# block 1

Figure 1. Power grid (block 1).
Scale bar: 50 µm. Pins as bars on the die edge. Tap cells in grey.
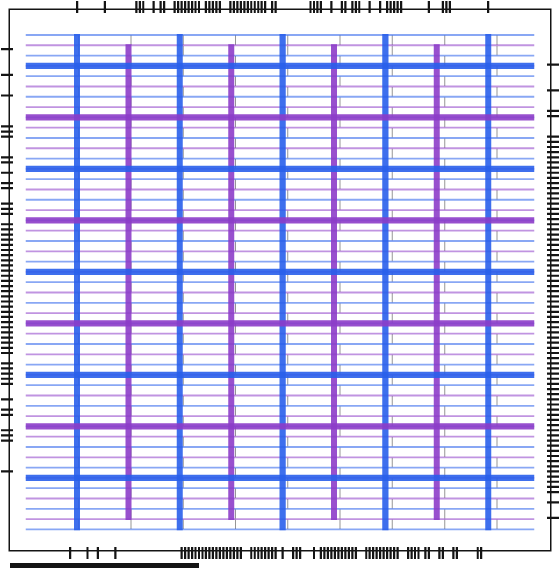

`src/rtl/cla_mp_sequencer.sv`:
```
// Multi-precision add/subtract sequencer. It drives one external 16-bit CLA
// with one slice per cycle, LSB first, and chains the carry through a register.
module cla_mp_sequencer #(
    parameter int WORDS = 4,
    parameter int SW    = 4
) (
    input  logic                clk,
    input  logic                rst_n,
    input  logic                in_valid,
    output logic                in_ready,
    input  logic                in_sub,
    input  logic                in_cin,
    input  logic [16*WORDS-1:0] in_a,
    input  logic [16*WORDS-1:0] in_b,
    output logic                out_valid,
    input  logic                out_ready,
    output logic [16*WORDS-1:0] out_sum,
    output logic                out_cout,
    output logic                out_ovf,
    output logic [15:0]         add_a,
    output logic [15:0]         add_b,
    output logic                add_cin,
    input  logic [15:0]         add_s,
    input  logic                add_cout
);
    localparam int W = 16 * WORDS;

    typedef enum logic [1:0] {IDLE, RUN, DONE} state_t;

    state_t        state_q, state_d;
    logic [SW-1:0] idx_q, idx_d;
    // Slice 0 goes straight to the adder registers, so only the upper slices are kept.
    logic [W-17:0] a_q, a_d, b_q, b_d;
    logic [W-1:0]  sum_q, sum_d;
    logic          cout_q, cout_d, ovf_q, ovf_d;
    logic [15:0]   add_a_q, add_a_d, add_b_q, add_b_d;
    logic          carry_q, carry_d;
    logic          in_ready_q, in_ready_d, out_valid_q, out_valid_d;
    logic [W-1:0]  b_eff;

    assign b_eff = in_sub ? ~in_b : in_b;

    always_comb begin
        state_d = state_q;
        idx_d   = idx_q;
        a_d     = a_q;
        b_d     = b_q;
        sum_d   = sum_q;
        cout_d  = cout_q;
        ovf_d   = ovf_q;
        add_a_d = add_a_q;
        add_b_d = add_b_q;
        carry_d = carry_q;
        case (state_q)
            IDLE: begin
                if (in_valid) begin
                    a_d     = in_a[W-1:16];
                    b_d     = b_eff[W-1:16];
                    add_a_d = in_a[15:0];
                    add_b_d = b_eff[15:0];
                    carry_d = in_sub | in_cin;
                    idx_d   = '0;
                    state_d = RUN;
                end
            end
            RUN: begin
                for (int i = 0; i < WORDS; i++)
                    if (idx_q == SW'(i)) sum_d[16*i +: 16] = add_s;
                for (int i = 1; i < WORDS; i++)
                    if (idx_q == SW'(i-1)) begin
                        add_a_d = a_q[16*(i-1) +: 16];
                        add_b_d = b_q[16*(i-1) +: 16];
                    end
                idx_d = idx_q + SW'(1);
                if (idx_q == SW'(WORDS-1)) begin
                    // Adder inputs still hold the MSB slice, so their bit 15 are the operand signs.
                    cout_d  = add_cout;
                    ovf_d   = (add_a_q[15] == add_b_q[15]) && (add_s[15] != add_a_q[15]);
                    state_d = DONE;
                end else begin
                    carry_d = add_cout;
                end
            end
            DONE: begin
                if (out_ready) state_d = IDLE;
            end
            default: state_d = IDLE;
        endcase
        in_ready_d  = (state_d == IDLE);
        out_valid_d = (state_d == DONE);
    end

    always_ff @(posedge clk or negedge rst_n) begin
        if (!rst_n) begin
            state_q     <= IDLE;
            idx_q       <= '0;
            a_q         <= '0;
            b_q         <= '0;
            sum_q       <= '0;
            cout_q      <= 1'b0;
            ovf_q       <= 1'b0;
            add_a_q     <= '0;
            add_b_q     <= '0;
            carry_q     <= 1'b0;
            in_ready_q  <= 1'b1;
            out_valid_q <= 1'b0;
        end else begin
            state_q     <= state_d;
            idx_q       <= idx_d;
            a_q         <= a_d;
            b_q         <= b_d;
            sum_q       <= sum_d;
            cout_q      <= cout_d;
            ovf_q       <= ovf_d;
            add_a_q     <= add_a_d;
            add_b_q     <= add_b_d;
            carry_q     <= carry_d;
            in_ready_q  <= in_ready_d;
            out_valid_q <= out_valid_d;
        end
    end

    assign in_ready  = in_ready_q;
    assign out_valid = out_valid_q;
    assign out_sum   = sum_q;
    assign out_cout  = cout_q;
    assign out_ovf   = ovf_q;
    assign add_a     = add_a_q;
    assign add_b     = add_b_q;
    assign add_cin   = carry_q;
endmodule
```
`config.mk`:
```
export PLATFORM = sky130hd
export DESIGN_NAME = cla_mp_sequencer
export DESIGN_NICKNAME = d
export VERILOG_FILES = /design/src/rtl/cla_mp_sequencer.sv
export SDC_FILE = /design/constraint.sdc
export NUM_CORES = 1
export LEC_CHECK = 0
export ABC_AREA = 1
export CORE_MARGIN = 4
export CORE_UTILIZATION = 53
export CTS_CLUSTER_DIAMETER = 120
export DETAILED_ROUTE_END_ITERATION = 10
export PLACE_DENSITY_LB_ADDON = 0.08
export SYNTH_ARGS = -nofsm -noshare
export SYNTH_HDL_FRONTEND = slang
export SYNTH_SLANG_ARGS = --single-unit
export TNS_END_PERCENT = 1
```
`constraint.sdc`:
```
create_clock -name clk -period 3.64 [get_ports clk]
set_input_delay 0.728 -clock clk [delete_from_list [all_inputs] [get_ports clk]]
set_output_delay 0.728 -clock clk [all_outputs]
set_load 0.005 [all_outputs]
```
# block 2

$ cat src/rtl/otp_ctrl_edn_gather_pkg.sv
// Shared widths, requestor indices and the sparse state encoding for the EDN gather front-end.
package otp_ctrl_edn_gather_pkg;

  localparam int unsigned NumEdnReq    = 2;
  localparam int unsigned EdnBusWidth  = 32;
  localparam int unsigned EdnDataWidth = 64;
  localparam int unsigned NumWords     = EdnDataWidth / EdnBusWidth;
  localparam int unsigned WordCntWidth = $clog2(NumWords + 1);
  localparam int unsigned ReqIdxWidth  = (NumEdnReq > 1) ? $clog2(NumEdnReq) : 1;
  localparam int unsigned StateWidth   = 9;

  typedef enum logic [ReqIdxWidth-1:0] {
    EdnReqLfsr = 0,
    EdnReqKey  = 1
  } edn_req_idx_e;

  // Pairwise Hamming distance >= 5; all-zero is deliberately not a legal state.
  typedef enum logic [StateWidth-1:0] {
    IdleSt   = 9'b101100011,
    GatherSt = 9'b010111000,
    AckSt    = 9'b111010110,
    ErrorSt  = 9'b000001101
  } edn_gather_state_e;

  function automatic logic [ReqIdxWidth-1:0] rr_next(logic [ReqIdxWidth-1:0] idx);
    return (idx == ReqIdxWidth'(NumEdnReq - 1)) ? '0 : idx + ReqIdxWidth'(1);
  endfunction

endpackage

$ cat src/rtl/otp_ctrl_edn_gather_if.sv
// Requestor handshake plus EDN word handshake of the gather front-end.
interface otp_ctrl_edn_gather_if
  import otp_ctrl_edn_gather_pkg::*;
();

  logic [NumEdnReq-1:0]    req;
  logic [NumEdnReq-1:0]    ack;
  logic [EdnDataWidth-1:0] data;
  logic                    edn_req;
  logic                    edn_ack;
  logic [EdnBusWidth-1:0]  edn_bus;

  modport slave (
    input  req,
    input  edn_ack,
    input  edn_bus,
    output ack,
    output data,
    output edn_req
  );

  modport master (
    output req,
    output edn_ack,
    output edn_bus,
    input  ack,
    input  data,
    input  edn_req
  );

endinterface

$ cat src/rtl/otp_ctrl_edn_rr_arb.sv
// Round-robin requestor pick: first set request at or above rr_ptr, wrapping around.
module otp_ctrl_edn_rr_arb
  import otp_ctrl_edn_gather_pkg::*;
(
  input  logic [NumEdnReq-1:0]   req_i,
  input  logic [ReqIdxWidth-1:0] rr_ptr,
  output logic [NumEdnReq-1:0]   gnt_o
);

  int unsigned idx;
  logic        found;

  always_comb begin
    gnt_o = '0;
    found = 1'b0;
    idx   = 0;
    for (int unsigned i = 0; i < NumEdnReq; i++) begin
      idx = (32'(rr_ptr) + i) % NumEdnReq;
      if (!found && req_i[ReqIdxWidth'(idx)]) begin
        gnt_o[ReqIdxWidth'(idx)] = 1'b1;
        found                    = 1'b1;
      end
    end
  end

endmodule

$ cat src/rtl/otp_ctrl_edn_gather.sv
// Gathers NumWords EDN bus words into one entropy word and hands it to a round-robin
// selected requestor; one EDN transaction in flight at a time.
module otp_ctrl_edn_gather
  import otp_ctrl_edn_gather_pkg::*;
(
  input  logic                 clk_i,
  input  logic                 rst_i,
  otp_ctrl_edn_gather_if.slave bus,
  output logic                 fsm_err_o
);

  edn_gather_state_e       state_q, state_d;
  logic [ReqIdxWidth-1:0]  grant_q, grant_d;
  logic [ReqIdxWidth-1:0]  rr_ptr_q, rr_ptr_d;
  logic [ReqIdxWidth-1:0]  gnt_idx;
  logic [WordCntWidth-1:0] word_cnt_q, word_cnt_d;
  logic [EdnDataWidth-1:0] data_q, data_d, data_out_q;
  logic [NumEdnReq-1:0]    gnt, ack_d, ack_q;
  logic                    lost_q, lost_d;
  logic                    edn_req_d, edn_req_q;

  otp_ctrl_edn_rr_arb u_arb (
    .req_i  (bus.req),
    .rr_ptr (rr_ptr_q),
    .gnt_o  (gnt)
  );

  always_comb begin
    gnt_idx = '0;
    for (int unsigned i = 0; i < NumEdnReq; i++) begin
      if (gnt[i]) gnt_idx = ReqIdxWidth'(i);
    end
  end

  // Next state plus next values of the registered outputs.
  always_comb begin
    state_d    = state_q;
    grant_d    = grant_q;
    rr_ptr_d   = rr_ptr_q;
    word_cnt_d = word_cnt_q;
    data_d     = data_q;
    lost_d     = lost_q;
    ack_d      = '0;
    edn_req_d  = 1'b0;
    fsm_err_o  = 1'b0;

    unique case (state_q)
      IdleSt: begin
        if (|bus.req) begin
          grant_d    = gnt_idx;
          word_cnt_d = '0;
          lost_d     = 1'b0;
          edn_req_d  = 1'b1;
          state_d    = GatherSt;
        end
      end

      GatherSt: begin
        edn_req_d = 1'b1;
        // A requestor that lets go mid-gather forfeits this word.
        if (!bus.req[grant_q]) lost_d = 1'b1;
        if (bus.edn_ack) begin
          for (int unsigned w = 0; w < NumWords; w++) begin
            if (word_cnt_q == WordCntWidth'(w)) data_d[w*EdnBusWidth +: EdnBusWidth] = bus.edn_bus;
          end
          word_cnt_d = word_cnt_q + WordCntWidth'(1);
          if (word_cnt_q == WordCntWidth'(NumWords - 1)) begin
            edn_req_d      = 1'b0;
            ack_d[grant_q] = ~lost_d;
            state_d        = AckSt;
          end
        end
      end

      AckSt: begin
        data_d   = '0;
        rr_ptr_d = rr_next(grant_q);
        state_d  = IdleSt;
      end

      ErrorSt: begin
        fsm_err_o = 1'b1;
      end

      default: begin
        fsm_err_o = 1'b1;
        state_d   = ErrorSt;
      end
    endcase
  end

  always_ff @(posedge clk_i) begin
    if (rst_i) begin
      state_q    <= IdleSt;
      grant_q    <= '0;
      rr_ptr_q   <= '0;
      word_cnt_q <= '0;
      data_q     <= '0;
      lost_q     <= 1'b0;
      ack_q      <= '0;
      data_out_q <= '0;
      edn_req_q  <= 1'b0;
    end else begin
      state_q    <= state_d;
      grant_q    <= grant_d;
      rr_ptr_q   <= rr_ptr_d;
      word_cnt_q <= word_cnt_d;
      data_q     <= data_d;
      lost_q     <= lost_d;
      ack_q      <= ack_d;
      data_out_q <= (|ack_d) ? data_d : '0;
      edn_req_q  <= edn_req_d;
    end
  end

  assign bus.ack     = ack_q;
  assign bus.data    = data_out_q;
  assign bus.edn_req = edn_req_q;

  WidthMultiple_A: assert property (@(posedge clk_i) (EdnDataWidth % EdnBusWidth) == 0);

  AckOnehot0_A: assert property (@(posedge clk_i) disable iff (rst_i)
    $onehot0(bus.ack));

  DataZeroNoAck_A: assert property (@(posedge clk_i) disable iff (rst_i)
    !(|bus.ack) |-> (bus.data == '0));

  EdnReqInGather_A: assert property (@(posedge clk_i) disable iff (rst_i || fsm_err_o)
    bus.edn_req |-> (state_q == GatherSt));

endmodule

$ cat src/flat_wrapper.sv
// flat-port wrapper written by rule: the top's interface ports become plain ports
module otp_ctrl_edn_gather_flat import otp_ctrl_edn_gather_pkg::*;
  (clk_i, rst_i, fsm_err_o, bus_req, bus_edn_ack, bus_edn_bus, bus_ack, bus_data, bus_edn_req);
  otp_ctrl_edn_gather_if bus_i ();
  input  logic clk_i;
  input  logic rst_i;
  output logic fsm_err_o;
  input wire logic [$bits(bus_i.req)-1:0] bus_req;
  input wire logic [$bits(bus_i.edn_ack)-1:0] bus_edn_ack;
  input wire logic [$bits(bus_i.edn_bus)-1:0] bus_edn_bus;
  output wire logic [$bits(bus_i.ack)-1:0] bus_ack;
  output wire logic [$bits(bus_i.data)-1:0] bus_data;
  output wire logic [$bits(bus_i.edn_req)-1:0] bus_edn_req;
  assign bus_i.req = bus_req;
  assign bus_i.edn_ack = bus_edn_ack;
  assign bus_i.edn_bus = bus_edn_bus;
  assign bus_ack = bus_i.ack;
  assign bus_data = bus_i.data;
  assign bus_edn_req = bus_i.edn_req;
  otp_ctrl_edn_gather u_core (.clk_i(clk_i), .rst_i(rst_i), .bus(bus_i), .fsm_err_o(fsm_err_o));
endmodule
$ cat config.mk
export PLATFORM = sky130hd
export DESIGN_NAME = otp_ctrl_edn_gather_flat
export DESIGN_NICKNAME = d
export VERILOG_FILES = /design/src/rtl/otp_ctrl_edn_gather_pkg.sv /design/src/rtl/otp_ctrl_edn_gather_if.sv /design/src/rtl/otp_ctrl_edn_rr_arb.sv /design/src/rtl/otp_ctrl_edn_gather.sv /design/src/flat_wrapper.sv
export SDC_FILE = /design/constraint.sdc
export NUM_CORES = 1
export LEC_CHECK = 0
export ABC_AREA = 1
export CAP_MARGIN = 30
export CORE_AREA = 2 2 170 131
export CTS_CLUSTER_SIZE = 30
export DETAILED_ROUTE_END_ITERATION = 10
export DIE_AREA = 0 0 172 133
export PLACE_DENSITY = 0.54
export SLEW_MARGIN = 20
export SYNTH_ARGS = -nofsm -noshare
export SYNTH_HDL_FRONTEND = slang
export SYNTH_SLANG_ARGS = --single-unit
export TNS_END_PERCENT = 100
$ cat constraint.sdc
create_clock -name clk_i -period 3.5 [get_ports clk_i]
set_input_delay 0.875 -clock clk_i [delete_from_list [all_inputs] [get_ports clk_i]]
set_output_delay 0.875 -clock clk_i [all_outputs]
set_load 0.01 [all_outputs]
Figure 2. Routed metal, one colour a layer (block 1).
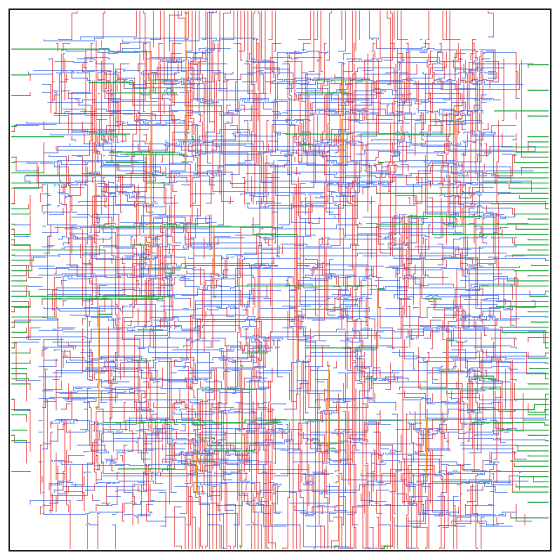
metal 4: marked orange, wire length 403 µm. metal 3: marked green, wire length 1790 µm. metal 2: marked red, wire length 12600 µm. metal 1: marked blue, wire length 11600 µm.

Figure 3. Clock distribution (block 1).
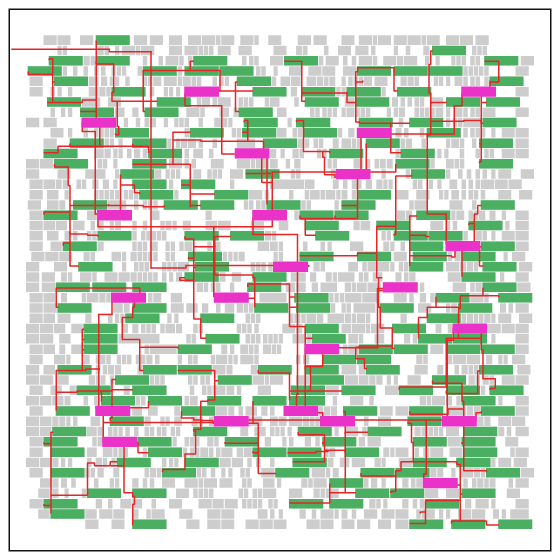
flip-flops: marked green, count 203. clock wires: marked red, length 2430 µm. clock drivers: marked magenta, count 22.
Position of the flops: all over the die.
largest clock skew in the final design: 0.00999 ns
portion of total power attributed to the clock network: 19.3%
Clk. pwr: 2.20 mW
clk latency of the worst-skew pair: 0.50 ns

Notes on Figure 1 above:
VSS: marked blue. VDD: marked purple.
252 signal pins sit on the boundary. 9 straps on met4. 9 straps on met5. 49 met1 rails follow the rows. The core has 48 rows.

==> run summary, block 1 <==
On the backend side, the flow ran end to end.

The number of multi-input combinational cells in the layout stands at 814. The slowest stage of the critical path is the sky130_fd_sc_hd__o21ai_4 cell. The non-clock buffer contribution to total cell area stands at 20.5%. Sorting the Yosys area breakdown by cell type puts at the top sky130_fd_sc_hd__dfrtp_1. The run finished with clean final reports. Combinational logic burns 46.0% of the power.

The critical path arrival stands at 3.05 ns. Wire segments on met3 add up to 1790 µm in the final route. VDD sags by at most 0.500 mV.

The switching component of the power was reported as 4.47 mW. The total setup buffers inserted after CTS stands at 0. At floorplan, the net count of the design was reported as 1353. The sequential cell count stands at 203. The finished cells cover 13000 µm².

The filler cell count in the final layout stands at 1372.
-- block 1: power by group through the flow --
| stage | clock network [mW] | registers [mW] | logic, mW |
|---|---|---|---|
| floorplan | 0 | 3.92 | 3.01 |
| global placement | 0 | 3.96 | 5.08 |
| detailed placement | 0 | 3.98 | 5.24 |
| CTS | 2.24 | 3.96 | 5.28 |
| global route | 2.33 | 4.09 | 5.90 |
| finish | 2.20 | 3.97 | 5.25 |
-- block 1: registers in the layout (all words and copies together), names as in the netlist --
signal / count
add_b: 16
state_q: 2
out_cout: 1
add_cin: 1
a_q: 48
in_ready: 1
b_q: 48
out_valid: 1
add_a: 16
idx_q: 4
out_ovf: 1
out_sum: 64
-- block 1: path summary, 6_finish.rpt --
path | from | end | slack (ns) | cells past startpoint
worst max-delay path | idx_q[0] | add_a[2] | 0.96 | 8
worst min-delay path | rst_n | out_sum[39] | 0.31 | 1
worst max register to register | idx_q[0] | add_a[2] | 0.96 | 8
worst min register to register | a_q[18] | a_q[18] | 0.46 | 2
max in group asynchronous | rst_n | a_q[1] | 2.47 | 2
min in group clk | a_q[18] | a_q[18] | 0.46 | 2
Figure 4. Routed metal, one colour a layer (block 2).
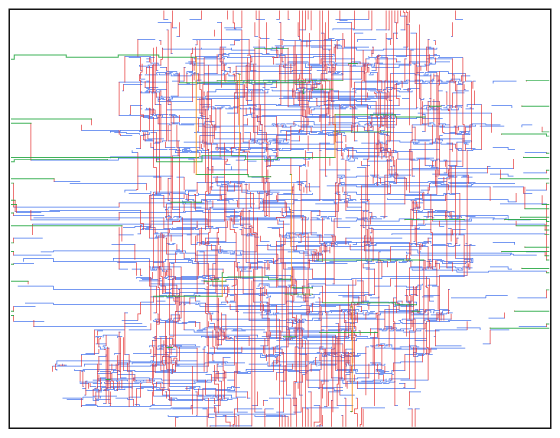
metal 4: marked orange, wire length 152 µm. metal 2: marked red, wire length 7260 µm. metal 3: marked green, wire length 845 µm. metal 1: marked blue, wire length 9560 µm.

Figure 5. Power grid (block 2).
Scale bar: 50 µm. Pins as bars on the die edge. Tap cells in grey.
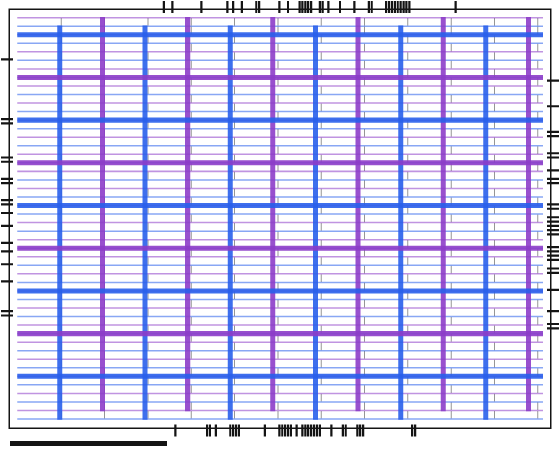
VDD: marked purple. VSS: marked blue.
48 met1 rails follow the rows. 12 straps on met4. 294 tap cells. 105 signal pins sit on the boundary. The core has 47 rows.

==> run summary, block 2 <==
On the backend side, the flow ran end to end.

The run finished with clean final reports. The script logs the mean routed wire length per placed instance as 14.4 µm. Per the post-synthesis report, the nets total 899. The initial antenna violation count came to 0. The worst-case reg-to-reg path depth stands at 8. The global routing report lists met3 layer usage as 4.31%. The critical path arrival stands at 1.87 ns. The final max-slew violation count recorded for this run is 0.

The count of cells in the finished layout, fillers not included, comes to 1236. The script extracted a total leakage power of 2.66 nW. Once the clock tree was built, the setup fixing pass inserted 0 buffers.

The met2 layer usage reported by global route stands at 21.7%. For the final routed database, the setup TNS stands at 0 ns. Ranking logic cells in the layout by count gives the top entries 211 x sky130_fd_sc_hd__nand2_1, 142 x sky130_fd_sc_hd__dfxtp_1, 110 x sky130_fd_sc_hd__o21ai_0. Setup repair after global routing left no endpoint under its margin. The number of distinct library cells after synthesis stands at 22. The post-route total power stands at 3.70 mW. The floorplan step set the die height to 133 µm.

In this run, power in flip-flops and latches comes to 1.63 mW.
-- block 2: Yosys cell counts, types with 2 or more instances --
master,count,area [µm²]
sky130_fd_sc_hd__a21oi_1,95,475
sky130_fd_sc_hd__a21oi_2,40,350
sky130_fd_sc_hd__buf_2,21,105
sky130_fd_sc_hd__buf_4,4,30.0
sky130_fd_sc_hd__buf_6,7,78.8
sky130_fd_sc_hd__clkbuf_1,31,116
sky130_fd_sc_hd__dfxtp_1,142,2840
sky130_fd_sc_hd__ha_1,2,25.0
sky130_fd_sc_hd__inv_1,77,289
sky130_fd_sc_hd__nand2_1,211,792
sky130_fd_sc_hd__nand3_1,70,350
sky130_fd_sc_hd__nand4_2,2,25.0
sky130_fd_sc_hd__nor2_1,18,67.6
sky130_fd_sc_hd__nor2_4,2,22.5
sky130_fd_sc_hd__o21ai_0,110,551
sky130_fd_sc_hd__o21ai_1,22,110
-- block 2: area by class of cell --
type | instances | area, µm²
Fill cell | 2231 | 13300
Timing Repair Buffer | 114 | 1140
Clock buffer | 19 | 453
Sequential cell | 142 | 2840
Inverter | 78 | 293
Tap cell | 294 | 368
Clock inverter | 13 | 163
Multi-Input combinational cell | 576 | 2830

==> notes/layouts.md <==
Pictures saved along the way, in no particular order.

Congestion heat map.
(a)
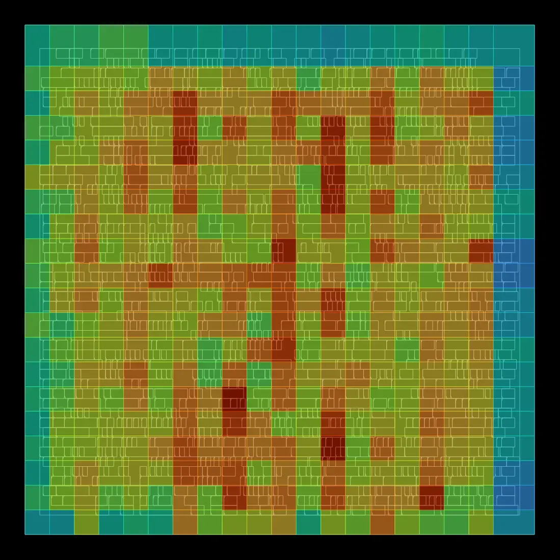
(b)
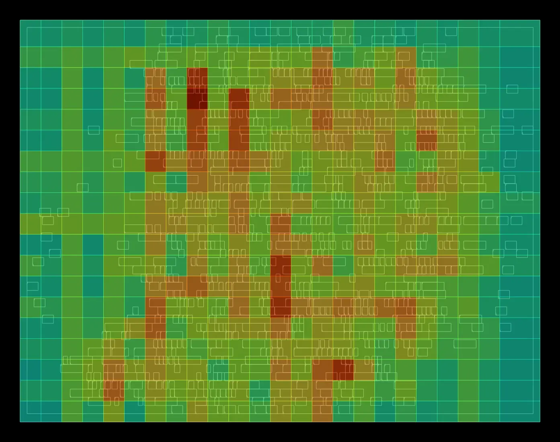
For block 2, see (b).
For block 1, see (a).
- highest track usage: (a)


# block 3

Figure 6. Cell classes on the final placement (block 3).
Scale bar: 100 µm.
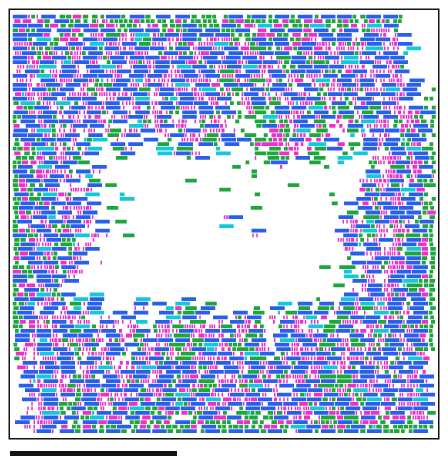

===== config.mk =====
export PLATFORM = sky130hd
export DESIGN_NAME = triangle_assembler
export DESIGN_NICKNAME = d
export VERILOG_FILES = /design/src/rtl/triangle_assembler.sv
export SDC_FILE = /design/constraint.sdc
export NUM_CORES = 1
export LEC_CHECK = 0
export ABC_AREA = 0
export CAP_MARGIN = 20
export CORE_UTILIZATION = 47
export DETAILED_ROUTE_END_ITERATION = 16
export PLACE_DENSITY = 0.83
export SETUP_SLACK_MARGIN = 0.05
export SYNTH_ARGS = -nofsm -noshare
export SYNTH_HDL_FRONTEND = slang
export SYNTH_SLANG_ARGS = --single-unit

===== constraint.sdc =====
create_clock -name clk -period 2.1 [get_ports clk]
set_clock_uncertainty 0.2 [all_clocks]
set_input_delay 0.315 -clock clk [delete_from_list [all_inputs] [get_ports clk]]
set_output_delay 0.315 -clock clk [all_outputs]
set_load 0.1 [all_outputs]

===== src/rtl/triangle_assembler.sv =====
`timescale 1ns/1ps
// Assembles a vertex stream into list or strip triangles and presents one buffered triangle to the rasterizer.
// Latency: 1 cycle from acceptance of a triangle's third vertex to tri_ready.
// Backpressure: while a triangle is held and rast_rfd=0, vtx_rfd=0. vtx_rfd follows rast_rfd combinationally, so strips sustain one triangle per cycle.
//
// Ports:
//   clk, rst                  clock (rising edge) and asynchronous active-low reset
//   vtx_nd/vtx_rfd/vtx_data   vertex handshake and attribute bundle (posX in the LSBs)
//   vtx_restart               accepted vertex starts a new primitive
//   strip_mode                0 = list, 1 = strip; sampled on a primitive's first vertex
//   tri_ready/rast_rfd        triangle handshake towards the rasterizer
//   v1/v2/v3_data             registered triangle vertex bundles, with strip winding corrected
//   tri_count                 count of transferred triangles, wraps at 16 bits
// Optional feature macro: TRI_DEGEN_CULL_EN drops triangles whose (posX,posY) pairs coincide.

module triangle_assembler #(
  parameter int ATTR_W = 16,
  parameter int N_ATTR = 9
) (
  input  logic                       clk,
  input  logic                       rst,
  input  logic                       vtx_nd,
  input  logic                       vtx_restart,
  input  logic [ATTR_W*N_ATTR-1:0]   vtx_data,
  output logic                       vtx_rfd,
  input  logic                       strip_mode,
  output logic                       tri_ready,
  input  logic                       rast_rfd,
  output logic [ATTR_W*N_ATTR-1:0]   v1_data,
  output logic [ATTR_W*N_ATTR-1:0]   v2_data,
  output logic [ATTR_W*N_ATTR-1:0]   v3_data,
  output logic [15:0]                tri_count
);

  localparam int VW = ATTR_W * N_ATTR;

  typedef enum logic [1:0] {
    S_EMPTY = 2'd0,
    S_ONE   = 2'd1,
    S_TWO   = 2'd2,
    S_FULL  = 2'd3
  } state_t;

  state_t          r_state;
  logic            r_strip;      // mode of the primitive in progress
  logic            r_parity;     // strip triangle index is odd
  logic            r_tri_ready;
  logic [15:0]     r_tri_count;
  // The two most recently accepted vertices in stream order (r_p1 newest).
  // In a strip these are exactly the two vertices the next triangle reuses.
  logic [VW-1:0]   r_p0;
  logic [VW-1:0]   r_p1;
  logic [VW-1:0]   r_v1;
  logic [VW-1:0]   r_v2;
  logic [VW-1:0]   r_v3;

  logic            w_xfer;
  logic            w_vtx_rfd;
  logic            w_vtx_acc;
  logic            w_first;
  logic            w_odd;
  logic            w_cull;
  state_t          w_base;
  logic [VW-1:0]   w_t1;
  logic [VW-1:0]   w_t2;

  assign w_xfer    = r_tri_ready & rast_rfd;
  // Gated by rst so the producer never sees a ready while the block is held in reset.
  assign w_vtx_rfd = rst & ((r_state != S_FULL) | rast_rfd);
  assign w_vtx_acc = vtx_nd & w_vtx_rfd;

  // State as it would be after this cycle's transfer, before any vertex is applied.
  // A strip keeps its last two vertices; a list starts over.
  always_comb begin
    w_base = r_state;
    if (w_xfer) begin
      w_base = r_strip ? S_TWO : S_EMPTY;
    end
  end

  // The accepted vertex opens a new primitive: explicit restart or nothing held.
  assign w_first = vtx_restart | (w_base == S_EMPTY);

  // Odd strip triangles swap the first two vertices to keep a consistent winding.
  assign w_odd = r_strip & r_parity;
  assign w_t1  = w_odd ? r_p1 : r_p0;
  assign w_t2  = w_odd ? r_p0 : r_p1;

`ifdef TRI_DEGEN_CULL_EN
  // Degenerate when any two vertices share the same (posX,posY) bit pattern.
  logic [2*ATTR_W-1:0] w_pos0;
  logic [2*ATTR_W-1:0] w_pos1;
  logic [2*ATTR_W-1:0] w_pos2;
  assign w_pos0 = r_p0[2*ATTR_W-1:0];
  assign w_pos1 = r_p1[2*ATTR_W-1:0];
  assign w_pos2 = vtx_data[2*ATTR_W-1:0];
  assign w_cull = (w_pos0 == w_pos1) | (w_pos1 == w_pos2) | (w_pos0 == w_pos2);
`else
  assign w_cull = 1'b0;
`endif

  always_ff @(posedge clk or negedge rst) begin
    if (!rst) begin
      r_state     <= S_EMPTY;
      r_strip     <= 1'b0;
      r_parity    <= 1'b0;
      r_tri_ready <= 1'b0;
      r_tri_count <= 16'h0000;
      r_p0        <= '0;
      r_p1        <= '0;
      r_v1        <= '0;
      r_v2        <= '0;
      r_v3        <= '0;
    end else begin
      if (w_xfer) begin
        r_tri_count <= r_tri_count + 16'h0001;
      end

      if (w_vtx_acc) begin
        r_p0 <= r_p1;
        r_p1 <= vtx_data;
      end

      if (w_vtx_acc) begin
        if (w_first) begin
          r_state     <= S_ONE;
          r_strip     <= strip_mode;
          r_parity    <= 1'b0;
          r_tri_ready <= 1'b0;
        end else if (w_base == S_ONE) begin
          r_state     <= S_TWO;
          r_tri_ready <= 1'b0;
        end else begin
          // Third vertex completes a triangle (base can only be TWO here).
          // Lists keep parity at zero; strips advance it even for culled triangles.
          r_parity <= r_strip & ~r_parity;
          if (w_cull) begin
            r_state     <= r_strip ? S_TWO : S_EMPTY;
            r_tri_ready <= 1'b0;
          end else begin
            r_state     <= S_FULL;
            r_tri_ready <= 1'b1;
            r_v1        <= w_t1;
            r_v2        <= w_t2;
            r_v3        <= vtx_data;
          end
        end
      end else begin
        r_state     <= w_base;
        r_tri_ready <= (w_base == S_FULL);
      end
    end
  end

  assign vtx_rfd   = w_vtx_rfd;
  assign tri_ready = r_tri_ready;
  assign v1_data   = r_v1;
  assign v2_data   = r_v2;
  assign v3_data   = r_v3;
  assign tri_count = r_tri_count;

endmodule


# block 4

<file path="src/rtl/mux8_arb_pkg.sv">
// Shared constants and state encoding for the 8-way
// round-robin mux select arbiter.
package mux8_arb_pkg;

    localparam int NREQ  = 8;
    localparam int SEL_W = 3;
    localparam int CNT_W = 4;

    typedef enum logic {
        ST_IDLE,
        ST_GRANT
    } state_t;

endpackage

</file>
<file path="src/rtl/rr_pick8.sv">
// Combinational round-robin picker: first set request
// at or after ptr, wrapping modulo 8.
module rr_pick8
    import mux8_arb_pkg::*;
(
    input  logic [NREQ-1:0]  req,
    input  logic [SEL_W-1:0] ptr,
    output logic             found,
    output logic [SEL_W-1:0] idx
);

    logic [2*NREQ-1:0] dbl;
    logic [NREQ-1:0]   rot;
    logic [SEL_W-1:0]  off;

    always_comb begin
        dbl = {req, req};
        // rot[k] is the request at position ptr+k
        rot = dbl[ptr +: NREQ];
        off = '0;
        for (int k = NREQ - 1; k >= 0; k--) begin
            if (rot[k]) off = SEL_W'(k);
        end
        found = |req;
        idx   = off + ptr;
    end

endmodule

</file>
<file path="src/rtl/mux8_rr_arbiter.sv">
// Round-robin arbiter driving the registered select of
// an 8:1 mux, with a bounded burst per grant.
module mux8_rr_arbiter
    import mux8_arb_pkg::*;
#(
    parameter int MAX_BURST = 4
) (
    input  logic             clk,
    input  logic             rst_n,
    input  logic             en,
    input  logic [NREQ-1:0]  req,
    output logic [NREQ-1:0]  gnt,
    output logic [SEL_W-1:0] sel,
    output logic             gnt_valid,
    output logic [CNT_W-1:0] busy_cnt
);

    localparam logic [CNT_W-1:0] CNT_MAX = CNT_W'(MAX_BURST);

    state_t           state_q, state_d;
    logic [SEL_W-1:0] ptr_q, ptr_d;
    logic [NREQ-1:0]  gnt_d;
    logic [SEL_W-1:0] sel_d;
    logic             valid_d;
    logic [CNT_W-1:0] cnt_d;

    logic [SEL_W-1:0] next_ptr;
    logic [SEL_W-1:0] pick_ptr;
    logic             found;
    logic [SEL_W-1:0] idx;
    logic             drop;

    // While granted, re-arbitration searches from the slot after the owner
    assign next_ptr = sel + SEL_W'(1);
    assign pick_ptr = (state_q == ST_GRANT) ? next_ptr : ptr_q;
    assign drop     = !req[sel] || (busy_cnt == CNT_MAX);

    rr_pick8 u_pick (
        .req   (req),
        .ptr   (pick_ptr),
        .found (found),
        .idx   (idx)
    );

    always_comb begin
        state_d = state_q;
        ptr_d   = ptr_q;
        gnt_d   = gnt;
        sel_d   = sel;
        valid_d = gnt_valid;
        cnt_d   = busy_cnt;
        unique case (state_q)
            ST_IDLE: begin
                if (en && found) begin
                    state_d = ST_GRANT;
                    gnt_d   = NREQ'(1) << idx;
                    sel_d   = idx;
                    valid_d = 1'b1;
                    cnt_d   = CNT_W'(1);
                end
            end
            ST_GRANT: begin
                if (!en) begin
                    ptr_d   = next_ptr;
                    state_d = ST_IDLE;
                    gnt_d   = '0;
                    sel_d   = '0;
                    valid_d = 1'b0;
                    cnt_d   = '0;
                end else if (drop) begin
                    ptr_d = next_ptr;
                    if (found) begin
                        gnt_d   = NREQ'(1) << idx;
                        sel_d   = idx;
                        valid_d = 1'b1;
                        cnt_d   = CNT_W'(1);
                    end else begin
                        state_d = ST_IDLE;
                        gnt_d   = '0;
                        sel_d   = '0;
                        valid_d = 1'b0;
                        cnt_d   = '0;
                    end
                end else begin
                    cnt_d = busy_cnt + CNT_W'(1);
                end
            end
            default: begin
                state_d = ST_IDLE;
                gnt_d   = '0;
                sel_d   = '0;
                valid_d = 1'b0;
                cnt_d   = '0;
            end
        endcase
    end

    always_ff @(posedge clk or negedge rst_n) begin
        if (!rst_n) begin
            state_q   <= ST_IDLE;
            ptr_q     <= '0;
            gnt       <= '0;
            sel       <= '0;
            gnt_valid <= 1'b0;
            busy_cnt  <= '0;
        end else begin
            state_q   <= state_d;
            ptr_q     <= ptr_d;
            gnt       <= gnt_d;
            sel       <= sel_d;
            gnt_valid <= valid_d;
            busy_cnt  <= cnt_d;
        end
    end

endmodule
</file>
<file path="config.mk">
export PLATFORM = sky130hd
export DESIGN_NAME = mux8_rr_arbiter
export DESIGN_NICKNAME = d
export VERILOG_FILES = /design/src/rtl/mux8_arb_pkg.sv /design/src/rtl/rr_pick8.sv /design/src/rtl/mux8_rr_arbiter.sv
export SDC_FILE = /design/constraint.sdc
export NUM_CORES = 1
export LEC_CHECK = 0
export ABC_AREA = 1
export CORE_UTILIZATION = 50
export CTS_BUF_LIST = sky130_fd_sc_hd__clkbuf_4 sky130_fd_sc_hd__clkbuf_8
export CTS_CLUSTER_DIAMETER = 120
export CTS_CLUSTER_SIZE = 25
export DETAILED_ROUTE_END_ITERATION = 8
export PLACE_DENSITY = 0.75
export SLEW_MARGIN = 20
export SYNTH_ARGS = -nofsm -noshare
export SYNTH_HDL_FRONTEND = slang
export SYNTH_SLANG_ARGS = --single-unit
</file>
<file path="constraint.sdc">
create_clock -name clk -period 4.1 [get_ports clk]
set_input_delay 0.82 -clock clk [delete_from_list [all_inputs] [get_ports clk]]
set_output_delay 0.82 -clock clk [all_outputs]
set_load 0.02 [all_outputs]
</file>
# block 5

[src/rtl/pi_ctl_slew_limiter_if.sv]
`default_nettype none
// ============================================================================
// Module      : pi_ctl_slew_limiter_if
// Description : Control-code, configuration and status bundle between the
//               PI code source and the per-channel slew limiter.
// Revision    : 1.0 - initial release
// ============================================================================
interface pi_ctl_slew_limiter_if #(
   parameter int NPI   = 9,
   parameter int NOUT  = 4,
   parameter int NHOLD = 4
);
   logic [NPI-1:0]   pi_ctl_target [NOUT];
   logic             en_limit;
   logic [NPI-1:0]   max_step;
   logic [NHOLD-1:0] hold_cycles;
   logic             load_direct;
   logic [NPI-1:0]   pi_ctl_out    [NOUT];
   logic [NOUT-1:0]  settled;
   logic             busy;

   modport master (
      output pi_ctl_target, en_limit, max_step, hold_cycles, load_direct,
      input  pi_ctl_out, settled, busy
   );

   modport slave (
      input  pi_ctl_target, en_limit, max_step, hold_cycles, load_direct,
      output pi_ctl_out, settled, busy
   );
endinterface
`default_nettype wire

[src/rtl/pi_ctl_slew_limiter.sv]
`default_nettype none
// ============================================================================
// Module      : pi_ctl_slew_limiter
// Description : Per-channel rate limiter for PI control codes using
//               shortest-path modular stepping with a programmable hold.
// Revision    : 1.0 - initial release
// ============================================================================
module pi_ctl_slew_limiter #(
   parameter int NPI   = 9,
   parameter int NOUT  = 4,
   parameter int NHOLD = 4
) (
   input  wire logic               clk_adc,
   input  wire logic               rstb,
   pi_ctl_slew_limiter_if.slave    bus
);

   typedef enum logic [1:0] {
      ST_IDLE = 2'd0,
      ST_HOLD = 2'd1,
      ST_STEP = 2'd2
   } state_t;

   localparam logic [NPI-1:0]   C_ZERO     = '0;
   localparam logic [NPI-1:0]   C_ONE      = NPI'(1);
   localparam logic [NPI-1:0]   C_HALF     = {1'b1, {(NPI-1){1'b0}}};
   localparam logic [NHOLD-1:0] C_HOLD_ONE = NHOLD'(1);

   logic [NPI-1:0]  w_eff_step;
   logic            w_bypass;
   logic [NOUT-1:0] w_settled;

   // A programmed step of zero would stall the channel forever.
   assign w_eff_step = (bus.max_step == C_ZERO) ? C_ONE : bus.max_step;
   assign w_bypass   = ~bus.en_limit | bus.load_direct;

   for (genvar j = 0; j < NOUT; j++) begin : g_ch
      logic [NPI-1:0]   r_cur;
      logic [NHOLD-1:0] r_hold;
      logic [NPI-1:0]   w_diff;
      logic             w_up;
      logic [NPI-1:0]   w_mag;
      logic [NPI-1:0]   w_step;
      state_t           w_state;

      assign w_diff = bus.pi_ctl_target[j] - r_cur;
      // Half-circle tie resolves upward.
      assign w_up   = (w_diff <= C_HALF);
      assign w_mag  = w_up ? w_diff : (C_ZERO - w_diff);
      assign w_step = (w_mag < w_eff_step) ? w_mag : w_eff_step;

      always_comb begin
         w_state = ST_IDLE;
         if (r_hold != '0) begin
            w_state = ST_HOLD;
         end else if (w_diff != C_ZERO) begin
            w_state = ST_STEP;
         end
      end

      always_ff @(posedge clk_adc or negedge rstb) begin
         if (!rstb) begin
            r_cur  <= '0;
            r_hold <= '0;
         end else if (w_bypass) begin
            r_cur  <= bus.pi_ctl_target[j];
            r_hold <= '0;
         end else begin
            case (w_state)
               ST_STEP: begin
                  r_cur  <= w_up ? (r_cur + w_step) : (r_cur - w_step);
                  r_hold <= bus.hold_cycles;
               end
               ST_HOLD: begin
                  r_hold <= r_hold - C_HOLD_ONE;
               end
               default: begin
                  r_cur  <= r_cur;
                  r_hold <= r_hold;
               end
            endcase
         end
      end

      assign bus.pi_ctl_out[j] = r_cur;
      assign w_settled[j]      = (w_diff == C_ZERO);
   end

   assign bus.settled = w_settled;
   assign bus.busy    = ~&w_settled;

endmodule
`default_nettype wire

[src/flat_wrapper.sv]
// flat-port wrapper written by rule: the top's interface ports become plain ports
module pi_ctl_slew_limiter_flat 
#(
   parameter int NPI   = 9,
   parameter int NOUT  = 4,
   parameter int NHOLD = 4
)
  (clk_adc, rstb, bus_pi_ctl_target, bus_en_limit, bus_max_step, bus_hold_cycles, bus_load_direct, bus_pi_ctl_out, bus_settled, bus_busy);
  pi_ctl_slew_limiter_if #(.NPI(NPI), .NOUT(NOUT), .NHOLD(NHOLD)) bus_i ();
  input  wire logic clk_adc;
  input  wire logic rstb;
  input wire logic [$bits(bus_i.pi_ctl_target)-1:0] bus_pi_ctl_target;
  input wire logic [$bits(bus_i.en_limit)-1:0] bus_en_limit;
  input wire logic [$bits(bus_i.max_step)-1:0] bus_max_step;
  input wire logic [$bits(bus_i.hold_cycles)-1:0] bus_hold_cycles;
  input wire logic [$bits(bus_i.load_direct)-1:0] bus_load_direct;
  output wire logic [$bits(bus_i.pi_ctl_out)-1:0] bus_pi_ctl_out;
  output wire logic [$bits(bus_i.settled)-1:0] bus_settled;
  output wire logic [$bits(bus_i.busy)-1:0] bus_busy;
  assign bus_i.pi_ctl_target = {>>{bus_pi_ctl_target}};
  assign bus_i.en_limit = bus_en_limit;
  assign bus_i.max_step = bus_max_step;
  assign bus_i.hold_cycles = bus_hold_cycles;
  assign bus_i.load_direct = bus_load_direct;
  assign bus_pi_ctl_out = {>>{bus_i.pi_ctl_out}};
  assign bus_settled = bus_i.settled;
  assign bus_busy = bus_i.busy;
  pi_ctl_slew_limiter #(.NPI(NPI), .NOUT(NOUT), .NHOLD(NHOLD)) u_core (.clk_adc(clk_adc), .rstb(rstb), .bus(bus_i));
endmodule
[config.mk]
export PLATFORM = sky130hd
export DESIGN_NAME = pi_ctl_slew_limiter_flat
export DESIGN_NICKNAME = d
export VERILOG_FILES = /design/src/rtl/pi_ctl_slew_limiter_if.sv /design/src/rtl/pi_ctl_slew_limiter.sv /design/src/flat_wrapper.sv
export SDC_FILE = /design/constraint.sdc
export NUM_CORES = 1
export LEC_CHECK = 0
export ABC_AREA = 1
export CORE_MARGIN = 2
export CORE_UTILIZATION = 33
export DETAILED_ROUTE_END_ITERATION = 8
export PLACE_DENSITY = 0.48
export SYNTH_ARGS = -nofsm -noshare
export SYNTH_HDL_FRONTEND = slang
export SYNTH_SLANG_ARGS = --single-unit
[constraint.sdc]
create_clock -name clk_adc -period 16.7 [get_ports clk_adc]
set_clock_uncertainty 0.2 [all_clocks]
set_input_delay 1.67 -clock clk_adc [delete_from_list [all_inputs] [get_ports clk_adc]]
set_output_delay 1.67 -clock clk_adc [all_outputs]
set_load 0.005 [all_outputs]
# block 6

**config.mk**
```make
export PLATFORM = sky130hd
export DESIGN_NAME = fetch_stage
export DESIGN_NICKNAME = d
export VERILOG_FILES = /design/src/rtl/fetch_stage.sv
export SDC_FILE = /design/constraint.sdc
export NUM_CORES = 1
export LEC_CHECK = 0
export CORE_MARGIN = 10
export CORE_UTILIZATION = 45
export CTS_CLUSTER_SIZE = 40
export DETAILED_ROUTE_END_ITERATION = 6
export PLACE_DENSITY_LB_ADDON = 0.3
export REMOVE_ABC_BUFFERS = 1
export SLEW_MARGIN = 0
export SYNTH_ARGS = -nofsm -noshare
export SYNTH_HDL_FRONTEND = slang
export SYNTH_SLANG_ARGS = --single-unit
```
**constraint.sdc**
```tcl
create_clock -name clk -period 2.1 [get_ports clk]
set_input_delay 0.315 -clock clk [delete_from_list [all_inputs] [get_ports clk]]
set_output_delay 0.315 -clock clk [all_outputs]
set_load 0.05 [all_outputs]
```
**src/rtl/fetch_stage.sv**
```systemverilog
// Instruction fetch stage with IF/ID register and one-entry skid buffer.
// Optional FETCH_PERF_EN adds fetched-word and stall-cycle counters.
module fetch_stage #(
    parameter logic [31:0] RESET_PC  = 32'h0000_0000,
    parameter logic [31:0] NOP_INSTR = 32'h0000_0000
) (
    input  logic        clk,
    input  logic        rst_n,
    output logic        imem_req,
    output logic [31:0] imem_addr,
    input  logic        imem_rvalid,
    input  logic [31:0] imem_rdata,
    input  logic        stall,
    input  logic        redirect,
    input  logic [31:0] redirect_pc,
    output logic [31:0] instr,
    output logic [31:0] pc_plus4,
    output logic        id_valid
`ifdef FETCH_PERF_EN
    ,
    output logic [31:0] perf_fetched,
    output logic [31:0] perf_stall_cycles
`endif
);

    typedef enum logic [1:0] {
        IDLE,
        WAIT,
        DROP
    } state_e;

    state_e      state_q, state_d;
    logic [31:0] pc_q, pc_d;
    logic [31:0] req_pc_q, req_pc_d;
    logic        skid_valid_q, skid_valid_d;
    logic [31:0] skid_data_q, skid_data_d;
    logic [31:0] skid_pc4_q, skid_pc4_d;
    logic        id_valid_q, id_valid_d;
    logic [31:0] instr_q, instr_d;
    logic [31:0] pc4_q, pc4_d;
    logic        rsp_want;
    logic        load_id;

    always_comb begin
        state_d      = state_q;
        pc_d         = pc_q;
        req_pc_d     = req_pc_q;
        skid_valid_d = skid_valid_q;
        skid_data_d  = skid_data_q;
        skid_pc4_d   = skid_pc4_q;
        id_valid_d   = id_valid_q;
        instr_d      = instr_q;
        pc4_d        = pc4_q;
        load_id      = 1'b0;

        imem_req = rst_n && (state_q == IDLE) && !skid_valid_q && !redirect;
        rsp_want = (state_q == WAIT) && imem_rvalid;

        // rvalid in IDLE is a protocol violation and is deliberately ignored
        unique case (state_q)
            IDLE: if (imem_req) state_d = WAIT;
            WAIT: begin
                if (imem_rvalid)   state_d = IDLE;
                else if (redirect) state_d = DROP;
            end
            DROP: if (imem_rvalid) state_d = IDLE;
            default: state_d = IDLE;
        endcase

        if (imem_req) begin
            req_pc_d = pc_q;
            pc_d     = pc_q + 32'd4;
        end

        if (redirect) begin
            pc_d         = redirect_pc;
            skid_valid_d = 1'b0;
            id_valid_d   = 1'b0;
            instr_d      = NOP_INSTR;
        end else if (stall) begin
            if (rsp_want) begin
                skid_valid_d = 1'b1;
                skid_data_d  = imem_rdata;
                skid_pc4_d   = req_pc_q + 32'd4;
            end
        end else if (skid_valid_q) begin
            skid_valid_d = 1'b0;
            id_valid_d   = 1'b1;
            instr_d      = skid_data_q;
            pc4_d        = skid_pc4_q;
            load_id      = 1'b1;
        end else if (rsp_want) begin
            id_valid_d = 1'b1;
            instr_d    = imem_rdata;
            pc4_d      = req_pc_q + 32'd4;
            load_id    = 1'b1;
        end else begin
            id_valid_d = 1'b0;
            instr_d    = NOP_INSTR;
        end
    end

    always_ff @(posedge clk or negedge rst_n) begin
        if (!rst_n) begin
            state_q      <= IDLE;
            pc_q         <= RESET_PC;
            req_pc_q     <= '0;
            skid_valid_q <= 1'b0;
            skid_data_q  <= '0;
            skid_pc4_q   <= '0;
            id_valid_q   <= 1'b0;
            instr_q      <= NOP_INSTR;
            pc4_q        <= '0;
        end else begin
            state_q      <= state_d;
            pc_q         <= pc_d;
            req_pc_q     <= req_pc_d;
            skid_valid_q <= skid_valid_d;
            skid_data_q  <= skid_data_d;
            skid_pc4_q   <= skid_pc4_d;
            id_valid_q   <= id_valid_d;
            instr_q      <= instr_d;
            pc4_q        <= pc4_d;
        end
    end

    assign imem_addr = pc_q;
    assign instr     = instr_q;
    assign pc_plus4  = pc4_q;
    assign id_valid  = id_valid_q;

`ifdef FETCH_PERF_EN
    logic [31:0] fetched_q, stalls_q;

    always_ff @(posedge clk or negedge rst_n) begin
        if (!rst_n) begin
            fetched_q <= '0;
            stalls_q  <= '0;
        end else begin
            if (load_id)             fetched_q <= fetched_q + 32'd1;
            if (stall && !redirect)  stalls_q  <= stalls_q + 32'd1;
        end
    end

    assign perf_fetched      = fetched_q;
    assign perf_stall_cycles = stalls_q;
`else
    logic unused_load_id;
    assign unused_load_id = load_id;
`endif

endmodule

```
Figure 7. Congestion heat map (block 3).
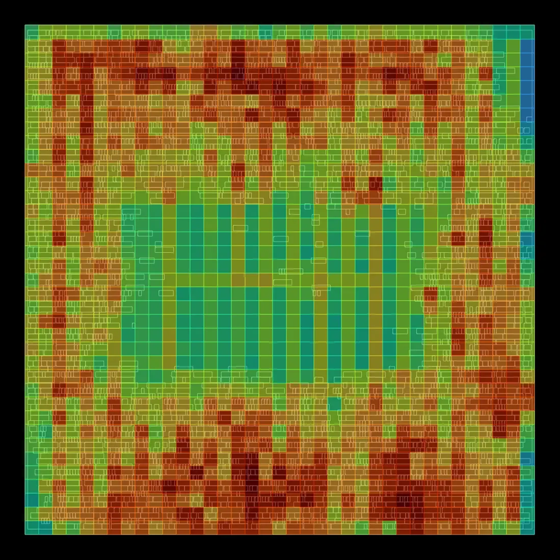
Global Route met3 Usage: 4.23%
Post-Route Utilization: 65.0%

Figure 8. Power grid (block 3).
Scale bar: 100 µm. Pins as bars on the die edge. Tap cells in grey.
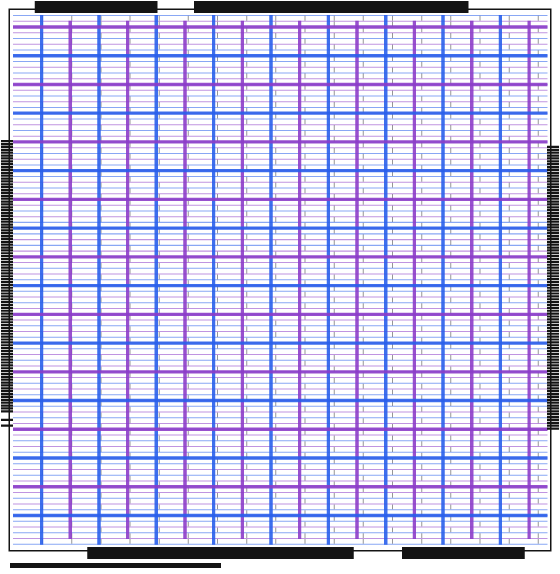
VSS: marked blue. VDD: marked purple.
18 straps on met4. 18 straps on met5.

About Figure 6:
combinational and other logic: marked magenta, cells 2237. flops: marked blue, cells 741. clock drivers and dummy loads: marked cyan, cells 137. other buffers and delay cells: marked green, cells 804.
std cell rows: 92
placeable core region: 63300 µm²

==> run summary, block 3 <==
On the backend side, the flow ran end to end.

The first global-routing pass estimated 140000 µm of wire. The net count after synthesis stands at 3338. The final reports fail on setup timing.

The overall via count from detail_route stands at 25800. The synthesis run shows the most used standard cells to be 1453 x sky130_fd_sc_hd__nand2_1, 741 x sky130_fd_sc_hd__dfrtp_1, 295 x sky130_fd_sc_hd__nor2_1, 288 x sky130_fd_sc_hd__a31oi_1, 114 x sky130_fd_sc_hd__clkbuf_1. The clock latency on the worst-skew pair stands at 0.62 ns. Max-cap violations in this run came to 0. The worst setup margin stands at -0.227 ns.

Among logic cells in the layout, the one with the most instances is sky130_fd_sc_hd__nand2_1. The via count of the first global-routing pass stands at 25000. The critical path arrival stands at 2.64 ns. Per the post-run analysis, buffers plus inverters along the critical path come to 5. The flow ran to the end, but the final reports show violations. The total setup buffers inserted after CTS stands at 18. Cells with a size suffix above 1 make up 23.5% of the layout. Synthesis instantiated 35 different standard cells from the library.

The worst setup path is of the reg2reg kind. The final report lists the setup-violating endpoint count as 409. The stage delay of the slowest cell on the critical path stands at 0.50 ns. The main area contributors are sky130_fd_sc_hd__dfrtp_1 61%, sky130_fd_sc_hd__nand2_1 18%, sky130_fd_sc_hd__a31oi_1 6.0%, sky130_fd_sc_hd__nor2_1 3.7%, sky130_fd_sc_hd__mux2_1 3.6%. The stat command in Yosys gives a chip area of 30200 µm².
## block 3: worst min-delay path by stage
stage | start | cells after the start | endpoint
2_1_floorplan | rst | 0 | r_p0[0]
3_3_place_gp | rst | 2 | r_p1[48]
3_5_place_dp | rst | 2 | v1_data[44]
4_1_cts | vtx_data[66] | 3 | r_p1[66]
5_1_grt | vtx_data[19] | 3 | r_p1[19]
6_report | vtx_data[66] | 3 | r_p1[66]
## block 3: sequential cells by signal, summed over array words and instances, names as in the netlist
signal	cells
r_p0	144
r_parity	1
v2_data	144
tri_ready	1
r_p1	144
v3_data	144
tri_count	16
r_state	2
r_strip	1
v1_data	144
## block 3: area by class of cell
cell class | instances | area [µm²]
timing repair buffer | 804 | 8090
tap | 846 | 1060
fill | 4561 | 22100
clock inverter | 27 | 367
sequential | 741 | 18600
multi-input combinational | 2234 | 10800
inverter | 3 | 11.3
clock buffer | 110 | 2270
## block 3: routing by layer
metal  track usage (%)  up-vias  routed length (µm)
met5                 0        -                   0
met2              44.0     1139               44400
met4              14.0        0                5530
met1              34.6    12700               36500
met3              4.23      325                5460
li1                  -    11700                   -
Figure 9. Routed metal, one colour a layer (block 6).
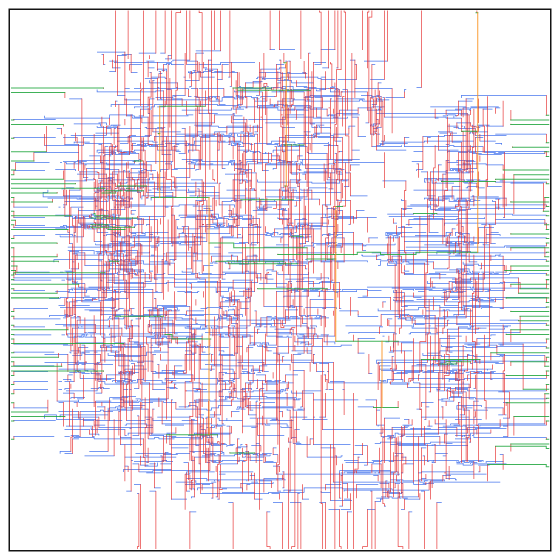
metal 1: marked blue, wire length 10800 µm. metal 3: marked green, wire length 1300 µm. metal 4: marked orange, wire length 266 µm. metal 2: marked red, wire length 10400 µm.
wire length per cell: 17.6 µm
total via count after detailed routing: 6934
final routed wirelength across all metal layers: 22800 µm
GRT Util Overall: 17.6%

==> run summary, block 6 <==
On the backend side, the flow ran end to end.

The layout has 17 clock buffers. The report lists the number of standard-cell rows as 51. Compared with the post-synthesis result, the final layout area differs by 33.1%. The die is 161 µm wide. The logic share of the area stands at 32.0%. For this design the top-level I/O count stands at 167.

The initial antenna violation count is 0. The number of clock buffers added by TritonCTS is 17. For reference, the critical path cell chain is or4b_4 > nor2_4 > buf_12 > buf_12. Hold is met by 0.266 ns. The wire length of the first global-routing pass stands at 37500 µm. The routed length on met1 stands at 10800 µm. Logged for this run, the post-placement worst setup slack is 0.0870 ns. The run finished with clean final reports.

Among all stages on the critical path, the maximum delay recorded is 0.58 ns.
-- block 6: sequential cells by signal (all words and copies together), names as in the netlist --
register and flops:
id_valid 1, imem_addr 32, instr 32, pc_plus4 32, req_pc_q 32, skid_data_q 32
skid_pc4_q 32, skid_valid_q 1, state_q 2
-- block 6: cells in the final DEF, fill, tap and decap left out, types with 28 or more instances in the layout --
cell type / instances
sky130_fd_sc_hd__nor2_1: 28
sky130_fd_sc_hd__xor2_1: 31
sky130_fd_sc_hd__buf_4: 31
sky130_fd_sc_hd__o21ai_0: 72
sky130_fd_sc_hd__nand2_1: 100
sky130_fd_sc_hd__clkdlybuf4s50_1: 143
sky130_fd_sc_hd__nor2b_1: 33
sky130_fd_sc_hd__nor3_1: 44
sky130_fd_sc_hd__dfrtp_1: 195
sky130_fd_sc_hd__a221oi_1: 33
sky130_fd_sc_hd__mux2_2: 71
-- block 6: worst min-delay path by stage --
stage                   from             to  slack, ns
floorplan              rst_n       id_valid       0.02
global placement       rst_n   req_pc_q[10]       0.29
detailed placement     rst_n    req_pc_q[7]       0.29
CTS                 redirect     state_q[0]       0.25
global route        redirect       id_valid       0.27
finish                 rst_n  skid_pc4_q[9]       0.27
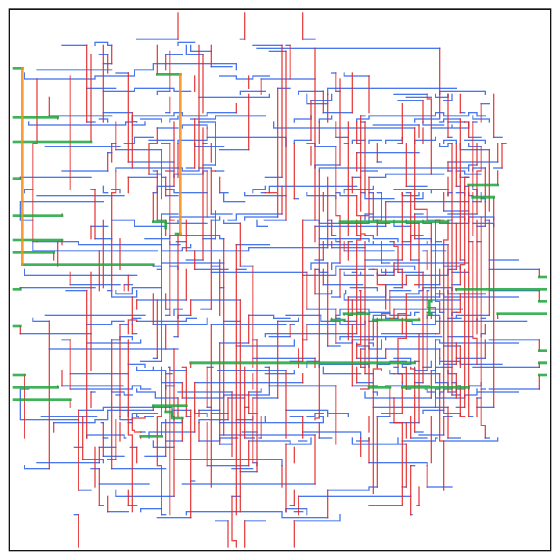
Figure 10: block 4, routed metal, one colour a layer.
metal 4: marked orange, wire length 39.4 µm. metal 1: marked blue, wire length 1830 µm. metal 2: marked red, wire length 1810 µm. metal 3: marked green, wire length 153 µm.
final routed wirelength across all metal layers: 3830 µm
wire length per cell: 12.3 µm
total via count after detailed routing: 1636

Figure 11. Clock distribution (block 4).
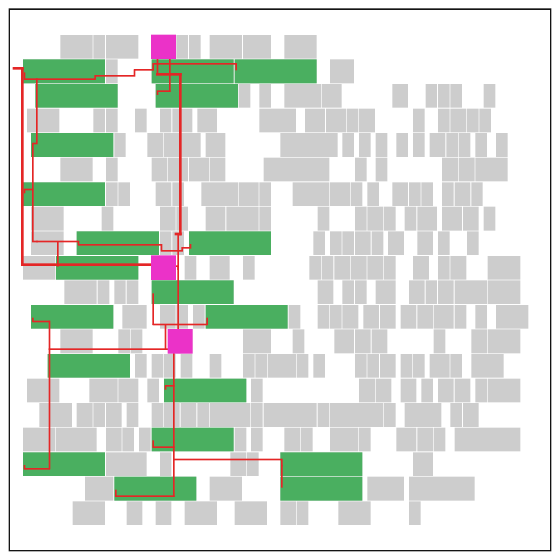
clock drivers: marked magenta, count 3. flip-flops: marked green, count 20. clock wires: marked red, length 242 µm.
There are 4 routed clock nets.
clk latency of the worst-skew pair: 0.30 ns
largest clock skew in the final design: 0.00769 ns

==> run summary, block 4 <==
On the backend side, the flow ran end to end.

The synthesized flop and latch total stands at 20. By instance count after routing, the leading logic cell types are 86 x sky130_fd_sc_hd__nand2_1, 35 x sky130_fd_sc_hd__nand3_1, 26 x sky130_fd_sc_hd__clkdlybuf4s50_1. TritonCTS built the clock tree. STA lists the startpoint of the worst hold path as gnt[7]. The flow ran to the end, and the final reports show no timing, DRC or antenna violations. By count the netlist is led by 86 x sky130_fd_sc_hd__nand2_1, 35 x sky130_fd_sc_hd__nand3_1, 21 x sky130_fd_sc_hd__inv_1, 20 x sky130_fd_sc_hd__dfrtp_1, 11 x sky130_fd_sc_hd__nand2_2. The worst setup path is captured at a flip-flop.

The via count of the first global-routing pass stands at 1509. The final cycle utilization of the critical path stands at 83.6%. Walking the critical path from launch to capture passes 22 cell instances.

The floorplan core area stands at 3100 µm². For reference, the critical path cell chain is ha_1 > inv_1 > nand2_1 > nand2_1 > o21ai_2 > nand3_1 > nand2_1 > nand2_1 > nand2_1 > nand2_1 > nand2_1 > nand2_1 > nand2_2 > nand3_4 > fa_1 > xnor2_1 > inv_1 > nand3_2 > nand2_4 > nor2_2 > nand4_1 > nand2_1. The initial antenna violation count was 0. The time the worst path needs with I/O delays and setup stands at 3.43 ns.

After synthesis, the cell types taking the most area are sky130_fd_sc_hd__dfrtp_1 30%, sky130_fd_sc_hd__nand2_1 19%, sky130_fd_sc_hd__nand3_1 10%, sky130_fd_sc_hd__inv_1 4.7%, sky130_fd_sc_hd__nand2_2 4.1%. After Yosys synthesis, AND-OR and OR-AND compound gates account for 10.1% of the synthesized area. The final-report max-slew violation count stands at 0. The post-route non-filler standard cell count stands at 311.
## block 4: worst register-to-register path, delay by kind of cell, from the launching register on
family / cells / cell delay (ns)
buffers and inverters: 2 / 0.13
XOR/XNOR: 1 / 0.29
flip-flops: 1 / 0.60
AND/OR/NAND/NOR: 16 / 1.30
AND-OR/OR-AND: 1 / 0.39
adder cells (fa/ha/maj): 2 / 0.65
## block 4: final cells by class
type | count | area [µm²] | share of cell area, %
flip-flops and latches | 20 | 500 | 25.1
repair buffers | 26 | 260 | 13.1
inverters | 25 | 98.8 | 4.96
well taps | 44 | 55.1 | 2.76
multi-input cells | 193 | 1050 | 53.0
clock buffers | 3 | 22.5 | 1.13
## block 4: routing by layer
| metal | wire length (µm) | vias up | global-route usage (%) |
|---|---|---|---|
| li1 | - | 841 | - |
| met1 | 1830 | 742 | 32.0 |
| met2 | 1810 | 49 | 40.3 |
| met3 | 152 | 4 | 1.52 |
| met4 | 39 | 0 | 8.31 |
| met5 | 0 | - | 0 |
## block 4: sequential cells by signal (all words and copies together), names as in the netlist
signal and flops:
gnt 8, ptr_q 3, sel 3, busy_cnt 4, gnt_valid 1, state_q 1
Figure 12. Power grid (block 5).
Scale bar: 50 µm. Pins as bars on the die edge. Tap cells in grey.
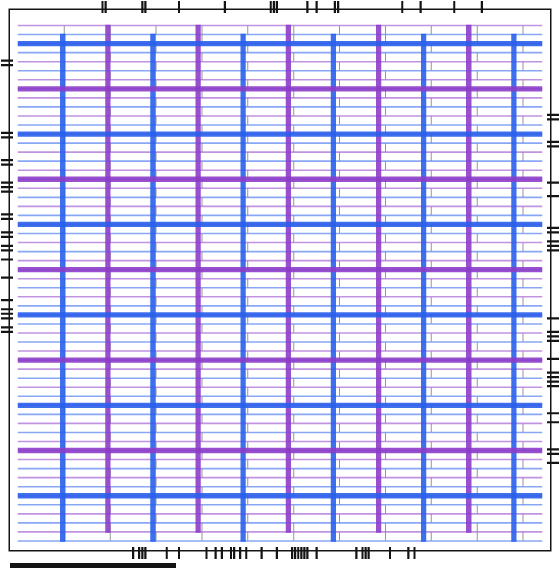
VDD: marked purple. VSS: marked blue.
11 straps on met4. 11 straps on met5. The core has 57 rows. 94 signal pins sit on the boundary.
die x size: 162 µm
placeable core region: 24500 µm²

Figure 13. Clock distribution (block 5).
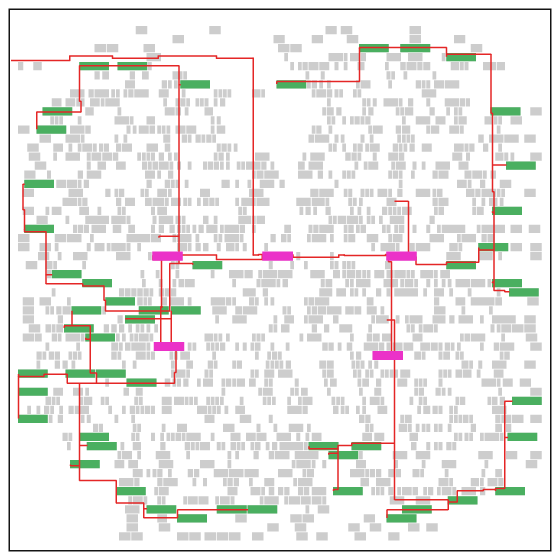
clock wires: marked red, length 1150 µm. clock drivers: marked magenta, count 5. flip-flops: marked green, count 52.
There are 6 routed clock nets.

==> run summary, block 5 <==
On the backend side, the flow ran end to end.

The run finished with clean final reports. The number of warnings the tools reported stands at 34. At the pin with the least slew margin, the transition time is 1.03 ns.

The cell area after placement stands at 9560 µm². For this run the aggregate overflow at the end of global routing stands at 0. The number of antenna diodes in the final layout is 0. Counting flops and latches in the post-synthesis netlist gives 52. The number of clock sinks came to 52. The largest driver fanout on the critical path stands at 13. The cell sitting at the root of the clock tree is a sky130_fd_sc_hd__clkbuf_16. According to the timing report, the critical path is launched from bus_pi_ctl_target[18].

The overall via count from detail_route stands at 7932. Ranked by instance count, the synthesized netlist is headed by 302 x sky130_fd_sc_hd__nand2_1, 237 x sky130_fd_sc_hd__inv_1, 114 x sky130_fd_sc_hd__ha_1, 107 x sky130_fd_sc_hd__nor2_1, 72 x sky130_fd_sc_hd__a21oi_1. The net count after synthesis stands at 1444.

The post-synthesis cell area stands at 8280 µm². The tally of max-capacitance violations stands at 0. Of the combinational cells, the family taking the most area is simple AND/OR/NAND/NOR gates. The number of hold buffers added after CTS stands at 0. The flip-flop count of the largest register, all copies and words added stands at 36. Across all hold checks on the routed design, the worst slack comes to 0.350 ns. The worst-case reg-to-reg path depth stands at 45.

The last timing report of the flow puts the setup violation total at 0. For this run, the number of Yosys warnings is 0.

block 5: worst max-delay path, delay by kind of cell:
kind | cells | cell delay [ns]
buffers and inverters | 11 | 1.62
AND-OR/OR-AND | 11 | 1.85
XOR/XNOR | 2 | 0.30
adder cells (fa/ha/maj) | 5 | 1.58
AND/OR/NAND/NOR | 18 | 1.86
block 5: per-layer routing:
| layer | part of all wire, % | GRT usage [%] | up-vias |
|---|---|---|---|
| met3 | 2.5 | 1.83 | 9 |
| met1 | 51 | 25.1 | 3564 |
| met5 | 0 | 0 | - |
| li1 | - | - | 4260 |
| met4 | 0.63 | 2.70 | 0 |
| met2 | 46 | 30.8 | 99 |
block 5: area by class of cell:
| class | count | area share (%) |
|---|---|---|
| Multi-Input combinational cell | 962 | 61.8 |
| Inverter | 241 | 9.32 |
| Timing Repair Buffer | 96 | 9.77 |
| Sequential cell | 52 | 13.4 |
| Tap cell | 324 | 4.17 |
| Clock buffer | 5 | 1.29 |
| Clock inverter | 3 | 0.296 |
block 5: cell families after synthesis:
kind of cell | after synthesis
buf+inv | 255
simple gates | 550
compound gates | 200
fa+ha+maj | 122
xor+xnor | 90
flops | 52

# block 7

Figure 14. Clock distribution (block 7).
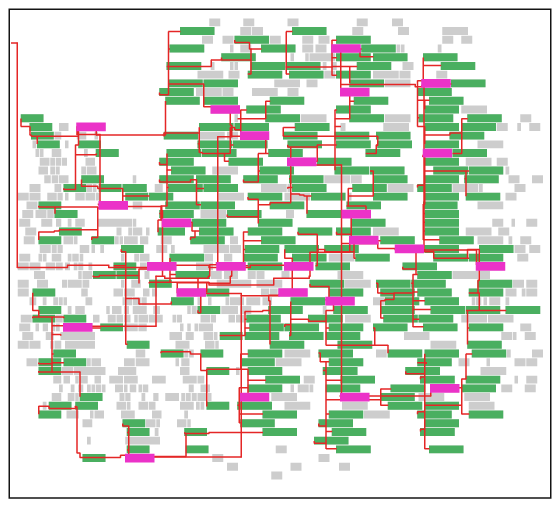

### src/rtl/pixel_stream_writer_pkg.sv
// Shared types and pixel format for pixel_stream_writer.
// Define PIX_RGB444_EN to store and write 12-bit RGB444 instead of 24-bit RGB888.
package pixel_stream_writer_pkg;

`ifdef PIX_RGB444_EN
  localparam int unsigned DATA_W = 12;
`else
  localparam int unsigned DATA_W = 24;
`endif

  typedef enum logic [1:0] {
    ST_IDLE = 2'd0,
    ST_RUN  = 2'd1,
    ST_DONE = 2'd2
  } state_t;

  // RGB444 keeps the top nibble of each channel (truncation, no rounding).
  function automatic logic [DATA_W-1:0] pack_pixel(input logic [23:0] c);
`ifdef PIX_RGB444_EN
    return {c[23:20], c[15:12], c[7:4]};
`else
    return c;
`endif
  endfunction

endpackage

### src/rtl/pixel_fifo.sv
// Synchronous pixel FIFO with combinational head; DEPTH must be a power of 2.
// Push while full is accepted when a pop happens in the same cycle.
module pixel_fifo
  import pixel_stream_writer_pkg::*;
#(
  parameter int unsigned WIDTH = 24,
  parameter int unsigned DEPTH = 8
) (
  input  logic             clk,
  input  logic             rst,
  input  logic             flush,
  input  logic             push,
  input  logic             pop,
  input  logic [WIDTH-1:0] din,
  output logic [WIDTH-1:0] head,
  output logic             full,
  output logic             empty
);

  localparam int unsigned AW = (DEPTH > 1) ? $clog2(DEPTH) : 1;

  logic [WIDTH-1:0] mem [DEPTH];
  logic [AW-1:0]    rd_ptr;
  logic [AW-1:0]    wr_ptr;
  logic [AW:0]      count;
  logic             do_push;
  logic             do_pop;

  assign do_pop  = pop && !empty;
  assign do_push = push && (!full || do_pop);

  always_ff @(posedge clk) begin
    if (rst || flush) begin
      rd_ptr <= '0;
      wr_ptr <= '0;
      count  <= '0;
    end else begin
      if (do_push) wr_ptr <= wr_ptr + 1'b1;
      if (do_pop)  rd_ptr <= rd_ptr + 1'b1;
      case ({do_push, do_pop})
        2'b10:   count <= count + 1'b1;
        2'b01:   count <= count - 1'b1;
        default: count <= count;
      endcase
    end
  end

  always_ff @(posedge clk) begin
    if (do_push && !rst && !flush) mem[wr_ptr] <= din;
  end

  assign head  = mem[rd_ptr];
  assign full  = (count == (AW+1)'(DEPTH));
  assign empty = (count == '0);

endmodule

### src/rtl/pixel_stream_writer.sv
// Buffers the shader pixel stream in a small FIFO and writes it to the framebuffer in raster order.
// Pixel width follows PIX_RGB444_EN (12-bit when defined, 24-bit otherwise).
module pixel_stream_writer
  import pixel_stream_writer_pkg::*;
#(
  parameter int unsigned H_RES      = 320,
  parameter int unsigned V_RES      = 240,
  parameter int unsigned ADDR_W     = 17,
  parameter int unsigned FIFO_DEPTH = 8
) (
  input  logic              clk,
  input  logic              rst,
  input  logic              frame_start,
  input  logic [23:0]       color,
  input  logic              color_valid,
  output logic              fb_we,
  output logic [ADDR_W-1:0] fb_addr,
  output logic [DATA_W-1:0] fb_wdata,
  input  logic              fb_ready,
  output logic              busy,
  output logic              frame_done,
  output logic              overflow
);

  localparam int unsigned       PIXELS    = H_RES * V_RES;
  localparam logic [ADDR_W:0]   PIXELS_C  = (ADDR_W+1)'(PIXELS);
  localparam logic [ADDR_W-1:0] LAST_ADDR = ADDR_W'(PIXELS - 1);

  if ((longint'(H_RES) * longint'(V_RES)) > (longint'(1) << ADDR_W)) begin : g_addr_check
    $error("pixel_stream_writer: ADDR_W too small for H_RES*V_RES");
  end

  if ((FIFO_DEPTH < 2) || ((FIFO_DEPTH & (FIFO_DEPTH - 1)) != 0)) begin : g_depth_check
    $error("pixel_stream_writer: FIFO_DEPTH must be a power of 2 and >= 2");
  end

  state_t            state_q;
  state_t            state_d;
  logic [ADDR_W:0]   acc_cnt;
  logic [DATA_W-1:0] fifo_head;
  logic              fifo_full;
  logic              fifo_empty;
  logic              accepting;
  logic              xfer;
  logic              push;
  logic              drop_full;

  // A pixel arriving with frame_start is discarded along with the flushed FIFO.
  assign accepting = (state_q == ST_RUN) && !frame_start && color_valid && (acc_cnt < PIXELS_C);
  assign xfer      = fb_we && fb_ready;
  assign push      = accepting && (!fifo_full || xfer);
  assign drop_full = accepting && fifo_full && !xfer;

  pixel_fifo #(
    .WIDTH (DATA_W),
    .DEPTH (FIFO_DEPTH)
  ) u_fifo (
    .clk   (clk),
    .rst   (rst),
    .flush (frame_start),
    .push  (push),
    .pop   (xfer),
    .din   (pack_pixel(color)),
    .head  (fifo_head),
    .full  (fifo_full),
    .empty (fifo_empty)
  );

  always_ff @(posedge clk) begin
    if (rst) state_q <= ST_IDLE;
    else     state_q <= state_d;
  end

  always_comb begin
    state_d = state_q;
    if (frame_start) begin
      state_d = ST_RUN;
    end else begin
      case (state_q)
        ST_IDLE: state_d = ST_IDLE;
        ST_RUN:  if (xfer && (fb_addr == LAST_ADDR)) state_d = ST_DONE;
        ST_DONE: state_d = ST_IDLE;
        default: state_d = ST_IDLE;
      endcase
    end
  end

  always_comb begin
    busy       = (state_q == ST_RUN);
    fb_we      = (state_q == ST_RUN) && !fifo_empty;
    fb_wdata   = fb_we ? fifo_head : '0;
    frame_done = (state_q == ST_DONE) && !frame_start;
  end

  always_ff @(posedge clk) begin
    if (rst || frame_start) begin
      acc_cnt  <= '0;
      fb_addr  <= '0;
      overflow <= 1'b0;
    end else if (state_q == ST_RUN) begin
      if (push)      acc_cnt  <= acc_cnt + 1'b1;
      if (xfer)      fb_addr  <= fb_addr + 1'b1;
      if (drop_full) overflow <= 1'b1;
    end
  end

endmodule
### config.mk
export PLATFORM = sky130hd
export DESIGN_NAME = pixel_stream_writer
export DESIGN_NICKNAME = d
export VERILOG_FILES = /design/src/rtl/pixel_stream_writer_pkg.sv /design/src/rtl/pixel_fifo.sv /design/src/rtl/pixel_stream_writer.sv
export SDC_FILE = /design/constraint.sdc
export NUM_CORES = 1
export LEC_CHECK = 0
export CORE_ASPECT_RATIO = 0.9
export CORE_MARGIN = 2
export CORE_UTILIZATION = 40
export DETAILED_ROUTE_END_ITERATION = 8
export GPL_ROUTABILITY_DRIVEN = 0
export SLEW_MARGIN = 10
export SYNTH_ARGS = -nofsm -noshare
export SYNTH_HDL_FRONTEND = slang
export SYNTH_SLANG_ARGS = --single-unit
### constraint.sdc
create_clock -name clk -period 13.55 [get_ports clk]
set_input_delay 1.355 -clock clk [delete_from_list [all_inputs] [get_ports clk]]
set_output_delay 1.355 -clock clk [all_outputs]
set_load 0.03 [all_outputs]
# block 8

File: config.mk
export PLATFORM = sky130hd
export DESIGN_NAME = id_ex_register_flat
export DESIGN_NICKNAME = d
export VERILOG_FILES = /design/src/rtl/id_ex_if.sv /design/src/rtl/id_ex_register.sv /design/src/flat_wrapper.sv
export SDC_FILE = /design/constraint.sdc
export NUM_CORES = 1
export LEC_CHECK = 0
export CORE_AREA = 2 2 152 154
export DETAILED_ROUTE_END_ITERATION = 8
export DIE_AREA = 0 0 154 156
export PLACE_DENSITY = 0.76
export RECOVER_POWER = 50
export SYNTH_ARGS = -nofsm -noshare
export SYNTH_HDL_FRONTEND = slang
export SYNTH_SLANG_ARGS = --single-unit
File: constraint.sdc
create_clock -name clk -period 2.2 [get_ports clk]
set_clock_uncertainty 0.15 [all_clocks]
set_input_delay 0.33 -clock clk [delete_from_list [all_inputs] [get_ports clk]]
set_output_delay 0.33 -clock clk [all_outputs]
set_load 0.05 [all_outputs]
File: src/rtl/id_ex_if.sv
// id_ex_if: decode-to-execute bundle; master drives the ID, WB and control inputs, slave is the pipeline register
interface id_ex_if #(parameter int CTRL_W = 12);
  logic              id_valid;
  logic [31:0]       id_pc;
  logic [4:0]        id_rs1, id_rs2, id_rd;
  logic              id_uses_rs1, id_uses_rs2;
  logic [31:0]       id_rs1_data, id_rs2_data, id_imm;
  logic              id_reg_write, id_mem_read;
  logic [CTRL_W-1:0] id_ctrl;
  logic              wb_reg_write;
  logic [4:0]        wb_rd;
  logic [31:0]       wb_data;
  logic              flush, mem_stall;
  logic              id_stall;
  logic              ex_valid;
  logic [31:0]       ex_pc;
  logic [4:0]        ex_rs1, ex_rs2, ex_rd;
  logic [31:0]       ex_rs1_data, ex_rs2_data, ex_imm;
  logic              ex_reg_write, ex_mem_read;
  logic [CTRL_W-1:0] ex_ctrl;
  logic [31:0]       bubble_count;
  modport master (
    output id_valid, id_pc, id_rs1, id_rs2, id_rd, id_uses_rs1, id_uses_rs2,
           id_rs1_data, id_rs2_data, id_imm, id_reg_write, id_mem_read, id_ctrl,
           wb_reg_write, wb_rd, wb_data, flush, mem_stall,
    input  id_stall, ex_valid, ex_pc, ex_rs1, ex_rs2, ex_rd, ex_rs1_data, ex_rs2_data,
           ex_imm, ex_reg_write, ex_mem_read, ex_ctrl, bubble_count
  );
  modport slave (
    input  id_valid, id_pc, id_rs1, id_rs2, id_rd, id_uses_rs1, id_uses_rs2,
           id_rs1_data, id_rs2_data, id_imm, id_reg_write, id_mem_read, id_ctrl,
           wb_reg_write, wb_rd, wb_data, flush, mem_stall,
    output id_stall, ex_valid, ex_pc, ex_rs1, ex_rs2, ex_rd, ex_rs1_data, ex_rs2_data,
           ex_imm, ex_reg_write, ex_mem_read, ex_ctrl, bubble_count
  );
endinterface

File: src/rtl/id_ex_register.sv
// id_ex_register: ID/EX pipeline register with load-use bubble, flush, stall hold, WB bypass and bubble counter (ports: clk, rst, b = id_ex_if.slave)
module id_ex_register #(parameter int CTRL_W = 12) (
  input logic  clk,
  input logic  rst,
  id_ex_if.slave b
);
  logic              r_valid, r_reg_write, r_mem_read;
  logic [31:0]       r_pc, r_rs1_data, r_rs2_data, r_imm, r_cnt;
  logic [4:0]        r_rs1, r_rs2, r_rd;
  logic [CTRL_W-1:0] r_ctrl;
  logic w_lu, w_hold1, w_hold2, w_load1, w_load2, w_wb;
  assign w_lu = r_valid & r_mem_read & (r_rd != 5'd0) & b.id_valid &
                ((b.id_uses_rs1 & (r_rd == b.id_rs1)) | (b.id_uses_rs2 & (r_rd == b.id_rs2)));
  assign b.id_stall = b.mem_stall | (w_lu & ~b.flush);
  // x0 is excluded once here so neither bypass path can ever target it
  assign w_wb    = b.wb_reg_write & (b.wb_rd != 5'd0);
  assign w_hold1 = w_wb & (b.wb_rd == r_rs1);
  assign w_hold2 = w_wb & (b.wb_rd == r_rs2);
  assign w_load1 = w_wb & (b.wb_rd == b.id_rs1);
  assign w_load2 = w_wb & (b.wb_rd == b.id_rs2);
  always_ff @(posedge clk)
    if (rst || b.flush) begin
      r_valid <= 1'b0;
      r_reg_write <= 1'b0;
      r_mem_read <= 1'b0;
      r_pc <= '0;
      r_rs1 <= '0;
      r_rs2 <= '0;
      r_rd <= '0;
      r_rs1_data <= '0;
      r_rs2_data <= '0;
      r_imm <= '0;
      r_ctrl <= '0;
    end else if (b.mem_stall) begin
      // a held instruction must still see results retiring while it waits
      if (w_hold1) r_rs1_data <= b.wb_data;
      if (w_hold2) r_rs2_data <= b.wb_data;
    end else if (w_lu) begin
      r_valid <= 1'b0;
      r_reg_write <= 1'b0;
      r_mem_read <= 1'b0;
    end else begin
      r_valid <= b.id_valid;
      r_reg_write <= b.id_valid & b.id_reg_write;
      r_mem_read <= b.id_valid & b.id_mem_read;
      r_pc <= b.id_pc;
      r_rs1 <= b.id_rs1;
      r_rs2 <= b.id_rs2;
      r_rd <= b.id_rd;
      r_rs1_data <= w_load1 ? b.wb_data : b.id_rs1_data;
      r_rs2_data <= w_load2 ? b.wb_data : b.id_rs2_data;
      r_imm <= b.id_imm;
      r_ctrl <= b.id_ctrl;
    end
  always_ff @(posedge clk)
    if (rst) r_cnt <= '0;
    else if (w_lu && !b.flush && !b.mem_stall && !(&r_cnt)) r_cnt <= r_cnt + 32'd1;
  assign b.ex_valid = r_valid;
  assign b.ex_pc = r_pc;
  assign b.ex_rs1 = r_rs1;
  assign b.ex_rs2 = r_rs2;
  assign b.ex_rd = r_rd;
  assign b.ex_rs1_data = r_rs1_data;
  assign b.ex_rs2_data = r_rs2_data;
  assign b.ex_imm = r_imm;
  assign b.ex_reg_write = r_reg_write;
  assign b.ex_mem_read = r_mem_read;
  assign b.ex_ctrl = r_ctrl;
  assign b.bubble_count = r_cnt;
endmodule

File: src/flat_wrapper.sv
// flat-port wrapper written by rule: the top's interface ports become plain ports
module id_ex_register_flat 
#(parameter int CTRL_W = 12)
  (clk, rst, b_id_valid, b_id_pc, b_id_rs1, b_id_rs2, b_id_rd, b_id_uses_rs1, b_id_uses_rs2, b_id_rs1_data, b_id_rs2_data, b_id_imm, b_id_reg_write, b_id_mem_read, b_id_ctrl, b_wb_reg_write, b_wb_rd, b_wb_data, b_flush, b_mem_stall, b_id_stall, b_ex_valid, b_ex_pc, b_ex_rs1, b_ex_rs2, b_ex_rd, b_ex_rs1_data, b_ex_rs2_data, b_ex_imm, b_ex_reg_write, b_ex_mem_read, b_ex_ctrl, b_bubble_count);
  id_ex_if #(.CTRL_W(CTRL_W)) b_i ();
  input logic clk;
  input logic rst;
  input wire logic [$bits(b_i.id_valid)-1:0] b_id_valid;
  input wire logic [$bits(b_i.id_pc)-1:0] b_id_pc;
  input wire logic [$bits(b_i.id_rs1)-1:0] b_id_rs1;
  input wire logic [$bits(b_i.id_rs2)-1:0] b_id_rs2;
  input wire logic [$bits(b_i.id_rd)-1:0] b_id_rd;
  input wire logic [$bits(b_i.id_uses_rs1)-1:0] b_id_uses_rs1;
  input wire logic [$bits(b_i.id_uses_rs2)-1:0] b_id_uses_rs2;
  input wire logic [$bits(b_i.id_rs1_data)-1:0] b_id_rs1_data;
  input wire logic [$bits(b_i.id_rs2_data)-1:0] b_id_rs2_data;
  input wire logic [$bits(b_i.id_imm)-1:0] b_id_imm;
  input wire logic [$bits(b_i.id_reg_write)-1:0] b_id_reg_write;
  input wire logic [$bits(b_i.id_mem_read)-1:0] b_id_mem_read;
  input wire logic [$bits(b_i.id_ctrl)-1:0] b_id_ctrl;
  input wire logic [$bits(b_i.wb_reg_write)-1:0] b_wb_reg_write;
  input wire logic [$bits(b_i.wb_rd)-1:0] b_wb_rd;
  input wire logic [$bits(b_i.wb_data)-1:0] b_wb_data;
  input wire logic [$bits(b_i.flush)-1:0] b_flush;
  input wire logic [$bits(b_i.mem_stall)-1:0] b_mem_stall;
  output wire logic [$bits(b_i.id_stall)-1:0] b_id_stall;
  output wire logic [$bits(b_i.ex_valid)-1:0] b_ex_valid;
  output wire logic [$bits(b_i.ex_pc)-1:0] b_ex_pc;
  output wire logic [$bits(b_i.ex_rs1)-1:0] b_ex_rs1;
  output wire logic [$bits(b_i.ex_rs2)-1:0] b_ex_rs2;
  output wire logic [$bits(b_i.ex_rd)-1:0] b_ex_rd;
  output wire logic [$bits(b_i.ex_rs1_data)-1:0] b_ex_rs1_data;
  output wire logic [$bits(b_i.ex_rs2_data)-1:0] b_ex_rs2_data;
  output wire logic [$bits(b_i.ex_imm)-1:0] b_ex_imm;
  output wire logic [$bits(b_i.ex_reg_write)-1:0] b_ex_reg_write;
  output wire logic [$bits(b_i.ex_mem_read)-1:0] b_ex_mem_read;
  output wire logic [$bits(b_i.ex_ctrl)-1:0] b_ex_ctrl;
  output wire logic [$bits(b_i.bubble_count)-1:0] b_bubble_count;
  assign b_i.id_valid = b_id_valid;
  assign b_i.id_pc = b_id_pc;
  assign b_i.id_rs1 = b_id_rs1;
  assign b_i.id_rs2 = b_id_rs2;
  assign b_i.id_rd = b_id_rd;
  assign b_i.id_uses_rs1 = b_id_uses_rs1;
  assign b_i.id_uses_rs2 = b_id_uses_rs2;
  assign b_i.id_rs1_data = b_id_rs1_data;
  assign b_i.id_rs2_data = b_id_rs2_data;
  assign b_i.id_imm = b_id_imm;
  assign b_i.id_reg_write = b_id_reg_write;
  assign b_i.id_mem_read = b_id_mem_read;
  assign b_i.id_ctrl = b_id_ctrl;
  assign b_i.wb_reg_write = b_wb_reg_write;
  assign b_i.wb_rd = b_wb_rd;
  assign b_i.wb_data = b_wb_data;
  assign b_i.flush = b_flush;
  assign b_i.mem_stall = b_mem_stall;
  assign b_id_stall = b_i.id_stall;
  assign b_ex_valid = b_i.ex_valid;
  assign b_ex_pc = b_i.ex_pc;
  assign b_ex_rs1 = b_i.ex_rs1;
  assign b_ex_rs2 = b_i.ex_rs2;
  assign b_ex_rd = b_i.ex_rd;
  assign b_ex_rs1_data = b_i.ex_rs1_data;
  assign b_ex_rs2_data = b_i.ex_rs2_data;
  assign b_ex_imm = b_i.ex_imm;
  assign b_ex_reg_write = b_i.ex_reg_write;
  assign b_ex_mem_read = b_i.ex_mem_read;
  assign b_ex_ctrl = b_i.ex_ctrl;
  assign b_bubble_count = b_i.bubble_count;
  id_ex_register #(.CTRL_W(CTRL_W)) u_core (.clk(clk), .rst(rst), .b(b_i));
endmodule
# block 9

### src/rtl/rx_frame_ctrl.sv
// Frame sequencer for one 5B/4B receive channel: arms the receiver, writes bytes to the frame buffer, and hands frames over with valid/ack.
// Optional build macro RXC_CHKSUM_EN: the frame must XOR to 0x00 and the trailing checksum byte is left out of frm_len.
module rx_frame_ctrl #(
  parameter int MAX_LEN   = 64,
  parameter int ADDR_W    = 6,
  parameter int TIMEOUT   = 2000,
  parameter int REARM_CYC = 4
) (
  input  logic              clk,
  input  logic              reset_n,
  input  logic              enable,
  input  logic              rx_rdy,
  input  logic              rx_frame,
  input  logic [7:0]        rx_data,
  input  logic              rx_done,
  output logic              rx_en,
  output logic              buf_we,
  output logic [ADDR_W-1:0] buf_addr,
  output logic [7:0]        buf_wdata,
  output logic              frm_valid,
  output logic [6:0]        frm_len,
  input  logic              frm_ack,
  output logic [7:0]        err_cnt,
  output logic [1:0]        err_last
);

  typedef enum logic [2:0] {S_IDLE, S_ARMED, S_RECV, S_HOLD, S_REARM} state_t;

  state_t      state, nxt;
  logic        frame_p0;
  logic [6:0]  byte_cnt;
  logic [15:0] timer;
  logic [15:0] rearm_cnt;

  logic        in_recv, wr_ok, ovf_ev, abort_ev, tmo_ev, done_ev;
  logic        sum_bad, err_ev, frame_ok, empty_ev, stay_recv;
  logic [6:0]  cnt_eff, pres_len;
  logic [1:0]  err_cause;

  // A byte strobe coinciding with rx_done is counted before the frame closes.
  assign in_recv  = (state == S_RECV);
  assign wr_ok    = in_recv && rx_rdy && (byte_cnt < 7'(MAX_LEN));
  assign ovf_ev   = in_recv && rx_rdy && (byte_cnt == 7'(MAX_LEN));
  assign abort_ev = in_recv && frame_p0 && !rx_frame && !rx_done;
  assign tmo_ev   = in_recv && (timer == 16'(TIMEOUT)) && !rx_rdy && !rx_done;
  assign done_ev  = in_recv && rx_done && !ovf_ev;
  assign cnt_eff  = byte_cnt + 7'(wr_ok);

`ifdef RXC_CHKSUM_EN
  logic [7:0] xor_acc, xor_eff;

  assign xor_eff  = xor_acc ^ (wr_ok ? rx_data : 8'h00);
  assign sum_bad  = done_ev && (cnt_eff != 7'd0) &&
                    ((cnt_eff == 7'd1) || (xor_eff != 8'h00));
  assign pres_len = cnt_eff - 7'd1;

  always_ff @(posedge clk) begin
    if (!reset_n) xor_acc <= 8'h00;
    else          xor_acc <= stay_recv ? xor_eff : 8'h00;
  end
`else
  assign sum_bad  = 1'b0;
  assign pres_len = cnt_eff;
`endif

  // Disabling mid-frame is a silent discard, so enable gates every error.
  assign err_ev    = enable && (ovf_ev || abort_ev || tmo_ev || sum_bad);
  assign frame_ok  = enable && done_ev && (cnt_eff != 7'd0) && !sum_bad;
  assign empty_ev  = enable && done_ev && (cnt_eff == 7'd0);
  assign err_cause = ovf_ev ? 2'd1 : ((abort_ev || sum_bad) ? 2'd3 : 2'd2);
  assign stay_recv = in_recv && (nxt == S_RECV);

  always_ff @(posedge clk) begin
    if (!reset_n) state <= S_IDLE;
    else          state <= nxt;
  end

  always_comb begin
    nxt = state;
    case (state)
      S_IDLE:  if (enable) nxt = S_ARMED;
      S_ARMED: begin
        if (!enable)                   nxt = S_IDLE;
        else if (rx_frame && !frame_p0) nxt = S_RECV;
      end
      S_RECV: begin
        if (!enable)       nxt = S_IDLE;
        else if (err_ev)   nxt = S_REARM;
        else if (frame_ok) nxt = S_HOLD;
        else if (empty_ev) nxt = S_ARMED;
      end
      S_HOLD:  if (frm_ack) nxt = S_REARM;
      S_REARM: if (rearm_cnt == 16'(REARM_CYC - 1)) nxt = enable ? S_ARMED : S_IDLE;
      default: nxt = S_IDLE;
    endcase
  end

  always_comb begin
    rx_en = 1'b0;
    case (state)
      S_ARMED, S_RECV: rx_en = 1'b1;
      default:         rx_en = 1'b0;
    endcase
  end

  // Registered stage: buffer write port, counters, frame presentation and error log.
  always_ff @(posedge clk) begin
    if (!reset_n) begin
      frame_p0  <= 1'b0;
      byte_cnt  <= 7'd0;
      timer     <= 16'd0;
      rearm_cnt <= 16'd0;
      buf_we    <= 1'b0;
      buf_addr  <= '0;
      buf_wdata <= 8'h00;
      frm_valid <= 1'b0;
      frm_len   <= 7'd0;
      err_cnt   <= 8'd0;
      err_last  <= 2'd0;
    end else begin
      frame_p0  <= rx_frame;
      byte_cnt  <= stay_recv ? cnt_eff : 7'd0;
      timer     <= stay_recv ? (rx_rdy ? 16'd0 : timer + 16'd1) : 16'd0;
      rearm_cnt <= (state == S_REARM) ? rearm_cnt + 16'd1 : 16'd0;
      buf_we    <= wr_ok;
      if (wr_ok) begin
        buf_addr  <= ADDR_W'(byte_cnt);
        buf_wdata <= rx_data;
      end
      if (in_recv && frame_ok) begin
        frm_valid <= 1'b1;
        frm_len   <= pres_len;
      end else if ((state == S_HOLD) && frm_ack) begin
        frm_valid <= 1'b0;
      end
      if (in_recv && err_ev) begin
        if (err_cnt != 8'hFF) err_cnt <= err_cnt + 8'd1;
        err_last <= err_cause;
      end
    end
  end

endmodule

### config.mk
export PLATFORM = sky130hd
export DESIGN_NAME = rx_frame_ctrl
export DESIGN_NICKNAME = d
export VERILOG_FILES = /design/src/rtl/rx_frame_ctrl.sv
export SDC_FILE = /design/constraint.sdc
export NUM_CORES = 1
export LEC_CHECK = 0
export ABC_AREA = 1
export CAP_MARGIN = 0
export CORE_UTILIZATION = 25
export CTS_CLUSTER_DIAMETER = 50
export DETAILED_ROUTE_END_ITERATION = 10
export SLEW_MARGIN = 40
export SYNTH_ARGS = -nofsm -noshare
export SYNTH_HDL_FRONTEND = slang
export SYNTH_SLANG_ARGS = --single-unit
export TNS_END_PERCENT = 10
### constraint.sdc
create_clock -name clk -period 4.7 [get_ports clk]
set_input_delay 1.175 -clock clk [delete_from_list [all_inputs] [get_ports clk]]
set_output_delay 1.175 -clock clk [all_outputs]
set_load 0.005 [all_outputs]
# block 10

===== src/rtl/instr_aligner.sv =====
// Realigns a 32-bit fetch stream into 16/32-bit instructions via a 3-halfword queue; output is
// combinational from the queue (0-cycle), fetch stalls while 2+ halfwords are held, output holds under ins_ready_i=0.
module instr_aligner #(
    parameter logic [31:0] RESET_PC = 32'h0000_0000
) (
    input  logic        clk,
    input  logic        rst_n,
    input  logic        flush_i,
    input  logic [31:0] redirect_pc_i,
    input  logic        fetch_valid_i,
    output logic        fetch_ready_o,
    input  logic [31:0] fetch_data_i,
    output logic        ins_valid_o,
    input  logic        ins_ready_i,
    output logic [31:0] ins_o,
    output logic [31:0] ins_pc_o,
    output logic        ins_comp_o
);

    logic [15:0] r_q [3];
    logic [1:0]  r_cnt;
    logic [31:0] r_pc;
    logic        r_skip;

    logic        w_is32;
    logic        w_complete;
    logic        w_pop_fire;
    logic        w_push_fire;
    logic [1:0]  w_pop_n;
    logic [1:0]  w_push_n;
    logic [1:0]  w_rem;
    logic [15:0] w_shift [3];
    logic [15:0] w_nq [3];

    assign w_is32      = (r_q[0][1:0] == 2'b11);
    assign w_complete  = w_is32 ? (r_cnt >= 2'd2) : (r_cnt != 2'd0);

    assign ins_valid_o   = w_complete & ~flush_i;
    assign fetch_ready_o = (r_cnt <= 2'd1) & ~flush_i;
    assign ins_comp_o    = w_complete & ~w_is32;
    assign ins_pc_o      = r_pc;
    assign ins_o         = !w_complete ? 32'h0 :
                           (w_is32 ? {r_q[1], r_q[0]} : {16'h0000, r_q[0]});

    assign w_pop_fire  = ins_valid_o & ins_ready_i;
    assign w_push_fire = fetch_valid_i & fetch_ready_o;
    assign w_pop_n     = !w_pop_fire  ? 2'd0 : (w_is32 ? 2'd2 : 2'd1);
    assign w_push_n    = !w_push_fire ? 2'd0 : (r_skip ? 2'd1 : 2'd2);
    assign w_rem       = r_cnt - w_pop_n;

    // Pop shifts the queue down first; pushed halfwords land right behind the survivors.
    always_comb begin
        w_shift[0] = r_q[0];
        w_shift[1] = r_q[1];
        w_shift[2] = r_q[2];
        if (w_pop_n == 2'd1) begin
            w_shift[0] = r_q[1];
            w_shift[1] = r_q[2];
        end else if (w_pop_n == 2'd2) begin
            w_shift[0] = r_q[2];
        end

        for (int i = 0; i < 3; i++) begin
            w_nq[i] = w_shift[i];
            if (w_push_fire) begin
                if (r_skip) begin
                    if (2'(i) == w_rem) w_nq[i] = fetch_data_i[31:16];
                end else begin
                    if (2'(i) == w_rem)        w_nq[i] = fetch_data_i[15:0];
                    if (2'(i) == w_rem + 2'd1) w_nq[i] = fetch_data_i[31:16];
                end
            end
        end
    end

    always_ff @(posedge clk) begin
        if (!rst_n) begin
            r_cnt  <= 2'd0;
            r_pc   <= RESET_PC & 32'hFFFF_FFFE;
            r_skip <= RESET_PC[1];
            for (int i = 0; i < 3; i++) r_q[i] <= 16'h0;
        end else if (flush_i) begin
            r_cnt  <= 2'd0;
            r_pc   <= redirect_pc_i & 32'hFFFF_FFFE;
            r_skip <= redirect_pc_i[1];
        end else begin
            for (int i = 0; i < 3; i++) r_q[i] <= w_nq[i];
            r_cnt <= w_rem + w_push_n;
            r_pc  <= r_pc + {29'h0, w_pop_n, 1'b0};
            if (w_push_fire) r_skip <= 1'b0;
        end
    end

endmodule


===== config.mk =====
export PLATFORM = sky130hd
export DESIGN_NAME = instr_aligner
export DESIGN_NICKNAME = d
export VERILOG_FILES = /design/src/rtl/instr_aligner.sv
export SDC_FILE = /design/constraint.sdc
export NUM_CORES = 1
export LEC_CHECK = 0
export ABC_AREA = 0
export CAP_MARGIN = 20
export CORE_ASPECT_RATIO = 0.6
export CORE_MARGIN = 10
export CORE_UTILIZATION = 51
export DETAILED_ROUTE_END_ITERATION = 8
export GPL_ROUTABILITY_DRIVEN = 0
export PLACE_DENSITY = 0.82
export SLEW_MARGIN = 25
export SYNTH_ARGS = -nofsm -noshare
export SYNTH_HDL_FRONTEND = slang
export SYNTH_SLANG_ARGS = --single-unit

===== constraint.sdc =====
create_clock -name clk -period 5.28 [get_ports clk]
set_input_delay 0.528 -clock clk [delete_from_list [all_inputs] [get_ports clk]]
set_output_delay 0.528 -clock clk [all_outputs]
set_load 0.05 [all_outputs]


## Gallery

Power grid.
image #1
Scale bar: 50 µm. Pins as bars on the die edge. Tap cells in grey.
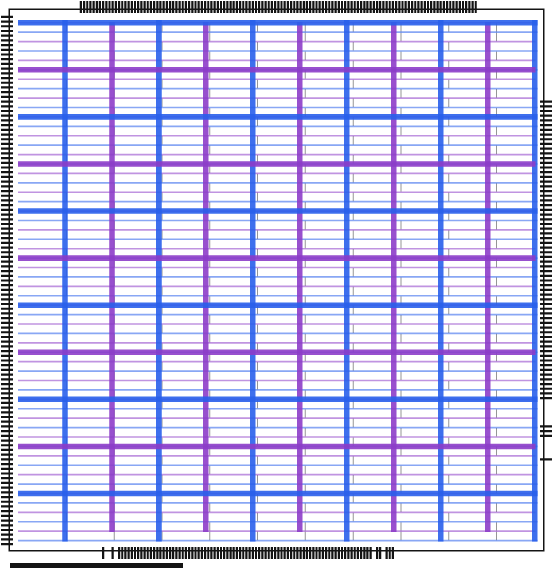
image #2
Scale bar: 20 µm. Pins as bars on the die edge. Tap cells in grey.
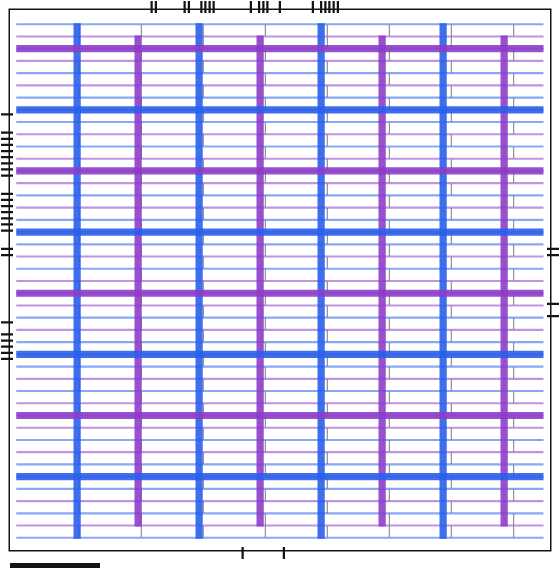
image #3
Scale bar: 50 µm. Pins as bars on the die edge. Tap cells in grey.
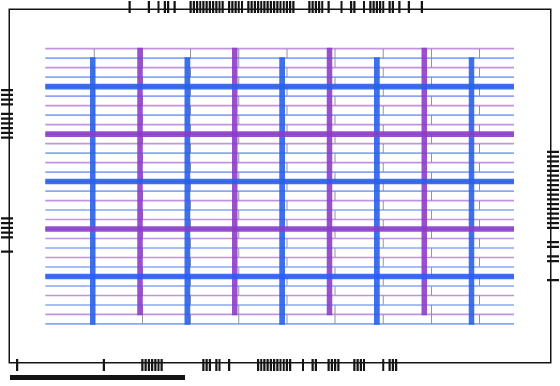
image #4
Scale bar: 50 µm. Pins as bars on the die edge. Tap cells in grey.
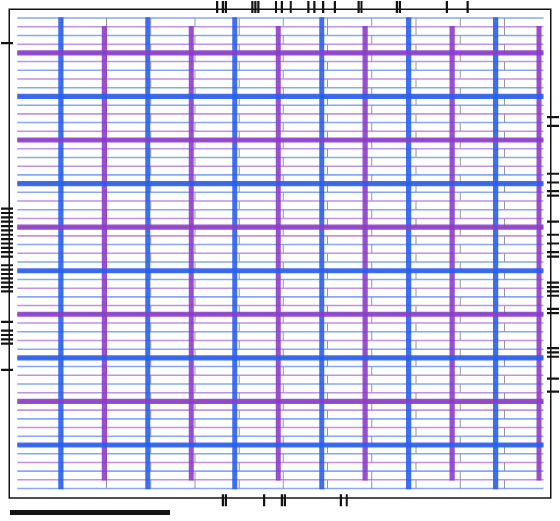
Of these, most pins: image #1
| picture | from |
|---|---|
| image #1 | block 8 |
| image #4 | block 7 |
| image #3 | block 10 |
| image #2 | block 9 |

Key to image #1:
VDD: marked purple. VSS: marked blue.
285 tap cells. 393 signal pins sit on the boundary. 11 straps on met4. 56 met1 rails follow the rows. The core has 55 rows.

Figure 15. Clock distribution (block 9).
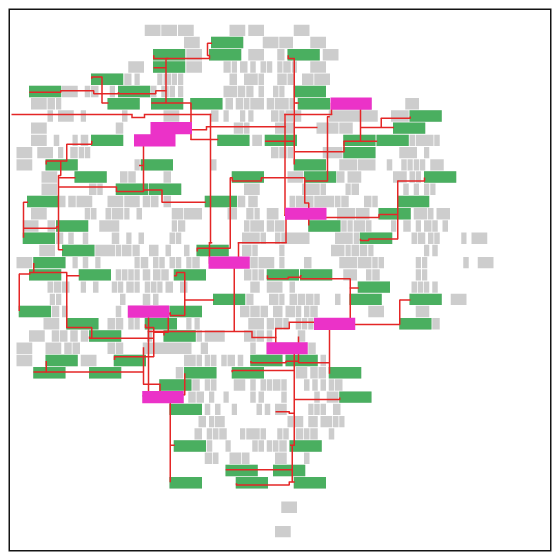
clock wires: marked red, length 1020 µm. flip-flops: marked green, count 76. clock drivers: marked magenta, count 9.
There are 10 routed clock nets.

Figure 16. Congestion heat map (block 9).
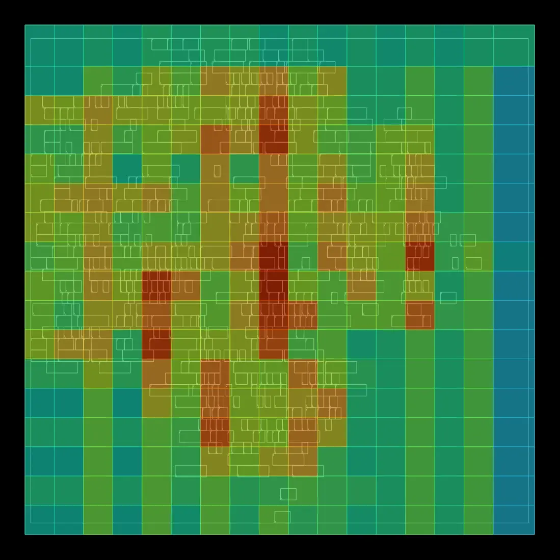
Global Route met3 Usage: 3.47%
GRT Util Overall: 11.4%
wire length per cell: 11.0 µm

==> run summary, block 9 <==
On the backend side, the flow ran end to end.

The maximum clock rate stands at 0.265 GHz. Sorting the synthesized cells by area gives the leading types as sky130_fd_sc_hd__dfxtp_1 44%, sky130_fd_sc_hd__nand2_1 9.6%, sky130_fd_sc_hd__a21oi_1 6.9%, sky130_fd_sc_hd__nor2_1 6.5%, sky130_fd_sc_hd__inv_1 5.8%. The synthesized netlist contains 34 unique library cells.

The net count after synthesis stands at 487. The area occupied by multi-input gates stands at 1690 µm². The die area stands at 14400 µm². The HPWL after detailed placement stands at 5740 µm.

The buffer_ports step reported a buffer count of 48. The routed length on met1 stands at 3800 µm. The tree built by TritonCTS fans out to 76 sinks. Of the total synthesized cell area, the portion taken by AND, OR, NAND and NOR gates is 31.3%.

The area fraction in mux cells stands at 0%. Wires add up to 7730 µm. The final clock skew stands at 0.00814 ns. Per the detail_route report, the via count comes to 3017. The largest total area in the synthesized netlist belongs to sky130_fd_sc_hd__dfxtp_1.

The data required time of the worst path stands at 4.89 ns. The initial antenna violation count stands at 0. The synthesis stats list as the most numerous cell sky130_fd_sc_hd__nand2_1.

Power spread over the standard cell area amounts to 317 nW/µm². In this run the worst hold path is classified as reg2reg. The fraction of registers with async set/reset stands at 0%. The run finished with clean final reports. By area, the combinational part of the netlist is dominated by simple AND/OR/NAND/NOR gates.
==> block 9: path summary, 6_finish.rpt <==
kind / start / to / cells after the start
worst max-delay path: rx_rdy / frm_len[5] / 17
worst min register to register: rearm_cnt[0] / rearm_cnt[0] / 1
worst min-delay path: rearm_cnt[0] / rearm_cnt[0] / 1
worst max register to register: state[1] / frm_len[5] / 16
==> block 9: report_power, final <==
group          total, mW  switching, mW  internal (mW)
Combinational     0.0344         0.0174         0.0170
Sequential         0.648        0.00174          0.646
Clock              0.738          0.259          0.479
Total               1.42          0.278           1.14
==> block 9: routing by layer <==
| metal | GRT usage, % | vias to the layer above |
|---|---|---|
| met5 | 0 | - |
| met4 | 3.75 | 0 |
| met3 | 3.47 | 8 |
| met2 | 18.5 | 47 |
| met1 | 14.2 | 1359 |
| li1 | - | 1603 |
==> block 9: cell type report <==
cell class              instances  area share, %
inverters                      57           4.78
repair buffers                 52           11.4
clock inverters                 4           1.62
well taps                     176           4.92
multi-input cells             323           37.8
clock buffers                  12           5.50
flip-flops and latches         76           34.0
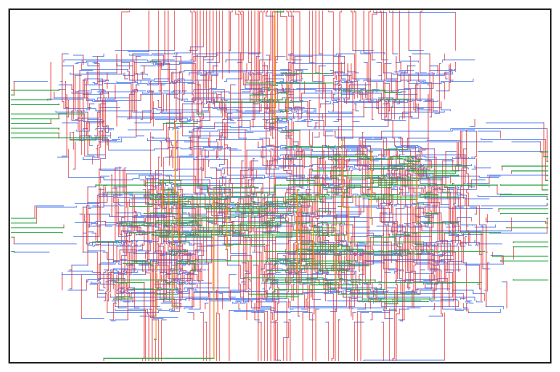
Figure 17: block 10, routed metal, one colour a layer.
metal 1: marked blue, wire length 7340 µm. metal 3: marked green, wire length 2310 µm. metal 4: marked orange, wire length 345 µm. metal 2: marked red, wire length 8800 µm.

==> run summary, block 10 <==
On the backend side, the flow ran end to end.

The met1 capacity usage during global routing stands at 29.1%. The post-route total power stands at 1.83 mW. Per the CTS log, the buffer count on the longest clock path is 2. The final route contains 5748 vias. According to the report, the first pass of detailed routing completed in 6 iterations. Data on the critical path is required at its endpoint by 5.46 ns.

During synthesis, Yosys emitted a total of 0 warnings. The H-tree depth stands at 3. After layout the clock buffers and inverters come to 4.38% of cell area. The floorplan core area stands at 10600 µm². Averaged over all synthesized cells, the footprint is 8.53 µm².

The total power per unit cell area stands at 251 nW/µm². For this run the top cell type by instance count after synthesis was sky130_fd_sc_hd__nand2_1. The flow ran to the end, and the final reports show no timing, DRC or antenna violations. The share of power burned in registers stands at 42.8%.

The via count of the first global-routing pass stands at 5454. Per the layout report, the design carries 31 non-clock inverters. Per the CTS log, the root buffer master is sky130_fd_sc_hd__clkbuf_16. The internal cell power stands at 1.28 mW. The synthesis report lists the most area-consuming cells as sky130_fd_sc_hd__edfxtp_1 26%, sky130_fd_sc_hd__dfxtp_1 12%, sky130_fd_sc_hd__a21oi_1 6.9%, sky130_fd_sc_hd__nand2_1 5.9%, sky130_fd_sc_hd__xnor2_1 3.8%. The tally of max-capacitance violations stands at 0. The post-synth area from yosys stat stands at 5550 µm². The leakage component of the power stands at 2.64 nW.

The register cell area after layout stands at 2120 µm². The initial antenna violation count is 0. The total cells reported by yosys after synthesis stands at 651. Buffers outside the clock tree occupy 20.2% of the routed design's cell area. The clock transition at the register clock pins on the worst setup and hold paths after CTS stands at 0.06 ns.

The share of synthesized cell area in and, or, nand and nor gates stands at 20.4%. Setup violations remaining at the end of the flow were counted as 0.
-- block 10: metal layers --
metal / vias to the layer above / wire length [µm] / part of all wire, %
met3: 45 / 2310 / 12
met1: 2686 / 7340 / 39
li1: 2607 / - / -
met2: 410 / 8800 / 47
met4: 0 / 344 / 1.8
met5: - / 0 / 0
-- block 10: metrics by stage --
| step | setup WS, ns | area, µm² | hold WS (ns) |
|---|---|---|---|
| after floorplan | 1.19 | 5550 | 0.588 |
| after global placement | 1.20 | 6940 | 0.522 |
| after detailed placement | 1.07 | 6940 | 0.543 |
| after CTS | 1.32 | 7260 | 0.557 |
| after global routing | 0.910 | 7260 | 0.588 |
| final | 1.20 | 7260 | 0.552 |
-- block 10: worst min path at each step --
stage	startpoint	end	slack, ns	cells past startpoint
3_5_place_dp	ins_pc_o[31]	ins_pc_o[31]	0.54	2
5_1_grt	ins_pc_o[19]	ins_pc_o[19]	0.59	2
6_report	ins_pc_o[31]	ins_pc_o[31]	0.55	2
3_3_place_gp	ins_pc_o[19]	ins_pc_o[19]	0.52	2
2_1_floorplan	r_q[0][10]	r_q[0][10]	0.59	2
4_1_cts	ins_pc_o[31]	ins_pc_o[31]	0.56	2
Figure 18. Routed metal, one colour a layer (block 7).
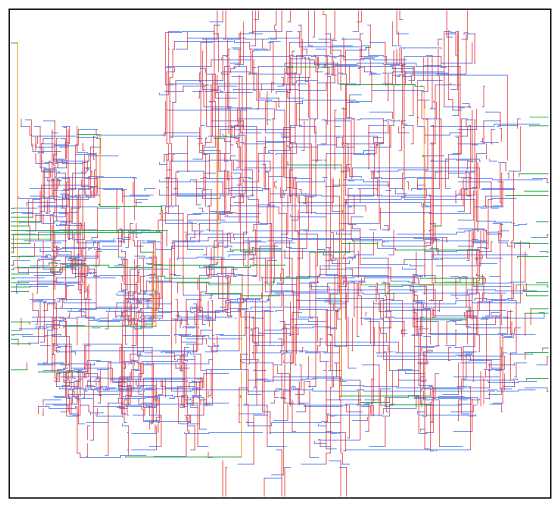
metal 2: marked red, wire length 9240 µm. metal 4: marked orange, wire length 343 µm. metal 1: marked blue, wire length 8630 µm. metal 3: marked green, wire length 886 µm.

Notes on Figure 14 above:
flip-flops: marked green, count 243. clock drivers: marked magenta, count 25. clock wires: marked red, length 2670 µm.
Position of the flops: all over the die.
largest clock skew in the final design: 0.0115 ns
clk latency of the worst-skew pair: 0.51 ns
portion of total power attributed to the clock network: 44.9%
Clk. pwr: 677 µW

==> run summary, block 7 <==
On the backend side, the flow ran end to end.

The report lists the number of standard-cell rows as 54. Setup repair after global routing left no endpoint under its margin. The data required time of the worst path stands at 12.19 ns. The final-report max-slew violation count stands at 0. The hold path depth stands at 1. In the final layout, the fill cell count is 2009. The overflow left after global routing stands at 0. The first TritonRoute pass finished after 4 iterations. The final antenna diode tally reported by the flow is 0. The worst relative slew slack stands at 28.5%. The synthesis report lists the most area-consuming cells as sky130_fd_sc_hd__edfxtp_1 59%, sky130_fd_sc_hd__mux4_2 11%, sky130_fd_sc_hd__dfxtp_1 10%, sky130_fd_sc_hd__nor2_1 2.8%, sky130_fd_sc_hd__mux2i_1 2.6%. The stage delay of the slowest cell on the critical path stands at 0.95 ns.

The total routing usage reported by global routing stands at 15.4%. Non-clock buffers make up 7.04% of the layout cell area. STA classifies the critical path endpoint as an output pin. CTS reports a maximum clock tree buffer depth of 3. The run finished with clean final reports. The worst setup path is of the reg2out kind. The synthesized design contains 192 enable-type register cells.
## block 7: critical path, delay by kind of cell (launching register included)
| kind | cells | cell delay [ns] |
|---|---|---|
| muxes | 2 | 0.85 |
| and+or+nand+nor | 1 | 0.07 |
| DFF | 1 | 0.95 |
| buffers and inverters | 1 | 0.60 |
## block 7: report_power, final
part | leakage, nW | internal [mW] | switching (mW)
logic | 1.03 | 0.0110 | 0.0167
clock network | 0.397 | 0.412 | 0.265
registers | 2.14 | 0.804 | 0.000845
total | 3.57 | 1.23 | 0.283
## block 7: metal layers
| layer | part of all wire, % | up-vias | track usage [%] |
|---|---|---|---|
| met2 | 48 | 112 | 25.2 |
| met1 | 45 | 2604 | 21.1 |
| met3 | 4.6 | 21 | 3.33 |
| met4 | 1.8 | 0 | 3.61 |
| met5 | 0 | - | 0 |
| li1 | - | 2417 | - |
## block 7: sequential cells by signal (all words and copies together), names as in the netlist, named ones only
signal and cells:
u_fifo.mem 192, acc_cnt 18, fb_addr 17, u_fifo.count 4
u_fifo.rd_ptr 3, u_fifo.wr_ptr 3, state_q 2, overflow 1
Figure 19. Congestion heat map (block 8).
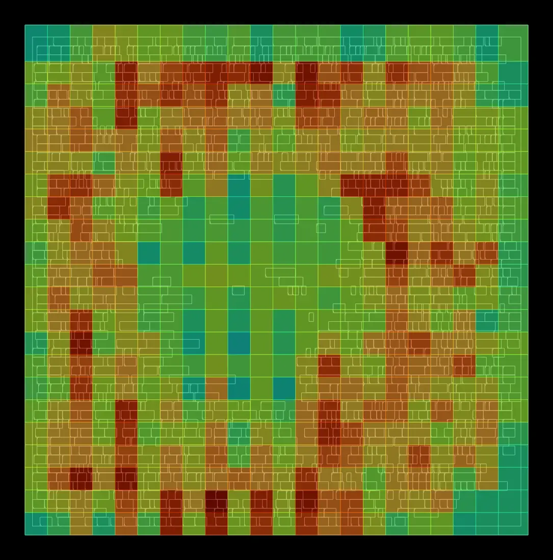
Most Used Layer, Global Route: met2
wire length per cell: 18.9 µm

Figure 20. Clock distribution (block 8).
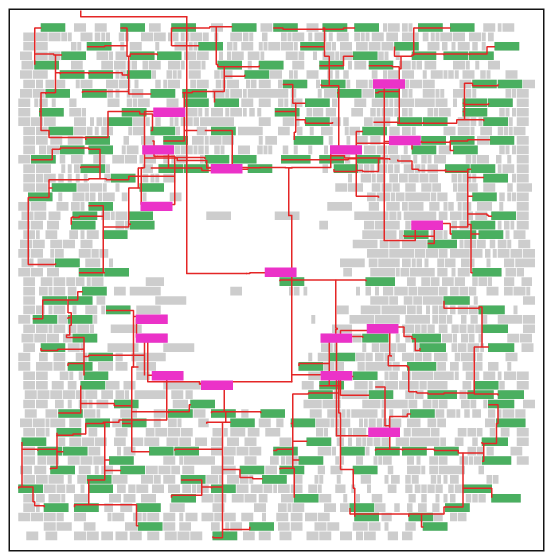
clock wires: marked red, length 2560 µm. clock drivers: marked magenta, count 17. flip-flops: marked green, count 190.
There are 18 routed clock nets.
portion of total power attributed to the clock network: 37.2%
Clk. pwr: 3.25 mW
clk latency of the worst-skew pair: 0.44 ns

==> run summary, block 8 <==
On the backend side, the flow ran end to end.

The run finished, with violations left. The final reports fail on setup timing. The final timing report counts setup violations totalling 104. The script logs the ratio of routed vias to standard cells as 5.16. Once placement completed, the tool counted placed cells totaling 1640. Synthesis handed over a netlist of 958 instances. The total power per unit cell area stands at 611 nW/µm². The horizontal extent of the die stands at 154 µm. The final timing report gives a worst setup slack of -0.230 ns. Leaving out fill and tap cells, the most frequent cell in the layout is sky130_fd_sc_hd__clkdlybuf4s50_1. The total cells reported by yosys after synthesis stands at 958.

For met1 alone, demand over resource in global routing was 28.1%. The number of warnings the tools reported stands at 32. The number of distinct library cells after synthesis stands at 43. The DRC violation total left in the routed layout is recorded as 0. Listed in order, past its start point the critical path passes clkdlybuf4s50_1 > xnor2_2 > nand4_1 > o22ai_4 > buf_4 > buf_4 > nand4_1 > buf_4 > or3_1 > a21oi_1.
==> block 8: cell families after synthesis <==
logic type               share of synthesized area (%)
AND-OR/OR-AND                                     16.0
XOR/XNOR                                          3.54
adder cells (fa/ha/maj)                          0.153
buffers and inverters                             4.40
flip-flops                                        46.6
multiplexers                                      9.21
AND/OR/NAND/NOR                                   20.1
==> block 8: power by group through the flow <==
stage / registers [mW] / clock network (mW) / logic, mW
3_3_place_gp: 3.69 / 0 / 1.67
5_1_grt: 3.63 / 3.46 / 1.97
2_1_floorplan: 4.10 / 0 / 0.463
6_report: 3.61 / 3.25 / 1.88
4_1_cts: 3.62 / 3.30 / 1.74
3_5_place_dp: 3.70 / 0 / 1.68
==> block 8: repair_timing <==
action,in CTS,in global routing
setup endpoints to repair,129,197
resized,33,92
buffers inserted,4,14
cloned,3,10
pin swaps,11,19
==> block 8: path summary, 6_finish.rpt <==
kind | from | end
max | b_id_rs1[3] | u_core.b.bubble_count[8]
min | b_id_rs1[4] | u_core.b.ex_rs1[4]
max reg2reg | u_core.b.ex_rd[3] | u_core.b.bubble_count[8]
min reg2reg | u_core.b.ex_imm[26] | u_core.b.ex_imm[26]


==> layout pictures side by side <==
Cell classes on the final placement.
shot_01.png
Scale bar: 50 µm.
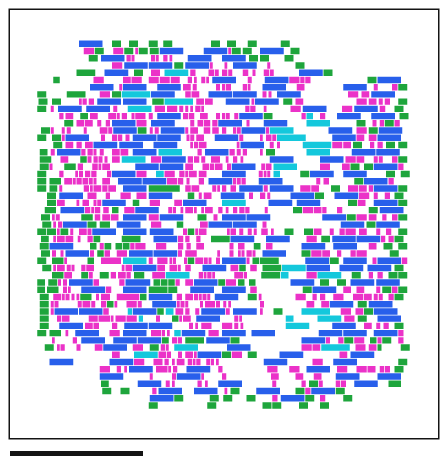
shot_02.png
Scale bar: 20 µm.
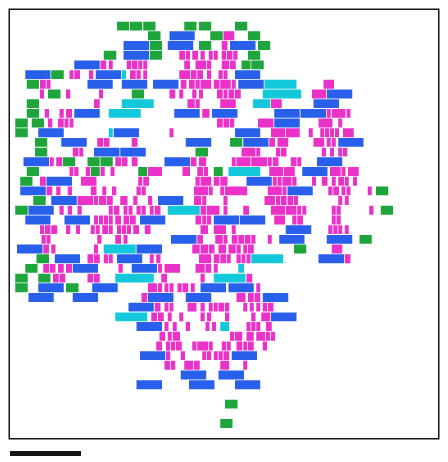
shot_03.png
Scale bar: 50 µm.
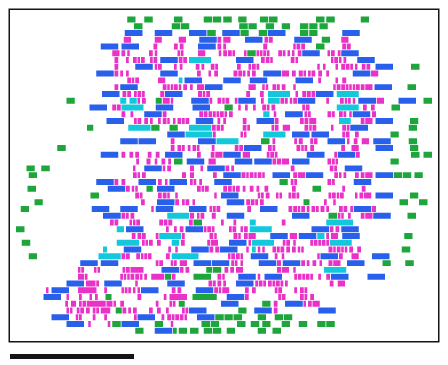
shot_04.png
Scale bar: 50 µm.
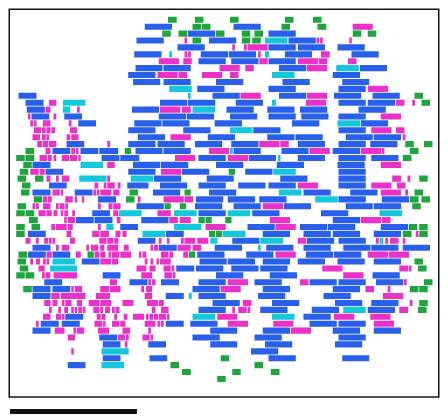
shot_05.png
Scale bar: 20 µm.
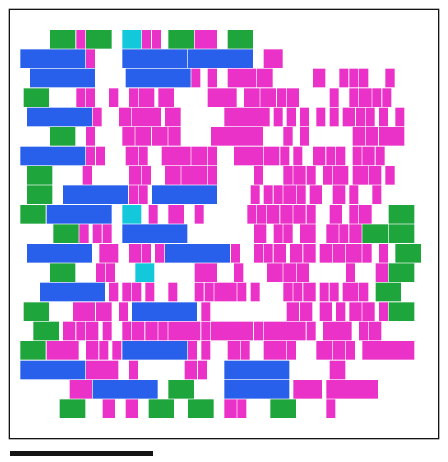
shot_06.png
Scale bar: 50 µm.
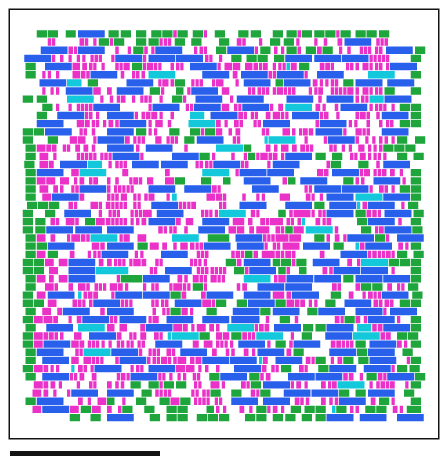
shot_02.png is block 9.
shot_01.png is block 6.
shot_05.png is block 4.
shot_03.png is block 2.
shot_04.png is block 7.
shot_06.png is block 1.

Key to shot_06.png:
other buffers and delay cells: marked green, cells 266. clock drivers and dummy loads: marked cyan, cells 40. flops: marked blue, cells 203. combinational and other logic: marked magenta, cells 919.


## Gallery

Routed metal, one colour a layer.
panel A
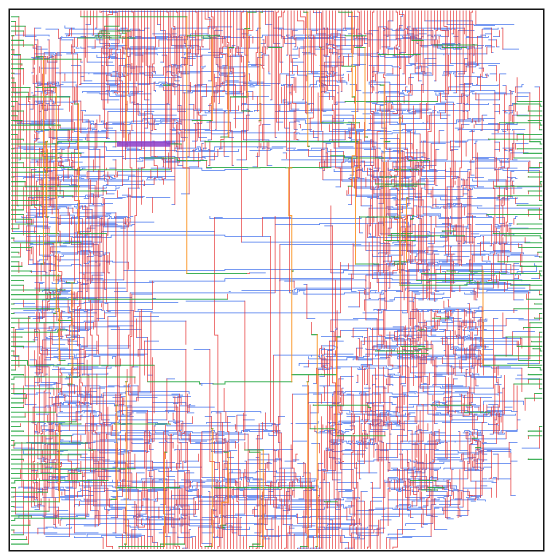
panel B
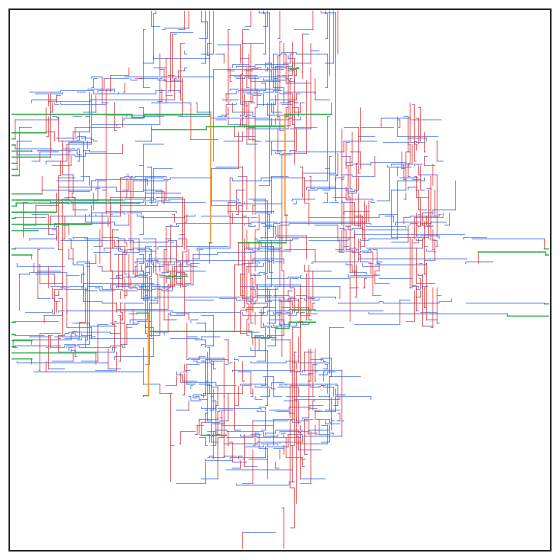
panel C
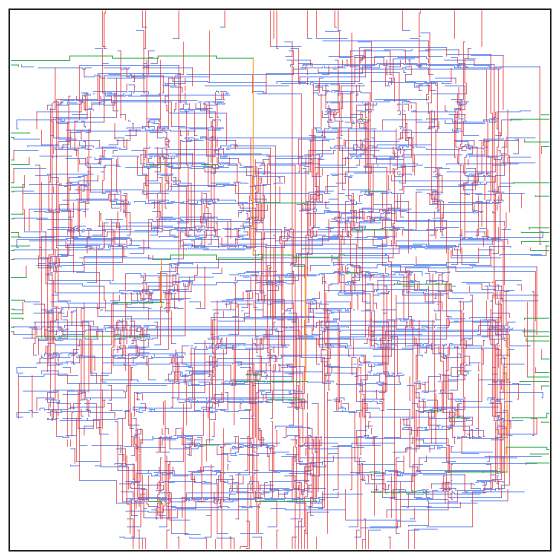
panel D
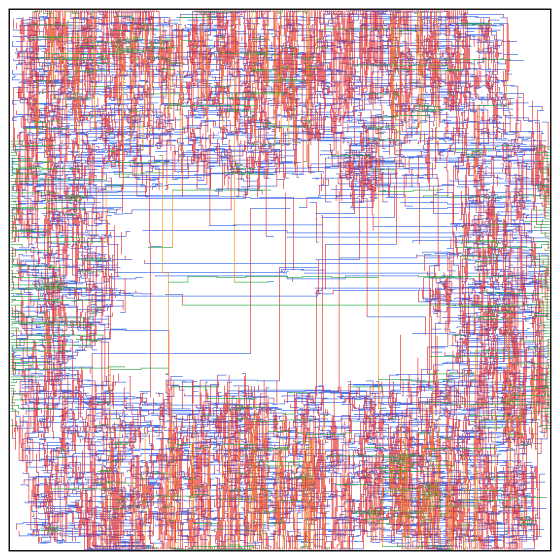
For block 9, see panel B.
For block 8, see panel A.
For block 3, see panel D.
For block 5, see panel C.
- least wire: panel B
- most wire: panel D

Key to panel C:
metal 2: marked red, wire length 10700 µm. metal 3: marked green, wire length 581 µm. metal 4: marked orange, wire length 148 µm. metal 1: marked blue, wire length 11900 µm.

Power is estimated from default activity; no workload was simulated.
